######## sam_mouse ########
[src/rtl/sam_mouse.sv]
// sam_mouse: SAM Coupe mouse emulation fed by PS/2 mouse packets.
// Ports: clk_sys system clock; rst_n async active-low reset;
//        ps2_clk/ps2_data raw PS/2 mouse lines; io_rd level high during a mouse-port read;
//        dout nibble for the current read index; active set after the first valid packet;
//        rx_err one-cycle pulse on a PS/2 framing or parity error.
module sam_mouse #(
  parameter int TIMEOUT = 4800,
  parameter int PKT_GAP = 192000,
  parameter int FILT    = 8
) (
  input  logic       clk_sys,
  input  logic       rst_n,
  input  logic       ps2_clk,
  input  logic       ps2_data,
  input  logic       io_rd,
  output logic [3:0] dout,
  output logic       active,
  output logic       rx_err
);
  localparam int TW = $clog2(TIMEOUT + 1);
  localparam int GW = $clog2(PKT_GAP + 1);
  localparam int FW = $clog2(FILT + 1);
  logic [1:0] ck_s, dt_s;
  logic ck_f, fall, gap;
  logic [FW-1:0] fcnt;
  logic [GW-1:0] gcnt;
  logic [3:0] bit_cnt;
  logic [8:0] shr;
  logic byte_vld, done, latch, rd_d, rd_rise, rd_fall;
  logic [7:0] byte_q, b0, b1;
  logic [1:0] pkt_cnt;
  logic [2:0] btn;
  logic signed [8:0] dx, dy;
  logic signed [11:0] acc_x, acc_y, lat_x, lat_y, nx_x, nx_y;
  logic signed [12:0] sx, sy;
  logic [3:0] idx, cur_idx;
  logic [TW-1:0] tmo;
  // Falling edge of the filtered clock: the filter is about to flip from 1 to 0.
  assign fall = ck_f && !ck_s[1] && fcnt == FW'(FILT - 1);
  assign gap  = gcnt == GW'(PKT_GAP);
  always_ff @(posedge clk_sys or negedge rst_n) begin
    if (!rst_n) begin
      ck_s <= 2'b11;
      dt_s <= 2'b11;
      ck_f <= 1'b1;
      fcnt <= '0;
      gcnt <= '0;
    end else begin
      ck_s <= {ck_s[0], ps2_clk};
      dt_s <= {dt_s[0], ps2_data};
      if (ck_s[1] == ck_f) fcnt <= '0;
      else if (fcnt == FW'(FILT - 1)) begin
        ck_f <= ck_s[1];
        fcnt <= '0;
      end else fcnt <= fcnt + 1'b1;
      gcnt <= fall ? '0 : gap ? gcnt : gcnt + 1'b1;
    end
  end
  // Bit 0 is the start bit, bits 1..9 shift data+parity, bit 10 is the stop bit.
  always_ff @(posedge clk_sys or negedge rst_n) begin
    if (!rst_n) begin
      bit_cnt  <= '0;
      shr      <= '0;
      byte_vld <= 1'b0;
      byte_q   <= '0;
      rx_err   <= 1'b0;
    end else begin
      byte_vld <= 1'b0;
      rx_err   <= 1'b0;
      if (fall) begin
        if (bit_cnt == 4'd0) begin
          if (dt_s[1]) rx_err <= 1'b1;
          else bit_cnt <= 4'd1;
        end else if (bit_cnt < 4'd10) begin
          shr     <= {dt_s[1], shr[8:1]};
          bit_cnt <= bit_cnt + 1'b1;
        end else begin
          bit_cnt <= '0;
          if (^shr && dt_s[1]) begin
            byte_vld <= 1'b1;
            byte_q   <= shr[7:0];
          end else rx_err <= 1'b1;
        end
      end else if (gap) bit_cnt <= '0;
    end
  end
  assign done = byte_vld && pkt_cnt == 2'd2;
  // Overflow replaces the 9-bit delta with the extreme of its sign.
  assign dx = b0[6] ? (b0[4] ? 9'h100 : 9'h0FF) : {b0[4], b1};
  assign dy = b0[7] ? (b0[5] ? 9'h100 : 9'h0FF) : {b0[5], byte_q};
  always_ff @(posedge clk_sys or negedge rst_n) begin
    if (!rst_n) begin
      pkt_cnt <= '0;
      b0      <= '0;
      b1      <= '0;
      btn     <= '0;
      active  <= 1'b0;
    end else if (rx_err || gap) pkt_cnt <= '0;
    else if (byte_vld) begin
      if (pkt_cnt == 2'd0) begin
        if (byte_q[3]) begin
          b0      <= byte_q;
          pkt_cnt <= 2'd1;
        end
      end else if (pkt_cnt == 2'd1) begin
        b1      <= byte_q;
        pkt_cnt <= 2'd2;
      end else begin
        pkt_cnt <= '0;
        btn     <= b0[2:0];
        active  <= 1'b1;
      end
    end
  end
  function automatic logic signed [11:0] sat(input logic signed [12:0] v);
    return v > 13'sd2047 ? 12'h7FF : v < -13'sd2048 ? 12'h800 : v[11:0];
  endfunction
  assign rd_rise = io_rd && !rd_d;
  assign rd_fall = !io_rd && rd_d;
  // An expired timeout reads as index 0, even in the same cycle as a new read edge.
  assign cur_idx = tmo == '0 ? 4'd0 : idx;
  assign latch   = rd_rise && cur_idx == 4'd0;
  // Latching empties the accumulator; a packet landing in that cycle starts the new total.
  always_comb begin
    sx   = (latch ? 13'sd0 : 13'(acc_x)) + (done ? 13'(dx) : 13'sd0);
    sy   = (latch ? 13'sd0 : 13'(acc_y)) + (done ? 13'(dy) : 13'sd0);
    nx_x = sat(sx);
    nx_y = sat(sy);
  end
  // The timeout reloads while io_rd is high so dout cannot change mid-read.
  always_ff @(posedge clk_sys or negedge rst_n) begin
    if (!rst_n) begin
      rd_d  <= 1'b0;
      idx   <= '0;
      tmo   <= '0;
      acc_x <= '0;
      acc_y <= '0;
      lat_x <= '0;
      lat_y <= '0;
    end else begin
      rd_d  <= io_rd;
      tmo   <= io_rd ? TW'(TIMEOUT) : tmo == '0 ? '0 : tmo - 1'b1;
      idx   <= rd_fall ? (cur_idx == 4'd9 ? 4'd9 : cur_idx + 4'd1) : cur_idx;
      acc_x <= nx_x;
      acc_y <= nx_y;
      if (latch) begin
        lat_x <= acc_x;
        lat_y <= acc_y;
      end
    end
  end
  always_comb begin
    case (cur_idx)
      4'd1:    dout = {1'b1, ~btn};
      4'd2:    dout = lat_y[11:8];
      4'd3:    dout = lat_y[7:4];
      4'd4:    dout = lat_y[3:0];
      4'd5:    dout = lat_x[11:8];
      4'd6:    dout = lat_x[7:4];
      4'd7:    dout = lat_x[3:0];
      default: dout = 4'hF;
    endcase
  end
endmodule

[config.mk]
export PLATFORM = sky130hd
export DESIGN_NAME = sam_mouse
export DESIGN_NICKNAME = d
export VERILOG_FILES = /design/src/rtl/sam_mouse.sv
export SDC_FILE = /design/constraint.sdc
export NUM_CORES = 1
export LEC_CHECK = 0
export CAP_MARGIN = 20
export CORE_MARGIN = 3
export CORE_UTILIZATION = 62
export CTS_CLUSTER_SIZE = 24
export DETAILED_ROUTE_END_ITERATION = 10
export PLACE_DENSITY = 0.86
export RECOVER_POWER = 25
export SLEW_MARGIN = 20
export SYNTH_ARGS = -nofsm -noshare
export SYNTH_HDL_FRONTEND = slang
export SYNTH_SLANG_ARGS = --single-unit
export TNS_END_PERCENT = 100
[constraint.sdc]
create_clock -name clk_sys -period 4.8 [get_ports clk_sys]
set_input_delay 0.96 -clock clk_sys [delete_from_list [all_inputs] [get_ports clk_sys]]
set_output_delay 0.96 -clock clk_sys [all_outputs]
set_load 0.05 [all_outputs]
######## sc_down_transition_counter ########
## src/rtl/sc_downcounter_pkg.sv

```systemverilog
// Shared FSM encodings for the loadable down transition counter.
package sc_downcounter_pkg;

  typedef logic [1:0] sc_state_t;

  localparam logic [1:0] IDLE     = 2'b00;
  localparam logic [1:0] COUNTING = 2'b01;
  localparam logic [1:0] EXPIRED  = 2'b10;

endpackage

```

## src/rtl/sc_fall_edge_detect.sv

```systemverilog
// Falling-edge detector with optional 2-flop input synchronizer.
// Macro SC_DOWNCOUNT_SYNC_EN enables the synchronizer (adds 2 cycles of latency).
module sc_fall_edge_detect (
  input  logic clk_i,
  input  logic rst_ni,
  input  logic din_i,
  output logic edge_o
);

  logic cur;
  logic prev_q;

`ifdef SC_DOWNCOUNT_SYNC_EN
  logic sync1_q;
  logic sync2_q;

  // Both stages idle high so a released button never looks like an edge out of reset.
  always_ff @(posedge clk_i or negedge rst_ni) begin
    if (!rst_ni) begin
      sync1_q <= 1'b1;
      sync2_q <= 1'b1;
    end else begin
      sync1_q <= din_i;
      sync2_q <= sync1_q;
    end
  end

  assign cur = sync2_q;
`else
  assign cur = din_i;
`endif

  always_ff @(posedge clk_i or negedge rst_ni) begin
    if (!rst_ni) begin
      prev_q <= 1'b1;
    end else begin
      prev_q <= cur;
    end
  end

  assign edge_o = prev_q & ~cur;

endmodule

```

## src/rtl/sc_down_transition_counter.sv

```systemverilog
// Loadable down-counter of falling transitions on an active-low strobe; flags expiry once.
// Macro SC_DOWNCOUNT_SYNC_EN adds an input synchronizer on the downcount strobe.
module sc_down_transition_counter
  import sc_downcounter_pkg::*;
#(
  parameter int DATAWIDTH = 8
) (
  input  logic                 SC_downTRANSITIONCOUNTER_CLOCK_50,
  input  logic                 SC_downTRANSITIONCOUNTER_RESET_InLow,
  input  logic                 SC_downTRANSITIONCOUNTER_load_InLow,
  input  logic [DATAWIDTH-1:0] SC_downTRANSITIONCOUNTER_load_InBUS,
  input  logic                 SC_downTRANSITIONCOUNTER_downcount_InLow,
  input  logic                 SC_downTRANSITIONCOUNTER_clear_InLow,
  output logic [DATAWIDTH-1:0] SC_downTRANSITIONCOUNTER_data_OutBUS,
  output logic                 SC_downTRANSITIONCOUNTER_zero_Out,
  output logic                 SC_downTRANSITIONCOUNTER_expired_Out
);

  localparam logic [DATAWIDTH-1:0] CNT_ZERO = '0;
  localparam logic [DATAWIDTH-1:0] CNT_ONE  = DATAWIDTH'(1);

  sc_state_t            state_q, state_d;
  logic [DATAWIDTH-1:0] count_q, count_d;
  logic                 expired_q, expired_d;
  logic                 fall_edge;

  sc_fall_edge_detect u_edge (
    .clk_i  (SC_downTRANSITIONCOUNTER_CLOCK_50),
    .rst_ni (SC_downTRANSITIONCOUNTER_RESET_InLow),
    .din_i  (SC_downTRANSITIONCOUNTER_downcount_InLow),
    .edge_o (fall_edge)
  );

  // clear > load > decrement; an edge that loses priority is simply dropped.
  always_comb begin
    state_d   = state_q;
    count_d   = count_q;
    expired_d = 1'b0;
    if (!SC_downTRANSITIONCOUNTER_clear_InLow) begin
      count_d = CNT_ZERO;
      state_d = IDLE;
    end else if (!SC_downTRANSITIONCOUNTER_load_InLow) begin
      count_d = SC_downTRANSITIONCOUNTER_load_InBUS;
      state_d = (SC_downTRANSITIONCOUNTER_load_InBUS == CNT_ZERO) ? IDLE : COUNTING;
    end else if (fall_edge && (state_q == COUNTING)) begin
      count_d = count_q - CNT_ONE;
      if (count_q == CNT_ONE) begin
        state_d   = EXPIRED;
        expired_d = 1'b1;
      end
    end
  end

  always_ff @(posedge SC_downTRANSITIONCOUNTER_CLOCK_50 or negedge SC_downTRANSITIONCOUNTER_RESET_InLow) begin
    if (!SC_downTRANSITIONCOUNTER_RESET_InLow) begin
      state_q   <= IDLE;
      count_q   <= CNT_ZERO;
      expired_q <= 1'b0;
    end else begin
      state_q   <= state_d;
      count_q   <= count_d;
      expired_q <= expired_d;
    end
  end

  assign SC_downTRANSITIONCOUNTER_data_OutBUS = count_q;
  assign SC_downTRANSITIONCOUNTER_zero_Out    = (count_q == CNT_ZERO);
  assign SC_downTRANSITIONCOUNTER_expired_Out = expired_q;

endmodule

```

## config.mk

```make
export PLATFORM = sky130hd
export DESIGN_NAME = sc_down_transition_counter
export DESIGN_NICKNAME = d
export VERILOG_FILES = /design/src/rtl/sc_downcounter_pkg.sv /design/src/rtl/sc_fall_edge_detect.sv /design/src/rtl/sc_down_transition_counter.sv
export SDC_FILE = /design/constraint.sdc
export NUM_CORES = 1
export LEC_CHECK = 0
export CELL_PAD_IN_SITES_DETAIL_PLACEMENT = 0
export CELL_PAD_IN_SITES_GLOBAL_PLACEMENT = 2
export CORE_UTILIZATION = 26
export DETAILED_ROUTE_END_ITERATION = 6
export PLACE_DENSITY = 0.78
export SETUP_SLACK_MARGIN = 0.4
export SLEW_MARGIN = 20
export SYNTH_ARGS = -nofsm -noshare
export SYNTH_HDL_FRONTEND = slang
export SYNTH_HIERARCHICAL = 1
export SYNTH_SLANG_ARGS = --single-unit
export TNS_END_PERCENT = 50
```

## constraint.sdc

```tcl
create_clock -name SC_downTRANSITIONCOUNTER_CLOCK_50 -period 2.25 [get_ports SC_downTRANSITIONCOUNTER_CLOCK_50]
set_input_delay 0.45 -clock SC_downTRANSITIONCOUNTER_CLOCK_50 [delete_from_list [all_inputs] [get_ports SC_downTRANSITIONCOUNTER_CLOCK_50]]
set_output_delay 0.45 -clock SC_downTRANSITIONCOUNTER_CLOCK_50 [all_outputs]
set_load 0.005 [all_outputs]
```

######## sync_fifo_rd_stream_flat ########
===== src/rtl/sync_fifo_rd_stream_if.sv =====
// Valid/ready stream carrying words read out of a sync_fifo, with burst framing.
interface sync_fifo_rd_stream_if #(
   parameter int DATA_WIDTH = 32
) ();
   logic [DATA_WIDTH-1:0] m_data;
   logic                  m_valid;
   logic                  m_ready;
   logic                  m_last;

   modport master (
      output m_data,
      output m_valid,
      output m_last,
      input  m_ready
   );

   modport slave (
      input  m_data,
      input  m_valid,
      input  m_last,
      output m_ready
   );
endinterface


===== src/rtl/sync_fifo_rd_stream.sv =====
// Read-side adapter for a non-lookahead sync_fifo: issues rd_en, catches the word
// one clock later into a 2-entry skid buffer and presents it on a valid/ready
// stream. Frames fixed-length bursts with m_last and counts accepted words.
module sync_fifo_rd_stream #(
   parameter int DATA_WIDTH = 32,
   parameter int BURST_LEN  = 16,
   parameter int CNT_WIDTH  = 16
) (
   input  logic                  clk,
   input  logic                  rst,
   input  logic                  sclr,
   input  logic [DATA_WIDTH-1:0] fifo_data_out,
   input  logic                  fifo_empty,
   output logic                  fifo_rd_en,
   sync_fifo_rd_stream_if.master m,
   output logic [CNT_WIDTH-1:0]  xfer_cnt
);

   // Burst index is 16 bits wide so that any legal BURST_LEN (1..65535) fits.
   localparam logic [15:0] LAST_IDX = 16'(BURST_LEN - 1);

   logic [DATA_WIDTH-1:0] buf_mem_r [2];
   logic                  head_r;
   logic                  tail_r;
   logic [1:0]            buf_count_r;
   logic                  inflight_r;
   logic [15:0]           burst_idx_r;
   logic [CNT_WIDTH-1:0]  xfer_cnt_r;

   logic                  valid_s;
   logic                  pop_s;
   logic                  push_s;
   logic                  rd_en_s;
   logic [2:0]            occ_after_pop_s;
   logic [1:0]            buf_count_nxt_s;
   logic                  head_nxt_s;
   logic                  tail_nxt_s;
   logic [15:0]           burst_idx_nxt_s;

   // Handshake decode and read-issue decision: a read is only issued when the
   // word it returns is guaranteed a free buffer slot, counting the word already
   // in flight and the slot freed by this cycle's pop.
   always_comb begin
      valid_s         = (buf_count_r != 2'd0);
      pop_s           = valid_s & m.m_ready;
      push_s          = inflight_r;
      occ_after_pop_s = {1'b0, buf_count_r} + {2'b00, inflight_r} - {2'b00, pop_s};
      rd_en_s         = rst & ~sclr & ~fifo_empty & (occ_after_pop_s < 3'd2);
   end

   // Next-state for buffer occupancy, pointers and burst position.
   always_comb begin
      buf_count_nxt_s = buf_count_r;
      case ({push_s, pop_s})
         2'b10:   buf_count_nxt_s = buf_count_r + 2'd1;
         2'b01:   buf_count_nxt_s = buf_count_r - 2'd1;
         default: buf_count_nxt_s = buf_count_r;
      endcase

      if (pop_s) begin
         head_nxt_s = ~head_r;
      end else begin
         head_nxt_s = head_r;
      end

      if (push_s) begin
         tail_nxt_s = ~tail_r;
      end else begin
         tail_nxt_s = tail_r;
      end

      if (!pop_s) begin
         burst_idx_nxt_s = burst_idx_r;
      end else if (burst_idx_r == LAST_IDX) begin
         burst_idx_nxt_s = 16'd0;
      end else begin
         burst_idx_nxt_s = burst_idx_r + 16'd1;
      end
   end

   // Skid buffer storage, pointers, occupancy and in-flight tracking; sclr also
   // drops the word returning from a read issued the cycle before.
   always_ff @(posedge clk or negedge rst) begin
      if (!rst) begin
         buf_mem_r[0] <= {DATA_WIDTH{1'b0}};
         buf_mem_r[1] <= {DATA_WIDTH{1'b0}};
         head_r       <= 1'b0;
         tail_r       <= 1'b0;
         buf_count_r  <= 2'd0;
         inflight_r   <= 1'b0;
      end else if (sclr) begin
         head_r       <= 1'b0;
         tail_r       <= 1'b0;
         buf_count_r  <= 2'd0;
         inflight_r   <= 1'b0;
      end else begin
         if (push_s) begin
            buf_mem_r[tail_r] <= fifo_data_out;
         end
         head_r       <= head_nxt_s;
         tail_r       <= tail_nxt_s;
         buf_count_r  <= buf_count_nxt_s;
         inflight_r   <= rd_en_s;
      end
   end

   // Position within the current burst; restarts on sclr.
   always_ff @(posedge clk or negedge rst) begin
      if (!rst) begin
         burst_idx_r <= 16'd0;
      end else if (sclr) begin
         burst_idx_r <= 16'd0;
      end else begin
         burst_idx_r <= burst_idx_nxt_s;
      end
   end

   // Accepted-word counter; only the asynchronous reset clears it, it wraps naturally.
   always_ff @(posedge clk or negedge rst) begin
      if (!rst) begin
         xfer_cnt_r <= {CNT_WIDTH{1'b0}};
      end else if (pop_s) begin
         xfer_cnt_r <= xfer_cnt_r + {{(CNT_WIDTH-1){1'b0}}, 1'b1};
      end else begin
         xfer_cnt_r <= xfer_cnt_r;
      end
   end

   assign fifo_rd_en = rd_en_s;
   assign m.m_valid  = valid_s;
   assign m.m_data   = buf_mem_r[head_r];
   assign m.m_last   = valid_s & (burst_idx_r == LAST_IDX);
   assign xfer_cnt   = xfer_cnt_r;

endmodule


===== src/flat_wrapper.sv =====
// flat-port wrapper written by rule: the top's interface ports become plain ports
module sync_fifo_rd_stream_flat 
#(
   parameter int DATA_WIDTH = 32,
   parameter int BURST_LEN  = 16,
   parameter int CNT_WIDTH  = 16
)
  (clk, rst, sclr, fifo_data_out, fifo_empty, fifo_rd_en, xfer_cnt, m_m_data, m_m_valid, m_m_last, m_m_ready);
  sync_fifo_rd_stream_if #(.DATA_WIDTH(DATA_WIDTH)) m_i ();
  input  logic clk;
  input  logic rst;
  input  logic sclr;
  input  logic [DATA_WIDTH-1:0] fifo_data_out;
  input  logic fifo_empty;
  output logic fifo_rd_en;
  output logic [CNT_WIDTH-1:0] xfer_cnt;
  output wire logic [$bits(m_i.m_data)-1:0] m_m_data;
  output wire logic [$bits(m_i.m_valid)-1:0] m_m_valid;
  output wire logic [$bits(m_i.m_last)-1:0] m_m_last;
  input wire logic [$bits(m_i.m_ready)-1:0] m_m_ready;
  assign m_m_data = m_i.m_data;
  assign m_m_valid = m_i.m_valid;
  assign m_m_last = m_i.m_last;
  assign m_i.m_ready = m_m_ready;
  sync_fifo_rd_stream #(.DATA_WIDTH(DATA_WIDTH), .BURST_LEN(BURST_LEN), .CNT_WIDTH(CNT_WIDTH)) u_core (.clk(clk), .rst(rst), .sclr(sclr), .fifo_data_out(fifo_data_out), .fifo_empty(fifo_empty), .fifo_rd_en(fifo_rd_en), .m(m_i), .xfer_cnt(xfer_cnt));
endmodule

===== config.mk =====
export PLATFORM = sky130hd
export DESIGN_NAME = sync_fifo_rd_stream_flat
export DESIGN_NICKNAME = d
export VERILOG_FILES = /design/src/rtl/sync_fifo_rd_stream_if.sv /design/src/rtl/sync_fifo_rd_stream.sv /design/src/flat_wrapper.sv
export SDC_FILE = /design/constraint.sdc
export NUM_CORES = 1
export LEC_CHECK = 0
export CORE_MARGIN = 4
export CORE_UTILIZATION = 30
export CTS_CLUSTER_SIZE = 12
export DETAILED_ROUTE_END_ITERATION = 10
export HOLD_SLACK_MARGIN = 0.08
export PLACE_DENSITY_LB_ADDON = 0.05
export SYNTH_ARGS = -nofsm -noshare
export SYNTH_HDL_FRONTEND = slang
export SYNTH_SLANG_ARGS = --single-unit

===== constraint.sdc =====
create_clock -name clk -period 6.3 [get_ports clk]
set_input_delay 1.575 -clock clk [delete_from_list [all_inputs] [get_ports clk]]
set_output_delay 1.575 -clock clk [all_outputs]
set_load 0.1 [all_outputs]

######## seq_detector_param ########
--- src/rtl/seq_det_pkg.sv ---
// seq_det_pkg: shared state encoding and sizing helpers
// for the parametrised sequence detector.
package seq_det_pkg;

  typedef enum logic [1:0] {
    ST_IDLE = 2'b00,
    ST_FILL = 2'b01,
    ST_RUN  = 2'b10
  } state_e;

  function automatic int fill_w(input int seq_len);
    return $clog2(seq_len + 1);
  endfunction

endpackage

--- src/rtl/seq_sym_window.sv ---
// seq_sym_window: SEQ_LEN x SYM_W symbol shift register.
// Newest symbol enters at the top; bits [SYM_W-1:0] hold the oldest.
module seq_sym_window #(
  parameter int SYM_W   = 2,
  parameter int SEQ_LEN = 4
) (
  input  logic                     clk,
  input  logic                     reset,
  input  logic                     shift,
  input  logic [SYM_W-1:0]         sym,
  output logic [SEQ_LEN*SYM_W-1:0] win
);

  localparam int W = SEQ_LEN * SYM_W;

  // shift in one symbol per accepted cycle, hold otherwise
  always_ff @(posedge clk or negedge reset) begin
    if (!reset) begin
      win <= '0;
    end else if (shift) begin
      win <= {sym, win[W-1:SYM_W]};
    end
  end

endmodule

--- src/rtl/seq_detector_param.sv ---
// seq_detector_param: programmable overlapping/non-overlapping detector.
// Macro SEQ_DET_COUNT_EN adds the saturating match counter.
module seq_detector_param
  import seq_det_pkg::*;
#(
  parameter int SYM_W   = 2,
  parameter int SEQ_LEN = 4,
  parameter int CNT_W   = 8
) (
  input  logic                     clk,
  input  logic                     reset,
  input  logic                     enable,
  input  logic                     overlap,
  input  logic                     cfg_load,
  input  logic [SEQ_LEN*SYM_W-1:0] pattern,
  input  logic [SYM_W-1:0]         x,
  input  logic                     x_valid,
  output logic                     z,
  output logic [1:0]               state,
  output logic                     cfg_err,
  output logic [CNT_W-1:0]         match_count
);

  localparam int W  = SEQ_LEN * SYM_W;
  localparam int FW = fill_w(SEQ_LEN);
  localparam logic [FW-1:0] LAST = FW'(SEQ_LEN - 1);
  localparam logic [FW-1:0] FULL = FW'(SEQ_LEN);
  localparam logic [FW-1:0] ONE  = FW'(1);

  logic [SYM_W-1:0] x_q;
  logic             v_q;
  logic [W-1:0]     pat_q;
  logic [W-1:0]     win;
  logic [W-1:0]     nxt;
  logic [FW-1:0]    fill;
  state_e           st;
  logic             in_fill;
  logic             in_run;
  logic             fill_done;
  logic             hit;

  assign state = st;

  // register the incoming symbol and its qualifier
  always_ff @(posedge clk or negedge reset) begin
    if (!reset) begin
      x_q <= '0;
      v_q <= 1'b0;
    end else begin
      x_q <= x;
      v_q <= x_valid;
    end
  end

  seq_sym_window #(
    .SYM_W  (SYM_W),
    .SEQ_LEN(SEQ_LEN)
  ) u_win (
    .clk  (clk),
    .reset(reset),
    .shift(v_q),
    .sym  (x_q),
    .win  (win)
  );

  assign nxt       = {x_q, win[W-1:SYM_W]};
  assign in_fill   = (st == ST_FILL);
  assign in_run    = (st == ST_RUN);
  assign fill_done = in_fill && (fill == LAST);
  assign hit       = enable && v_q
                   && (fill_done || in_run)
                   && (nxt == pat_q);

  // detector FSM, pattern register and config guard
  always_ff @(posedge clk or negedge reset) begin
    if (!reset) begin
      st      <= ST_IDLE;
      fill    <= '0;
      z       <= 1'b0;
      cfg_err <= 1'b0;
      pat_q   <= '0;
    end else begin
      z       <= hit;
      cfg_err <= 1'b0;
      if (cfg_load) begin
        if (in_fill || in_run) cfg_err <= 1'b1;
        else                   pat_q   <= pattern;
      end
      if (!enable) begin
        st   <= ST_IDLE;
        fill <= '0;
      end else begin
        unique case (1'b1)
          in_fill: begin
            if (v_q) begin
              if (!fill_done) begin
                fill <= fill + ONE;
              end else if (hit && !overlap) begin
                fill <= '0;
              end else begin
                st   <= ST_RUN;
                fill <= FULL;
              end
            end
          end
          in_run: begin
            if (hit && !overlap) begin
              st   <= ST_FILL;
              fill <= '0;
            end
          end
          default: begin
            st   <= ST_FILL;
            fill <= '0;
          end
        endcase
      end
    end
  end

`ifdef SEQ_DET_COUNT_EN
  localparam logic [CNT_W-1:0] CMAX  = '1;
  localparam logic [CNT_W-1:0] C_ONE = CNT_W'(1);

  logic [CNT_W-1:0] cnt;

  // count matches, sticking at all-ones
  always_ff @(posedge clk or negedge reset) begin
    if (!reset) begin
      cnt <= '0;
    end else if (hit && (cnt != CMAX)) begin
      cnt <= cnt + C_ONE;
    end
  end

  assign match_count = cnt;
`else
  assign match_count = '0;
`endif

endmodule

--- config.mk ---
export PLATFORM = sky130hd
export DESIGN_NAME = seq_detector_param
export DESIGN_NICKNAME = d
export VERILOG_FILES = /design/src/rtl/seq_det_pkg.sv /design/src/rtl/seq_sym_window.sv /design/src/rtl/seq_detector_param.sv
export SDC_FILE = /design/constraint.sdc
export NUM_CORES = 1
export LEC_CHECK = 0
export CORE_UTILIZATION = 45
export CTS_BUF_LIST = sky130_fd_sc_hd__clkbuf_4 sky130_fd_sc_hd__clkbuf_8
export DETAILED_ROUTE_END_ITERATION = 10
export GPL_TIMING_DRIVEN = 0
export PLACE_DENSITY_LB_ADDON = 0.25
export RECOVER_POWER = 25
export SLEW_MARGIN = 20
export SYNTH_ARGS = -nofsm -noshare
export SYNTH_HDL_FRONTEND = slang
export SYNTH_SLANG_ARGS = --single-unit
export TNS_END_PERCENT = 20
--- constraint.sdc ---
create_clock -name clk -period 3 [get_ports clk]
set_input_delay 0.75 -clock clk [delete_from_list [all_inputs] [get_ports clk]]
set_output_delay 0.75 -clock clk [all_outputs]
set_load 0.02 [all_outputs]
**sam_mouse: signal wires on met3**

Bar = 20 um.
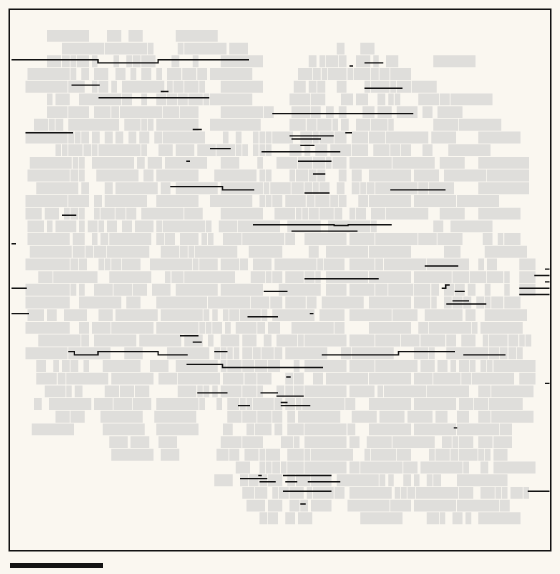
- main direction: horizontal
- wire length on this layer: 512 um
- nets with wire on the layer: 47
- longest straight run: 29.9 um
- share of all routed wire: 3.4%
drt total wl: 15.14 mm
met3 GRT Util: 6.057%
Vias: 5246

==> deck_impl_summary.md, sam_mouse <==
Run Summary

Synth
  – Ys flops: 137
  – Ys async rst share: 100.0%
  – Netlist cell types: between 60 and 70

Run status
  – Run status: finished with violations
  – Violated checks: capacitance limit, slew limit

Critical path
  – Worst reg2reg path depth: 15
  – Cell depth of the worst setup path: 15
  – R2R Path Start: tmo[5]
  – Flop-to-flop setup slack: 0.29 ns
  – CP Capture Point: acc_x[7]

Run
  – Number of max-cap violations: 1

GRT
  – Vias in the first global route: 5450
  – Largest net degree at the start of global routing: slightly above 70

Floorplanning
  – FP Core Util: 64.26%
  – Die W: 115.7 um
  – Row count: 39
  – Die area: roughly 13000 um2

Timing
  – # setup viols final: 0
  – Max-slew violations: between 70 and 80
  – Fmax: between 0.2 and 0.25 GHz

Finish
  – Area Overhead vs Synth: 12.56%
  – Non-clk buf share: 1.787%

CTS
  – Inserted Clock Buffers: 17
  – Clk root buf: clkbuf_16

Hold path
  – Hold path depth: 0

Pwr
  – Clock Power: 1.50 mW

Place
  – RD Place Congestion: 0.8700
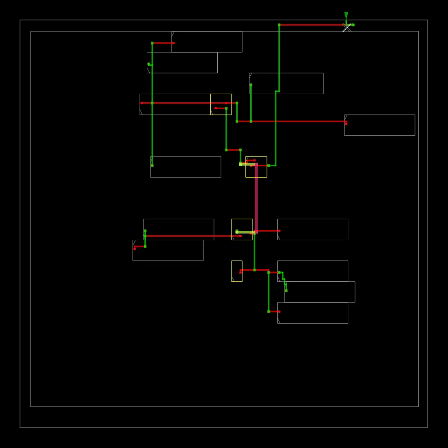
**Above:** sc_down_transition_counter (clock nets).
Sink Count: 12
Inserted Clock Buffers: 3
clk latency late pin: 0.27 ns
flop count: 12
Clock Power: 138 uW

==> deck_impl_summary.md, sc_down_transition_counter <==
Run Summary

Drt
  – Post-route antenna net violation count: 0
  – Via-per-instance ratio: 5.138
  – Metal3 WL: 84 um
  – # DRC: 2

Finish
  – Area Overhead vs Synth: 51.65%
  – Nets: 117
  – Combinational Gates: about 49
  – Logic cell area: about 360 um2

Run status
  – Run status: finished with violations
  – Violated checks: DRC

Pwr
  – Comb. pwr: roughly 130 uW

Floorplanning
  – Die span in y: about 53 um
  – Die area: 2827 um2

Synth
  – Syn Inst Count: roughly 67
  – Area share of the largest cell type after synthesis: 40.44%

CTS
  – Clock slew at reported path FFs: around 0.07 ns
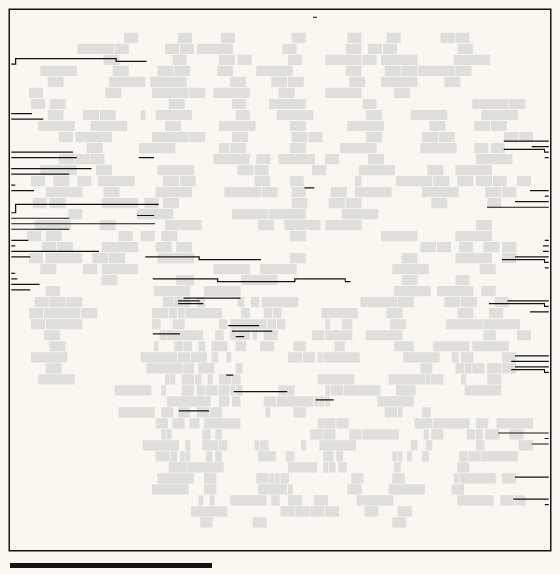
**Above:** sync_fifo_rd_stream_flat (signal wires on met3).
Bar = 50 um.
- longest straight run: 35.2 um
- nets with wire on the layer: 58
- share of all routed wire: 5.6%
- main direction: horizontal
- wire length on this layer: 605 um
Vias: 3189
met3 GRT Util: 3.512%
drt total wl: 10.79 mm

**sync_fifo_rd_stream_flat: selected gate families**

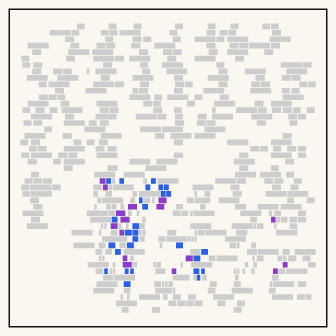
- AND and OR gates: purple (cells 16)
- inverting AOI/OAI gates: blue (cells 28)
fin cells: 664
dominant logic cell type in the layout: dfrtp_1
Comb area share: 34.27%

==> deck_impl_summary.md, sync_fifo_rd_stream_flat <==
Run Summary

Run status
  – Run status: completed

Critical path
  – Cell depth of the worst setup path: 9
  – Crit path max-delay cell type: clkdlybuf4s50_1
  – Flop-to-flop setup slack: 3.64 ns

Synth
  – Syn nets: roughly 410
  – Syn_area_per_cell: 12.88 um2
  – EDFF count, synth: 0

GRT
  – Met2 usage in global routing: 20.06%
  – First-pass GRT wire length: 18.11 mm
  – Initial antenna violation count: 0

Timing
  – Hold Slack: 0.4674 ns
  – # setup viols final: 0

Finish
  – Flop count: 101
  – Fill count: 1496
  – Non-CTS buffers: ~90

Drt
  – Post-route antenna net violation count: 0

CTS
  – CTS Hold Bufs: 0
**seq_detector_param: clock nets**

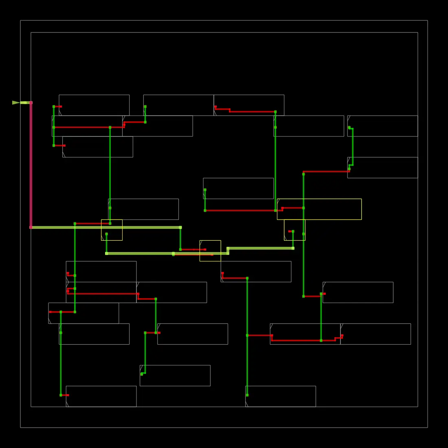
Inserted Clock Buffers: 3
Final Skew: 0.007639 ns
Clock Power: 231 uW

**seq_detector_param: signal wires on met3**

Bar = 20 um.
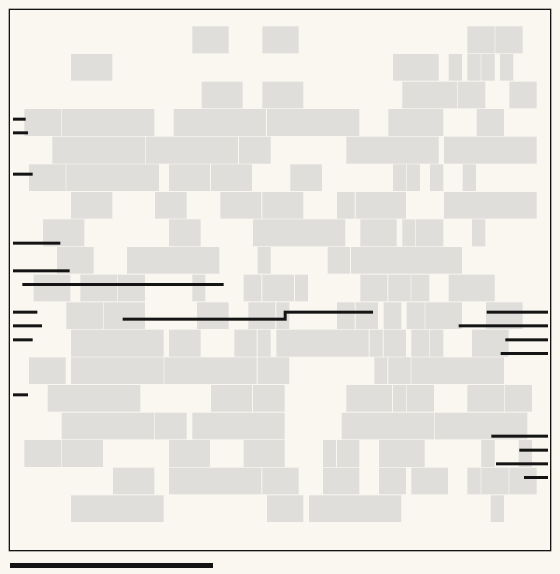
- wire length on this layer: 103 um
- nets with wire on the layer: 18
- longest straight run: 19.5 um
drt total wl: 2.003 mm
met3 GRT Util: 6.034%
Vias: 785

==> deck_impl_summary.md, seq_detector_param <==
Run Summary

Run status
  – Run status: completed

Finish
  – Finished Cell Area: 1483 um2
  – Area Overhead vs Synth: 25.40%
  – Diodes inserted: 0
  – Max reg flops: 8
  – Non-CTS buffers: 28
  – Flop count: 24

GRT
  – Total gr overflow: 0
  – M1 GR Usage: 17.48%
  – Vias in the first global route: 799

CTS
  – CTS Hold Bufs: 0
  – CTS tree: built
  – PostCTS Resize Cnt: 0

Synth
  – EDFF count, synth: 0
  – Netlist cell types: 26
  – Ys async rst share: 100.0%

Place
  – Post-DP HPWL: 1.491 mm
  – Placed cells: 154
  – RD Place Congestion: approximately 0.78

Drt
  – 1st-iter DRT viols: 0
  – # DRC: 0

Critical path
  – Slowest stage delay, CP: 0.59 ns
  – Setup Crit Path Kind: in2reg
  – Worst reg2reg path depth: 7

Pwr
  – Comb. pwr: 139 uW
  – Cell leakage power: around 0.68 nW
  – Switching share of power: 24.18%
  – Power Internal: approximately 570 uW

==> layout pictures side by side <==
Metal 2.
panel A
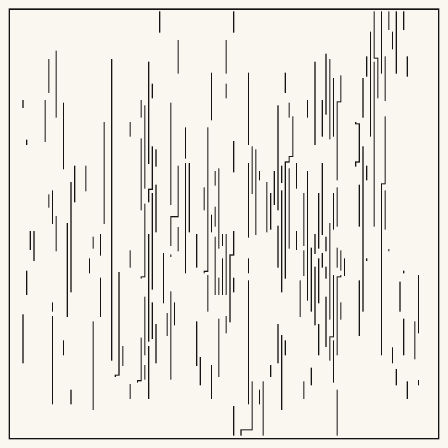
panel B
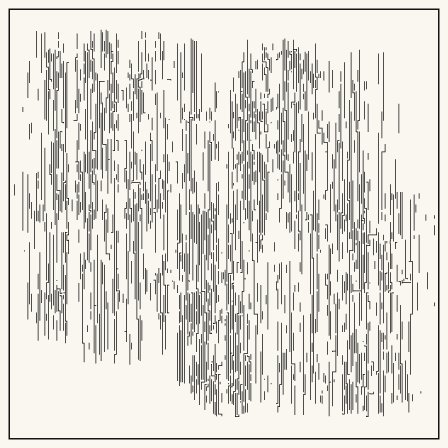
panel C
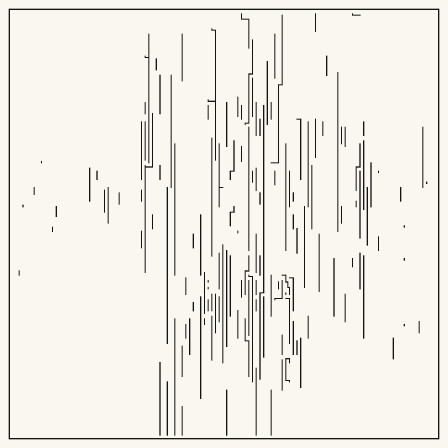
panel D
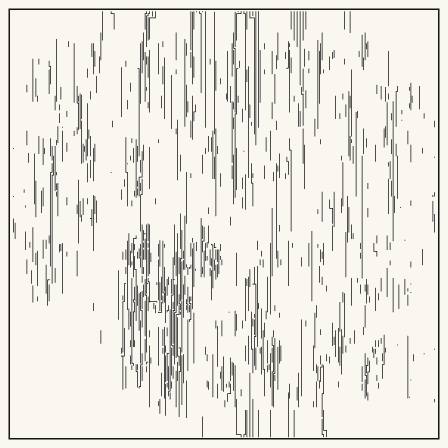
sync_fifo_rd_stream_flat: panel D
seq_detector_param: panel A
sc_down_transition_counter: panel C
sam_mouse: panel B


######## jtag_tap_master_flat ########
`src/rtl/jtag_tap_master_if.sv`:
```
// Command/response channel between on-chip debug logic and the JTAG TAP master.
interface jtag_tap_master_if #(
    parameter int unsigned DATA_WIDTH = 32,
    parameter int unsigned LEN_W      = $clog2(DATA_WIDTH)
);
    logic                  cmd_valid;
    logic                  cmd_ready;
    logic [1:0]            cmd_op;
    logic [LEN_W-1:0]      cmd_len;
    logic [DATA_WIDTH-1:0] cmd_data;
    logic                  rsp_valid;
    logic [DATA_WIDTH-1:0] rsp_data;

    modport master (
        output cmd_valid, cmd_op, cmd_len, cmd_data,
        input  cmd_ready, rsp_valid, rsp_data
    );

    modport slave (
        input  cmd_valid, cmd_op, cmd_len, cmd_data,
        output cmd_ready, rsp_valid, rsp_data
    );
endinterface

```
`src/rtl/jtag_tap_master.sv`:
```
// Host-side JTAG driver: turns TAP reset / IR scan / DR scan / run-idle commands into
// TCLK/TMS/TDI slot sequences and captures TDO during shift slots.
module jtag_tap_master #(
    parameter int unsigned DATA_WIDTH = 32,
    parameter int unsigned CLK_DIV    = 2,
    parameter int unsigned LEN_W      = $clog2(DATA_WIDTH)
) (
    input  logic             clk,
    input  logic             reset_n,
    jtag_tap_master_if.slave bus,
    output logic             TCLK,
    output logic             TRST,
    output logic             TMS,
    output logic             TDI,
    input  logic             TDO
);
    localparam int unsigned N_W   = LEN_W + 1;
    localparam int unsigned CNT_W = LEN_W + 3;
    localparam int unsigned DIV_W = (CLK_DIV > 1) ? $clog2(CLK_DIV) : 1;

    localparam logic [1:0] OP_RESET = 2'd0;
    localparam logic [1:0] OP_IR    = 2'd1;
    localparam logic [1:0] OP_DR    = 2'd2;
    localparam logic [1:0] OP_RUN   = 2'd3;

    typedef enum logic [1:0] {ST_BOOT, ST_IDLE, ST_LOW, ST_HIGH} state_t;

    state_t                r_state, w_state_nx;
    logic [DIV_W-1:0]      r_div, w_div_nx;
    logic [1:0]            r_op, w_op_nx;
    logic [N_W-1:0]        r_n, w_n_nx;
    logic [CNT_W-1:0]      r_slot, w_slot_nx;
    logic [CNT_W-1:0]      r_total, w_total_nx;
    logic                  r_init, w_init_nx;
    logic [DATA_WIDTH-1:0] r_sh, w_sh_nx;
    logic [DATA_WIDTH-1:0] r_cap, w_cap_nx;
    logic                  r_tclk, w_tclk_nx;
    logic                  r_tms, w_tms_nx;
    logic                  r_tdi, w_tdi_nx;
    logic                  r_trst, w_trst_nx;
    logic                  r_ready, w_ready_nx;
    logic                  r_rsp_valid, w_rsp_valid_nx;
    logic [DATA_WIDTH-1:0] r_rsp_data, w_rsp_data_nx;

    logic                  w_start;
    logic [1:0]            w_op_sel;
    logic [N_W-1:0]        w_n_sel;
    logic [CNT_W-1:0]      w_slot_sel;
    logic [DATA_WIDTH-1:0] w_sh_src;
    logic [N_W-1:0]        w_cmd_n;
    logic                  w_phase_end;
    logic                  w_last;
    logic                  w_cur_shift;

    // Slot where TDI drives / TDO is captured: between the fixed pre- and post-amble slots.
    function automatic logic slot_shift(input logic [1:0] op, input logic [N_W-1:0] n,
                                        input logic [CNT_W-1:0] s);
        logic [CNT_W-1:0] pre;
        pre = (op == OP_IR) ? CNT_W'(4) : CNT_W'(3);
        slot_shift = ((op == OP_IR) || (op == OP_DR)) && (s >= pre) && (s < pre + CNT_W'(n));
    endfunction

    function automatic logic slot_tms(input logic [1:0] op, input logic [N_W-1:0] n,
                                      input logic [CNT_W-1:0] s);
        logic [CNT_W-1:0] pre;
        logic [CNT_W-1:0] last;
        pre  = (op == OP_IR) ? CNT_W'(4) : CNT_W'(3);
        last = pre + CNT_W'(n) - CNT_W'(1);
        case (op)
            OP_RESET: slot_tms = (s < CNT_W'(5));
            OP_RUN:   slot_tms = 1'b0;
            default:  slot_tms = (s < pre) ? (s < pre - CNT_W'(2))
                                           : ((s == last) || (s == last + CNT_W'(1)));
        endcase
    endfunction

    function automatic logic [CNT_W-1:0] slot_total(input logic [1:0] op, input logic [N_W-1:0] n);
        case (op)
            OP_RESET: slot_total = CNT_W'(6);
            OP_IR:    slot_total = CNT_W'(n) + CNT_W'(6);
            OP_DR:    slot_total = CNT_W'(n) + CNT_W'(5);
            default:  slot_total = CNT_W'(n);
        endcase
    endfunction

    assign w_cmd_n     = (bus.cmd_len == '0) ? N_W'(DATA_WIDTH) : N_W'(bus.cmd_len);
    assign w_phase_end = (r_div == DIV_W'(CLK_DIV - 1));
    assign w_last      = (r_slot == r_total - CNT_W'(1));
    assign w_cur_shift = slot_shift(r_op, r_n, r_slot);

    always_ff @(posedge clk or negedge reset_n) begin
        if (!reset_n) r_state <= ST_BOOT;
        else          r_state <= w_state_nx;
    end

    always_comb begin
        w_state_nx = r_state;
        case (r_state)
            ST_BOOT: w_state_nx = ST_LOW;
            ST_IDLE: if (bus.cmd_valid) w_state_nx = ST_LOW;
            ST_LOW:  if (w_phase_end) w_state_nx = ST_HIGH;
            ST_HIGH: if (w_phase_end) w_state_nx = w_last ? ST_IDLE : ST_LOW;
            default: w_state_nx = ST_BOOT;
        endcase
    end

    // Next values of pins and datapath; a slot start loads TMS/TDI for w_slot_sel.
    always_comb begin
        w_div_nx       = w_phase_end ? '0 : r_div + DIV_W'(1);
        w_op_nx        = r_op;
        w_n_nx         = r_n;
        w_slot_nx      = r_slot;
        w_total_nx     = r_total;
        w_init_nx      = r_init;
        w_sh_nx        = r_sh;
        w_cap_nx       = r_cap;
        w_tclk_nx      = r_tclk;
        w_tms_nx       = r_tms;
        w_tdi_nx       = r_tdi;
        w_trst_nx      = r_trst;
        w_ready_nx     = r_ready;
        w_rsp_valid_nx = 1'b0;
        w_rsp_data_nx  = r_rsp_data;
        w_start        = 1'b0;
        w_op_sel       = r_op;
        w_n_sel        = r_n;
        w_slot_sel     = r_slot + CNT_W'(1);
        w_sh_src       = r_sh;

        case (r_state)
            ST_BOOT: begin
                w_start    = 1'b1;
                w_op_sel   = OP_RESET;
                w_slot_sel = '0;
                w_op_nx    = OP_RESET;
                w_slot_nx  = '0;
                w_total_nx = slot_total(OP_RESET, r_n);
                w_init_nx  = 1'b1;
                w_trst_nx  = 1'b0;
                w_div_nx   = '0;
            end
            ST_IDLE: begin
                w_div_nx = '0;
                if (bus.cmd_valid) begin
                    w_start    = 1'b1;
                    w_op_sel   = bus.cmd_op;
                    w_n_sel    = w_cmd_n;
                    w_slot_sel = '0;
                    w_op_nx    = bus.cmd_op;
                    w_n_nx     = w_cmd_n;
                    w_slot_nx  = '0;
                    w_total_nx = slot_total(bus.cmd_op, w_cmd_n);
                    w_init_nx  = 1'b0;
                    w_sh_src   = bus.cmd_data << (N_W'(DATA_WIDTH) - w_cmd_n);
                    w_sh_nx    = w_sh_src;
                    w_cap_nx   = '0;
                    w_trst_nx  = (bus.cmd_op == OP_RESET);
                    w_ready_nx = 1'b0;
                end
            end
            ST_LOW: begin
                if (w_phase_end) begin
                    w_tclk_nx = 1'b1;
                    if (w_cur_shift) w_cap_nx = {r_cap[DATA_WIDTH-2:0], TDO};
                end
            end
            ST_HIGH: begin
                if (w_phase_end) begin
                    w_tclk_nx = 1'b0;
                    if (w_last) begin
                        w_tms_nx   = 1'b0;
                        w_tdi_nx   = 1'b0;
                        w_trst_nx  = 1'b0;
                        w_ready_nx = 1'b1;
                        w_init_nx  = 1'b0;
                        if (!r_init) begin
                            w_rsp_valid_nx = 1'b1;
                            w_rsp_data_nx  = r_cap;
                        end
                    end else begin
                        w_start   = 1'b1;
                        w_slot_nx = r_slot + CNT_W'(1);
                    end
                end
            end
            default: ;
        endcase

        if (w_start) begin
            w_tms_nx = slot_tms(w_op_sel, w_n_sel, w_slot_sel);
            w_tdi_nx = 1'b0;
            if (slot_shift(w_op_sel, w_n_sel, w_slot_sel)) begin
                w_tdi_nx = w_sh_src[DATA_WIDTH-1];
                w_sh_nx  = w_sh_src << 1;
            end
        end
    end

    always_ff @(posedge clk or negedge reset_n) begin
        if (!reset_n) begin
            r_div       <= '0;
            r_op        <= OP_RESET;
            r_n         <= '0;
            r_slot      <= '0;
            r_total     <= '0;
            r_init      <= 1'b1;
            r_sh        <= '0;
            r_cap       <= '0;
            r_tclk      <= 1'b0;
            r_tms       <= 1'b1;
            r_tdi       <= 1'b0;
            r_trst      <= 1'b1;
            r_ready     <= 1'b0;
            r_rsp_valid <= 1'b0;
            r_rsp_data  <= '0;
        end else begin
            r_div       <= w_div_nx;
            r_op        <= w_op_nx;
            r_n         <= w_n_nx;
            r_slot      <= w_slot_nx;
            r_total     <= w_total_nx;
            r_init      <= w_init_nx;
            r_sh        <= w_sh_nx;
            r_cap       <= w_cap_nx;
            r_tclk      <= w_tclk_nx;
            r_tms       <= w_tms_nx;
            r_tdi       <= w_tdi_nx;
            r_trst      <= w_trst_nx;
            r_ready     <= w_ready_nx;
            r_rsp_valid <= w_rsp_valid_nx;
            r_rsp_data  <= w_rsp_data_nx;
        end
    end

    assign TCLK          = r_tclk;
    assign TMS           = r_tms;
    assign TDI           = r_tdi;
    assign TRST          = r_trst;
    assign bus.cmd_ready = r_ready;
    assign bus.rsp_valid = r_rsp_valid;
    assign bus.rsp_data  = r_rsp_data;
endmodule

```
`src/flat_wrapper.sv`:
```
// flat-port wrapper written by rule: the top's interface ports become plain ports
module jtag_tap_master_flat 
#(
    parameter int unsigned DATA_WIDTH = 32,
    parameter int unsigned CLK_DIV    = 2,
    parameter int unsigned LEN_W      = $clog2(DATA_WIDTH)
)
  (clk, reset_n, TCLK, TRST, TMS, TDI, TDO, bus_cmd_valid, bus_cmd_op, bus_cmd_len, bus_cmd_data, bus_cmd_ready, bus_rsp_valid, bus_rsp_data);
  jtag_tap_master_if #(.DATA_WIDTH(DATA_WIDTH), .LEN_W(LEN_W)) bus_i ();
  input  logic clk;
  input  logic reset_n;
  output logic TCLK;
  output logic TRST;
  output logic TMS;
  output logic TDI;
  input  logic TDO;
  input wire logic [$bits(bus_i.cmd_valid)-1:0] bus_cmd_valid;
  input wire logic [$bits(bus_i.cmd_op)-1:0] bus_cmd_op;
  input wire logic [$bits(bus_i.cmd_len)-1:0] bus_cmd_len;
  input wire logic [$bits(bus_i.cmd_data)-1:0] bus_cmd_data;
  output wire logic [$bits(bus_i.cmd_ready)-1:0] bus_cmd_ready;
  output wire logic [$bits(bus_i.rsp_valid)-1:0] bus_rsp_valid;
  output wire logic [$bits(bus_i.rsp_data)-1:0] bus_rsp_data;
  assign bus_i.cmd_valid = bus_cmd_valid;
  assign bus_i.cmd_op = bus_cmd_op;
  assign bus_i.cmd_len = bus_cmd_len;
  assign bus_i.cmd_data = bus_cmd_data;
  assign bus_cmd_ready = bus_i.cmd_ready;
  assign bus_rsp_valid = bus_i.rsp_valid;
  assign bus_rsp_data = bus_i.rsp_data;
  jtag_tap_master #(.DATA_WIDTH(DATA_WIDTH), .CLK_DIV(CLK_DIV), .LEN_W(LEN_W)) u_core (.clk(clk), .reset_n(reset_n), .bus(bus_i), .TCLK(TCLK), .TRST(TRST), .TMS(TMS), .TDI(TDI), .TDO(TDO));
endmodule
```
`config.mk`:
```
export PLATFORM = sky130hd
export DESIGN_NAME = jtag_tap_master_flat
export DESIGN_NICKNAME = d
export VERILOG_FILES = /design/src/rtl/jtag_tap_master_if.sv /design/src/rtl/jtag_tap_master.sv /design/src/flat_wrapper.sv
export SDC_FILE = /design/constraint.sdc
export NUM_CORES = 1
export LEC_CHECK = 0
export CAP_MARGIN = 20
export CORE_ASPECT_RATIO = 2
export CORE_MARGIN = 1.5
export CORE_UTILIZATION = 53
export CTS_BUF_LIST = sky130_fd_sc_hd__clkbuf_2
export DETAILED_ROUTE_END_ITERATION = 12
export HOLD_SLACK_MARGIN = 0.03
export PLACE_DENSITY = 0.87
export SETUP_SLACK_MARGIN = 0.3
export SKIP_CTS_REPAIR_TIMING = 1
export SLEW_MARGIN = 0
export SYNTH_ARGS = -nofsm -noshare
export SYNTH_HDL_FRONTEND = slang
export SYNTH_SLANG_ARGS = --single-unit
```
`constraint.sdc`:
```
create_clock -name clk -period 4.64 [get_ports clk]
set_input_delay 0.464 -clock clk [delete_from_list [all_inputs] [get_ports clk]]
set_output_delay 0.464 -clock clk [all_outputs]
set_load 0.01 [all_outputs]
```
######## baud_acq_generator_flat ########
$ cat src/rtl/baud_acq_generator_pkg.sv
// rtl/baud_acq_generator_pkg.sv - shared UART timing widths and limits
package baud_acq_generator_pkg;

    localparam int UART_DIV_W   = 16;
    localparam int UART_ACQN_W  = 4;
    localparam int UART_DIV_MIN = 2;
    localparam int UART_FRAC_W  = 4;

endpackage

$ cat src/rtl/baud_acq_generator_if.sv
// rtl/baud_acq_generator_if.sv - control/strobe bundle; BaudFrac_i present under BAUD_ACQ_FRAC_EN
interface baud_acq_generator_if
    import baud_acq_generator_pkg::*;
#(
    parameter int DIV_W  = UART_DIV_W,
    parameter int ACQN_W = UART_ACQN_W
);

    logic              p_Enable_i;
    logic [DIV_W-1:0]  BaudDivide_i;
    logic [ACQN_W-1:0] AcqNumPerBit_i;
    logic              p_Resync_i;
    logic              AcqSig_o;
    logic              BaudSig_o;
    logic [ACQN_W-1:0] BitPhase_o;

`ifdef BAUD_ACQ_FRAC_EN
    logic [UART_FRAC_W-1:0] BaudFrac_i;

    modport master (
        output p_Enable_i, BaudDivide_i, AcqNumPerBit_i, p_Resync_i, BaudFrac_i,
        input  AcqSig_o, BaudSig_o, BitPhase_o
    );

    modport slave (
        input  p_Enable_i, BaudDivide_i, AcqNumPerBit_i, p_Resync_i, BaudFrac_i,
        output AcqSig_o, BaudSig_o, BitPhase_o
    );
`else
    modport master (
        output p_Enable_i, BaudDivide_i, AcqNumPerBit_i, p_Resync_i,
        input  AcqSig_o, BaudSig_o, BitPhase_o
    );

    modport slave (
        input  p_Enable_i, BaudDivide_i, AcqNumPerBit_i, p_Resync_i,
        output AcqSig_o, BaudSig_o, BitPhase_o
    );
`endif

endinterface

$ cat src/rtl/baud_frac_accum.sv
// rtl/baud_frac_accum.sv - fractional phase accumulator; carry stretches the next acquisition period
module baud_frac_accum
    import baud_acq_generator_pkg::*;
(
    input  logic                   clk,
    input  logic                   rst,
    input  logic                   clear,
    input  logic                   step,
    input  logic [UART_FRAC_W-1:0] frac,
    output logic                   carry_o
);

    logic [UART_FRAC_W-1:0] acc_d, acc_q;
    logic                   carry_d, carry_q;

    always_comb begin
        acc_d   = acc_q;
        carry_d = carry_q;
        if (clear) begin
            acc_d   = '0;
            carry_d = 1'b0;
        end else if (step) begin
            {carry_d, acc_d} = {1'b0, acc_q} + {1'b0, frac};
        end
    end

    always_ff @(posedge clk) begin
        if (!rst) begin
            acc_q   <= '0;
            carry_q <= 1'b0;
        end else begin
            acc_q   <= acc_d;
            carry_q <= carry_d;
        end
    end

    assign carry_o = carry_q;

endmodule

$ cat src/rtl/baud_acq_generator.sv
// rtl/baud_acq_generator.sv - acquisition/baud strobe generator; BAUD_ACQ_FRAC_EN adds fractional division
module baud_acq_generator
    import baud_acq_generator_pkg::*;
#(
    parameter int DIV_W  = UART_DIV_W,
    parameter int ACQN_W = UART_ACQN_W
)(
    input  logic                 clk,
    input  logic                 rst,
    baud_acq_generator_if.slave  bus
);

    logic [DIV_W-1:0]  acq_cnt_d, acq_cnt_q;
    logic [DIV_W-1:0]  div_d, div_q, div_in;
    logic [ACQN_W-1:0] bit_cnt_d, bit_cnt_q;
    logic [ACQN_W-1:0] n_d, n_q, n_in;
    logic              acq_sig_d, acq_sig_q;
    logic              baud_sig_d, baud_sig_q;
    logic              en_d, en_q;
    logic              restart, terminal, wrap, latch;
    logic              stretch;

    assign div_in = (bus.BaudDivide_i < DIV_W'(UART_DIV_MIN)) ? DIV_W'(UART_DIV_MIN) : bus.BaudDivide_i;
    assign n_in   = (bus.AcqNumPerBit_i == '0) ? ACQN_W'(1) : bus.AcqNumPerBit_i;

    // Enable rise and resync both restart the phase and reload the divisor latches.
    assign restart  = bus.p_Enable_i && (!en_q || bus.p_Resync_i);
    assign terminal = bus.p_Enable_i && !restart &&
                      (acq_cnt_q == div_q - DIV_W'(1) + DIV_W'(stretch));
    assign wrap     = terminal && (bit_cnt_q == n_q - ACQN_W'(1));
    assign latch    = restart || wrap;

`ifdef BAUD_ACQ_FRAC_EN
    logic [UART_FRAC_W-1:0] frac_d, frac_q;

    assign frac_d = latch ? bus.BaudFrac_i : frac_q;

    always_ff @(posedge clk) begin
        if (!rst) frac_q <= bus.BaudFrac_i;
        else      frac_q <= frac_d;
    end

    baud_frac_accum u_frac (
        .clk     (clk),
        .rst     (rst),
        .clear   (!bus.p_Enable_i || restart),
        .step    (terminal),
        .frac    (frac_q),
        .carry_o (stretch)
    );
`else
    assign stretch = 1'b0;
`endif

    always_comb begin
        en_d       = bus.p_Enable_i;
        acq_cnt_d  = '0;
        bit_cnt_d  = '0;
        acq_sig_d  = 1'b0;
        baud_sig_d = 1'b0;
        div_d      = latch ? div_in : div_q;
        n_d        = latch ? n_in : n_q;
        if (bus.p_Enable_i && !restart) begin
            if (terminal) begin
                acq_sig_d  = 1'b1;
                baud_sig_d = wrap;
                bit_cnt_d  = wrap ? '0 : bit_cnt_q + ACQN_W'(1);
            end else begin
                acq_cnt_d = acq_cnt_q + DIV_W'(1);
                bit_cnt_d = bit_cnt_q;
            end
        end
    end

    always_ff @(posedge clk) begin
        if (!rst) begin
            acq_cnt_q  <= '0;
            bit_cnt_q  <= '0;
            acq_sig_q  <= 1'b0;
            baud_sig_q <= 1'b0;
            en_q       <= 1'b0;
            div_q      <= div_in;
            n_q        <= n_in;
        end else begin
            acq_cnt_q  <= acq_cnt_d;
            bit_cnt_q  <= bit_cnt_d;
            acq_sig_q  <= acq_sig_d;
            baud_sig_q <= baud_sig_d;
            en_q       <= en_d;
            div_q      <= div_d;
            n_q        <= n_d;
        end
    end

    assign bus.AcqSig_o   = acq_sig_q;
    assign bus.BaudSig_o  = baud_sig_q;
    assign bus.BitPhase_o = bit_cnt_q;

endmodule

$ cat src/flat_wrapper.sv
// flat-port wrapper written by rule: the top's interface ports become plain ports
module baud_acq_generator_flat import baud_acq_generator_pkg::*;
#(
    parameter int DIV_W  = UART_DIV_W,
    parameter int ACQN_W = UART_ACQN_W
)
  (clk, rst, bus_p_Enable_i, bus_BaudDivide_i, bus_AcqNumPerBit_i, bus_p_Resync_i, bus_AcqSig_o, bus_BaudSig_o, bus_BitPhase_o);
  baud_acq_generator_if #(.DIV_W(DIV_W), .ACQN_W(ACQN_W)) bus_i ();
  input  logic clk;
  input  logic rst;
  input wire logic [$bits(bus_i.p_Enable_i)-1:0] bus_p_Enable_i;
  input wire logic [$bits(bus_i.BaudDivide_i)-1:0] bus_BaudDivide_i;
  input wire logic [$bits(bus_i.AcqNumPerBit_i)-1:0] bus_AcqNumPerBit_i;
  input wire logic [$bits(bus_i.p_Resync_i)-1:0] bus_p_Resync_i;
  output wire logic [$bits(bus_i.AcqSig_o)-1:0] bus_AcqSig_o;
  output wire logic [$bits(bus_i.BaudSig_o)-1:0] bus_BaudSig_o;
  output wire logic [$bits(bus_i.BitPhase_o)-1:0] bus_BitPhase_o;
  assign bus_i.p_Enable_i = bus_p_Enable_i;
  assign bus_i.BaudDivide_i = bus_BaudDivide_i;
  assign bus_i.AcqNumPerBit_i = bus_AcqNumPerBit_i;
  assign bus_i.p_Resync_i = bus_p_Resync_i;
  assign bus_AcqSig_o = bus_i.AcqSig_o;
  assign bus_BaudSig_o = bus_i.BaudSig_o;
  assign bus_BitPhase_o = bus_i.BitPhase_o;
  baud_acq_generator #(.DIV_W(DIV_W), .ACQN_W(ACQN_W)) u_core (.clk(clk), .rst(rst), .bus(bus_i));
endmodule
$ cat config.mk
export PLATFORM = sky130hd
export DESIGN_NAME = baud_acq_generator_flat
export DESIGN_NICKNAME = d
export VERILOG_FILES = /design/src/rtl/baud_acq_generator_pkg.sv /design/src/rtl/baud_acq_generator_if.sv /design/src/rtl/baud_frac_accum.sv /design/src/rtl/baud_acq_generator.sv /design/src/flat_wrapper.sv
export SDC_FILE = /design/constraint.sdc
export NUM_CORES = 1
export LEC_CHECK = 0
export CORE_ASPECT_RATIO = 0.8
export CORE_UTILIZATION = 45
export DETAILED_ROUTE_END_ITERATION = 8
export PLACE_DENSITY_LB_ADDON = 0.05
export REMOVE_ABC_BUFFERS = 1
export SETUP_SLACK_MARGIN = 0.15
export SYNTH_ARGS = -nofsm -noshare
export SYNTH_HDL_FRONTEND = slang
export SYNTH_HIERARCHICAL = 1
export SYNTH_SLANG_ARGS = --single-unit
export TNS_END_PERCENT = 50
$ cat constraint.sdc
create_clock -name clk -period 4.21 [get_ports clk]
set_input_delay 0.6315 -clock clk [delete_from_list [all_inputs] [get_ports clk]]
set_output_delay 0.6315 -clock clk [all_outputs]
set_load 0.05 [all_outputs]
######## ex_mem_stage ########
--- src/rtl/ex_mem_stage.sv ---
// rtl/ex_mem_stage.sv - EX/MEM pipeline register with branch resolution and precise ALU exceptions
module ex_mem_stage #(
  parameter int   DW      = 32,
  parameter logic TRAP_EN = 1'b1
) (
  input  logic          clock,
  input  logic          reset,
  input  logic          stall,
  input  logic          flush,
  input  logic          in_valid,
  input  logic [3:0]    alu_op,
  input  logic [DW-1:0] alu_result,
  input  logic          alu_zero,
  input  logic          alu_of,
  input  logic [DW-1:0] pc_in,
  input  logic [4:0]    rd_in,
  input  logic          reg_write_in,
  input  logic          mem_read_in,
  input  logic          mem_write_in,
  input  logic [DW-1:0] store_data_in,
  input  logic          br_eq_in,
  input  logic          br_ne_in,
  input  logic [DW-1:0] br_target_in,
  input  logic          exc_ack,
  output logic          out_valid,
  output logic [DW-1:0] result_out,
  output logic [DW-1:0] store_data_out,
  output logic [4:0]    rd_out,
  output logic          reg_write_out,
  output logic          mem_read_out,
  output logic          mem_write_out,
  output logic          br_taken,
  output logic [DW-1:0] br_target_out,
  output logic          exc_req,
  output logic [1:0]    exc_cause,
  output logic [DW-1:0] epc,
  output logic          exc_pending
);

  logic [1:0] cause;
  logic       fault;
  logic       take;

  // Only add/sub and the divide ops can trap; overflow from any other op is ignored.
  always_comb begin
    cause = 2'b00;
    case (alu_op)
      4'b0000, 4'b0001: cause = 2'b01;
      4'b1100, 4'b1101: cause = 2'b10;
      default:          cause = 2'b00;
    endcase
    fault = in_valid & alu_of & TRAP_EN & (cause != 2'b00);
    take  = in_valid & ~fault & ((br_eq_in & alu_zero) | (br_ne_in & ~alu_zero));
  end

  always_ff @(posedge clock) begin
    if (reset) begin
      out_valid      <= 1'b0;
      result_out     <= '0;
      store_data_out <= '0;
      rd_out         <= '0;
      reg_write_out  <= 1'b0;
      mem_read_out   <= 1'b0;
      mem_write_out  <= 1'b0;
      br_taken       <= 1'b0;
      br_target_out  <= '0;
      exc_req        <= 1'b0;
      exc_cause      <= 2'b00;
      epc            <= '0;
      exc_pending    <= 1'b0;
    end else begin
      // Acknowledge first so a fault captured on the same edge overrides it.
      if (exc_ack && exc_pending) begin
        exc_pending <= 1'b0;
        exc_cause   <= 2'b00;
      end
      if (flush) begin
        out_valid     <= 1'b0;
        reg_write_out <= 1'b0;
        mem_read_out  <= 1'b0;
        mem_write_out <= 1'b0;
        br_taken      <= 1'b0;
        exc_req       <= 1'b0;
      end else if (stall) begin
        br_taken <= 1'b0;
        exc_req  <= 1'b0;
      end else begin
        out_valid      <= in_valid;
        result_out     <= alu_result;
        store_data_out <= store_data_in;
        rd_out         <= rd_in;
        reg_write_out  <= reg_write_in & ~fault;
        mem_read_out   <= mem_read_in & ~fault;
        mem_write_out  <= mem_write_in & ~fault;
        br_taken       <= take;
        br_target_out  <= br_target_in;
        exc_req        <= fault;
        // The first unacknowledged fault is kept; an ack in this cycle frees the slot.
        if (fault && (!exc_pending || exc_ack)) begin
          epc         <= pc_in;
          exc_cause   <= cause;
          exc_pending <= 1'b1;
        end
      end
    end
  end

endmodule

--- config.mk ---
export PLATFORM = sky130hd
export DESIGN_NAME = ex_mem_stage
export DESIGN_NICKNAME = d
export VERILOG_FILES = /design/src/rtl/ex_mem_stage.sv
export SDC_FILE = /design/constraint.sdc
export NUM_CORES = 1
export LEC_CHECK = 0
export CAP_MARGIN = 20
export CORE_MARGIN = 3
export CORE_UTILIZATION = 42
export DETAILED_ROUTE_END_ITERATION = 7
export HOLD_SLACK_MARGIN = 0.1
export PLACE_DENSITY = 0.87
export SLEW_MARGIN = 20
export SYNTH_ARGS = -nofsm -noshare
export SYNTH_HDL_FRONTEND = slang
export SYNTH_SLANG_ARGS = --single-unit
export TNS_END_PERCENT = 20
--- constraint.sdc ---
create_clock -name clock -period 4.5 [get_ports clock]
set_input_delay 1.35 -clock clock [delete_from_list [all_inputs] [get_ports clock]]
set_output_delay 1.35 -clock clock [all_outputs]
set_load 0.02 [all_outputs]
**baud_acq_generator_flat: signal wires on met3**

Bar = 20 um.
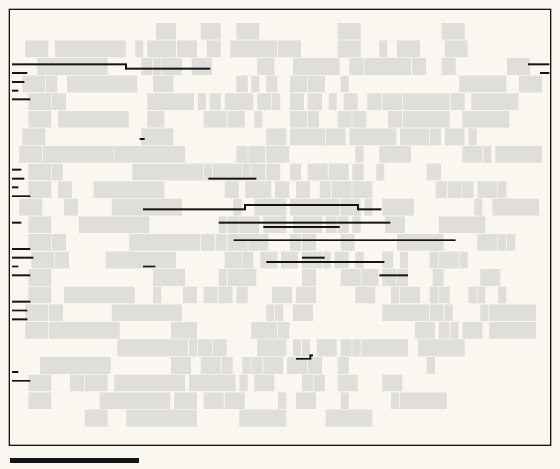
- main direction: horizontal
- nets with wire on the layer: 29
- wire length on this layer: 215 um
met3 GRT Util: 4.034%
Vias: 1724

**baud_acq_generator_flat: clock nets**

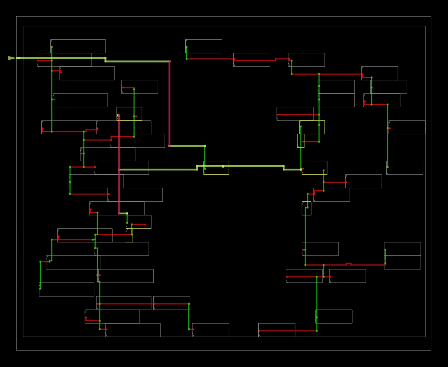
Inserted Clock Buffers: 5
clkbuf count: 7
flop count: 43
Final Skew: 0.003374 ns
clk latency late pin: 0.28 ns

==> deck_impl_summary.md, baud_acq_generator_flat <==
Run Summary

Drt
  – Via-per-instance ratio: 5.177
  – Wire length on met2: 1.617 mm

Finish
  – Diodes inserted: 0
  – Area Overhead vs Synth: 15.64%

Run status
  – Run status: completed

GRT
  – Total gr overflow: 0
  – Top Usage Layer GRT: met1

Place
  – Placed cells: 325
  – Port buffer count: 29

CTS
  – Buffers from clock root to sink, at most: 2
  – Clk root buf: clkbuf_8
  – CTS Hold Bufs: 0

Synth
  – Seq/Total Area, Yosys: 44.35%
  – Syn_area_per_cell: around 9.5 um2
  – Ys flops: between 40 and 50

Floorplanning
  – Row count: 23
  – Die span in y: 67.22 um
  – Tap cells: 62
  – FP Core Util: a little under half

Timing
  – Final min period: about 3.3 ns
  – Period utilization: 79.37%
  – # setup viols final: 0

Pwr
  – Clk pwr share: 30.5%
  – Seq pwr: between 400 and 500 uW

Critical path
  – Slowest stage delay, CP: 0.47 ns
  – Setup crit start: u_core/div_q[0]
  – Arr. time, crit path: 3.32 ns
  – Cell chain of the critical path: inv_1 -> ha_1 -> or4b_1 -> or4_1 -> o32ai_1 -> a31oi_1 -> nor4_4 -> nand2_1 -> o211ai_1 -> buf_4
  – CP Capture Point: u_core/div_q[5]
  – Crit path max-delay cell type: or4b_1
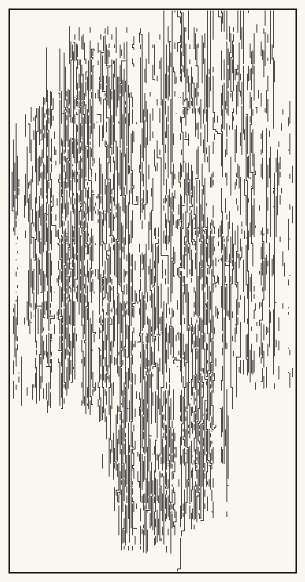
**Above:** jtag_tap_master_flat (metal 2).
- nets with wire on the layer: 1042
- main direction: vertical
- share of all routed wire: 54%
- wire length on this layer: 12800 um
Vias: 7945
met2 usage in global routing: 47.75%
drt total wl: 23.70 mm

**jtag_tap_master_flat: M4 wires**

Supply wires on this layer in gray.
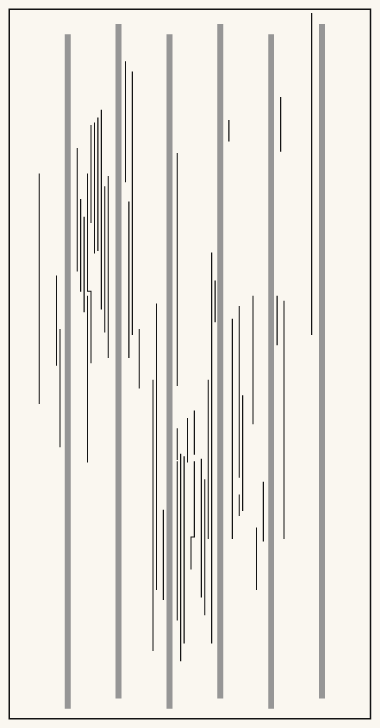
- nets with wire on the layer: 44
- longest straight run: 104 um

==> deck_impl_summary.md, jtag_tap_master_flat <==
Run Summary

Run status
  – Run status: completed

Timing
  – Worst Slack Setup Final: 0.3610 ns
  – Final hold violation count: 0

Drt
  – Per-cell routed wire length: 18.31 um
  – Wire length on met2: 12.82 mm

Synth
  – Ys flop type: dfrtp_1
  – Ys flops: roughly 130

Place
  – Post-DP HPWL: 17.68 mm
  – Port buffer count: ~80

Critical path
  – Flop-to-flop setup slack: 0.36 ns
  – Worst setup EP type: flop

Finish
  – Area Overhead vs Synth: 16.53%

Pwr
  – Sequential Power Share: 30.1%
  – Cell leakage power: about 5 nW

GRT
  – First-pass GRT wire length: 37.23 mm
**ex_mem_stage: clock nets**

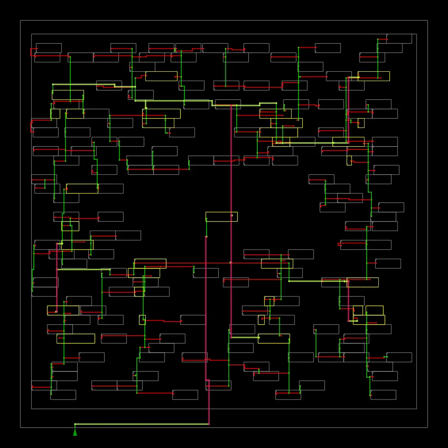
Inserted Clock Buffers: 17
Clock Power: 1.45 mW
clkbuf count: 22
clk latency late pin: 0.42 ns
flop count: 142

==> deck_impl_summary.md, ex_mem_stage <==
Run Summary

Synth
  – Syn Inst Count: 624
  – Syn nets: ~770
  – Seq/Total Area, Yosys: 53.76%
  – Synth Cell Area: 5288 um2
  – Netlist cell types: 21
  – EDFF count, synth: 0
  – Yosys stat area: 5288 um2
  – Dominant comb cell: simple AND/OR/NAND/NOR gates

Finish
  – Non-CTS buffers: between 200 and 300
  – Combinational Gates: between 400 and 500
  – Diodes inserted: 0
  – Final clock-cell share: under 10%

Drt
  – Per-cell routed wire length: 15.19 um
  – Metal3 WL: 1.232 mm

Critical path
  – Buffer and inverter count on the worst path: 2
  – Setup Crit Path Kind: in2reg

Hold path
  – Hold endpoint: result_out[3]
  – Hold path start: result_out[3]

CTS
  – PostCTS Resize Cnt: 0

GRT
  – Met2 usage in global routing: 39.80%

Pwr
  – Cell leakage power: between 3 and 4 nW

Floorplanning
  – Core Box Area: 12160 um2

Timing
  – Period utilization: 72.21%
  – Max-slew violations: 0

Place
  – Port buffer count: 290
  – RD Place Congestion: roughly 0.79
  – Cell Area, Placed: between 8000 and 9000 um2

Run status
  – Run status: completed

==> gallery <==
The metal 1 layer.
Bar = 20 um. Supply wires on this layer in gray.
shot_01.png
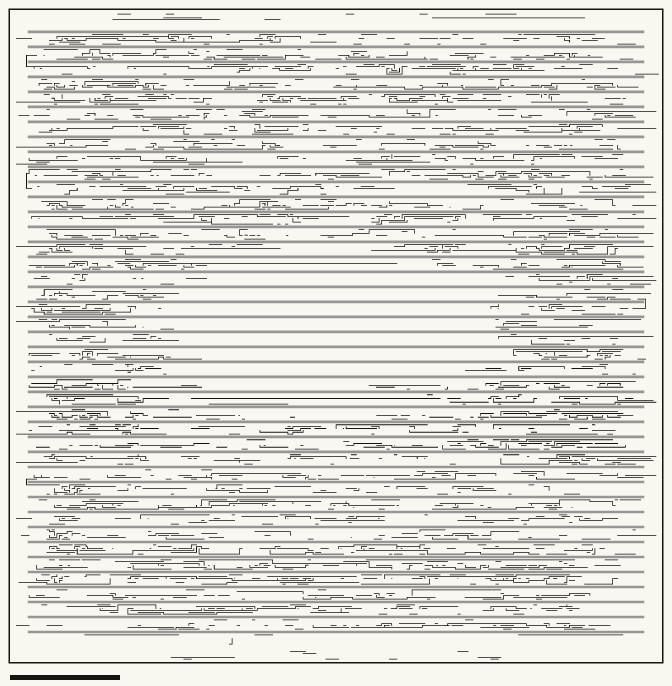
shot_02.png
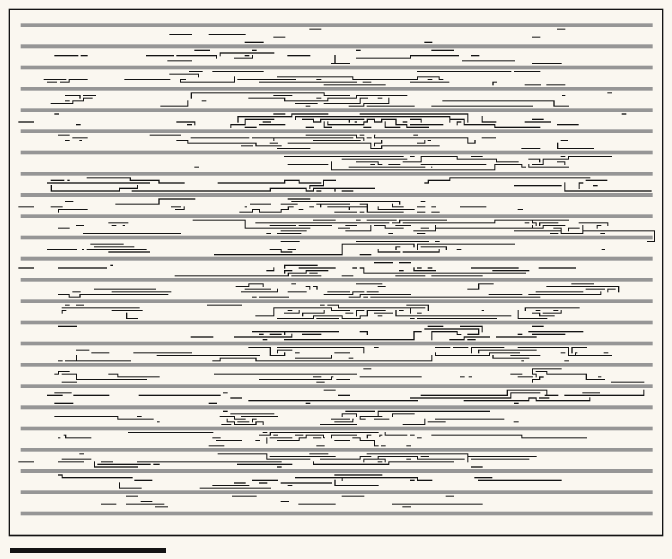
shot_03.png
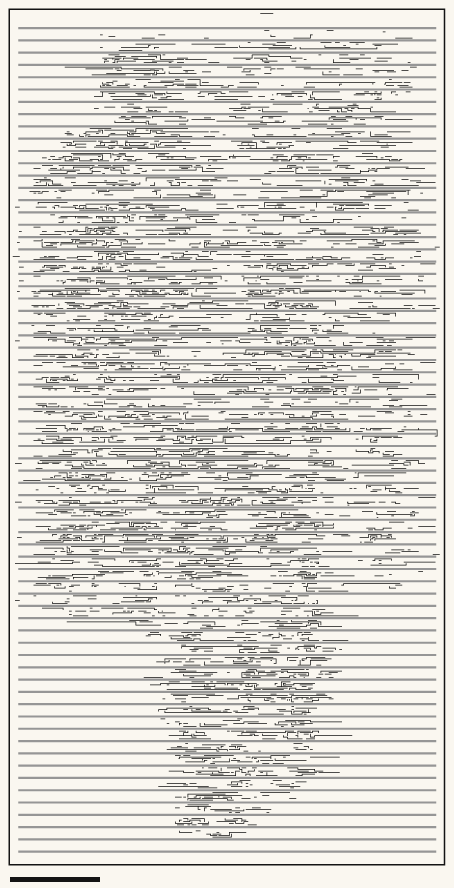
For ex_mem_stage, see shot_01.png.
For jtag_tap_master_flat, see shot_03.png.
For baud_acq_generator_flat, see shot_02.png.



==> notes/layouts.md <==
Pictures saved along the way, in no particular order.

Selected gate families.
Plate I
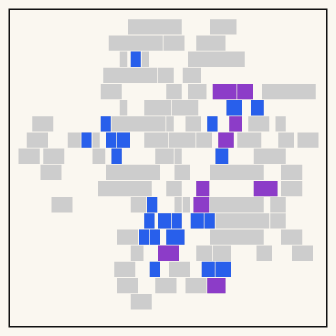
Plate II
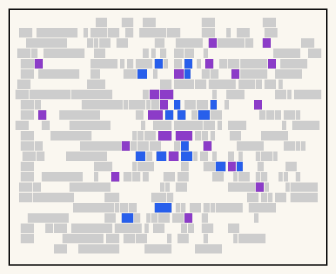
Plate III
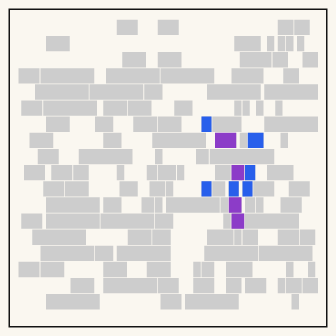
Plate III comes from seq_detector_param.
Plate II comes from baud_acq_generator_flat.
Plate I comes from sc_down_transition_counter.
Of these, most cells: Plate II


==> screenshots <==
The metal 1 layer.
image #1
Bar = 20 um. Supply wires on this layer in gray.
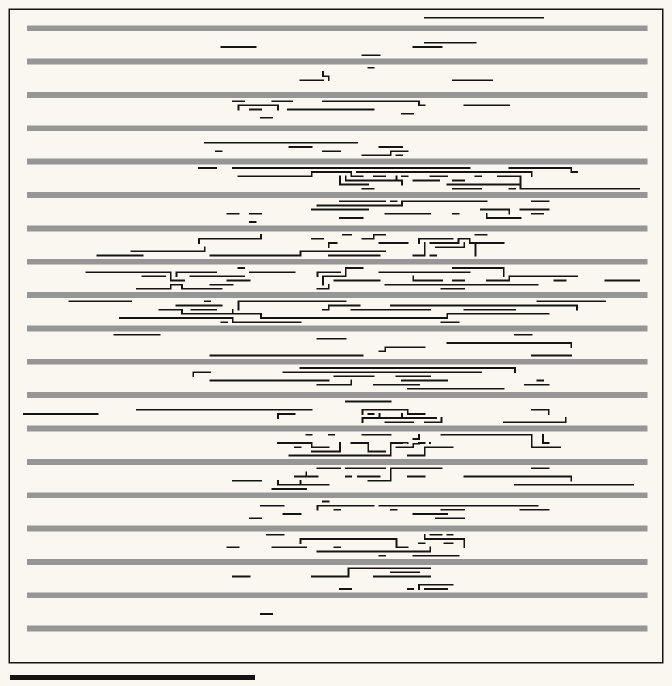
image #2
Bar = 20 um. Supply wires on this layer in gray.
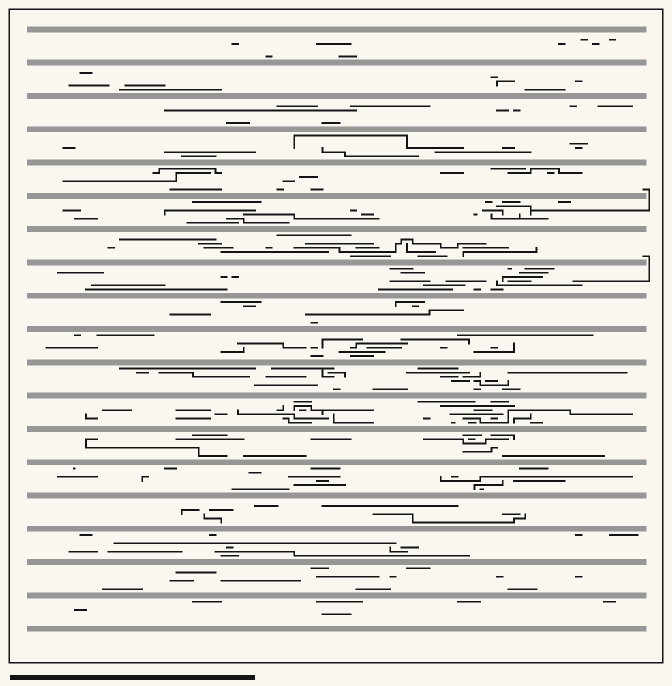
image #3
Bar = 50 um. Supply wires on this layer in gray.
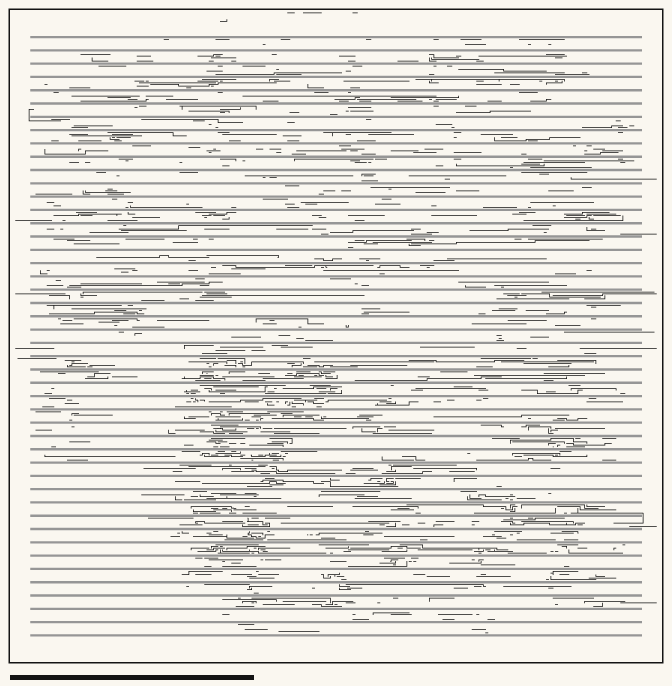
image #4
Bar = 20 um. Supply wires on this layer in gray.
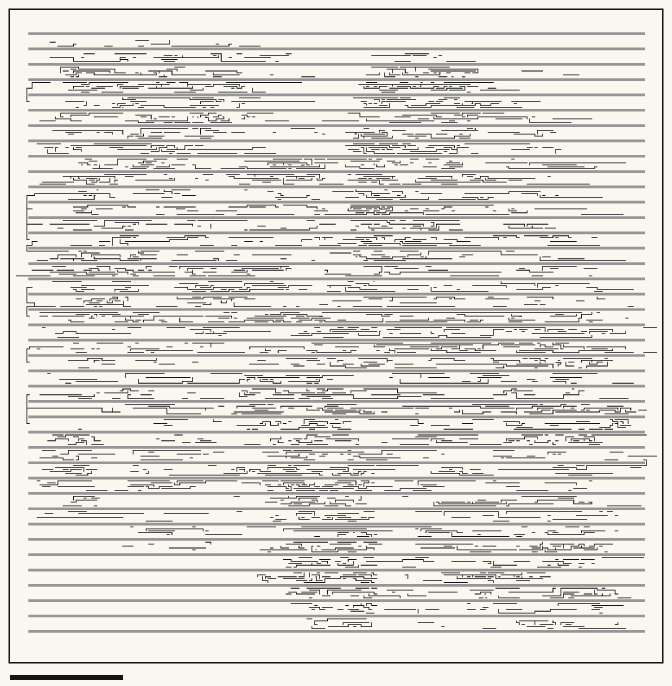
- image #4 = sam_mouse
- image #2 = seq_detector_param
- image #3 = sync_fifo_rd_stream_flat
- image #1 = sc_down_transition_counter
- largest die: image #3

Power and IR drop assume default switching activity.
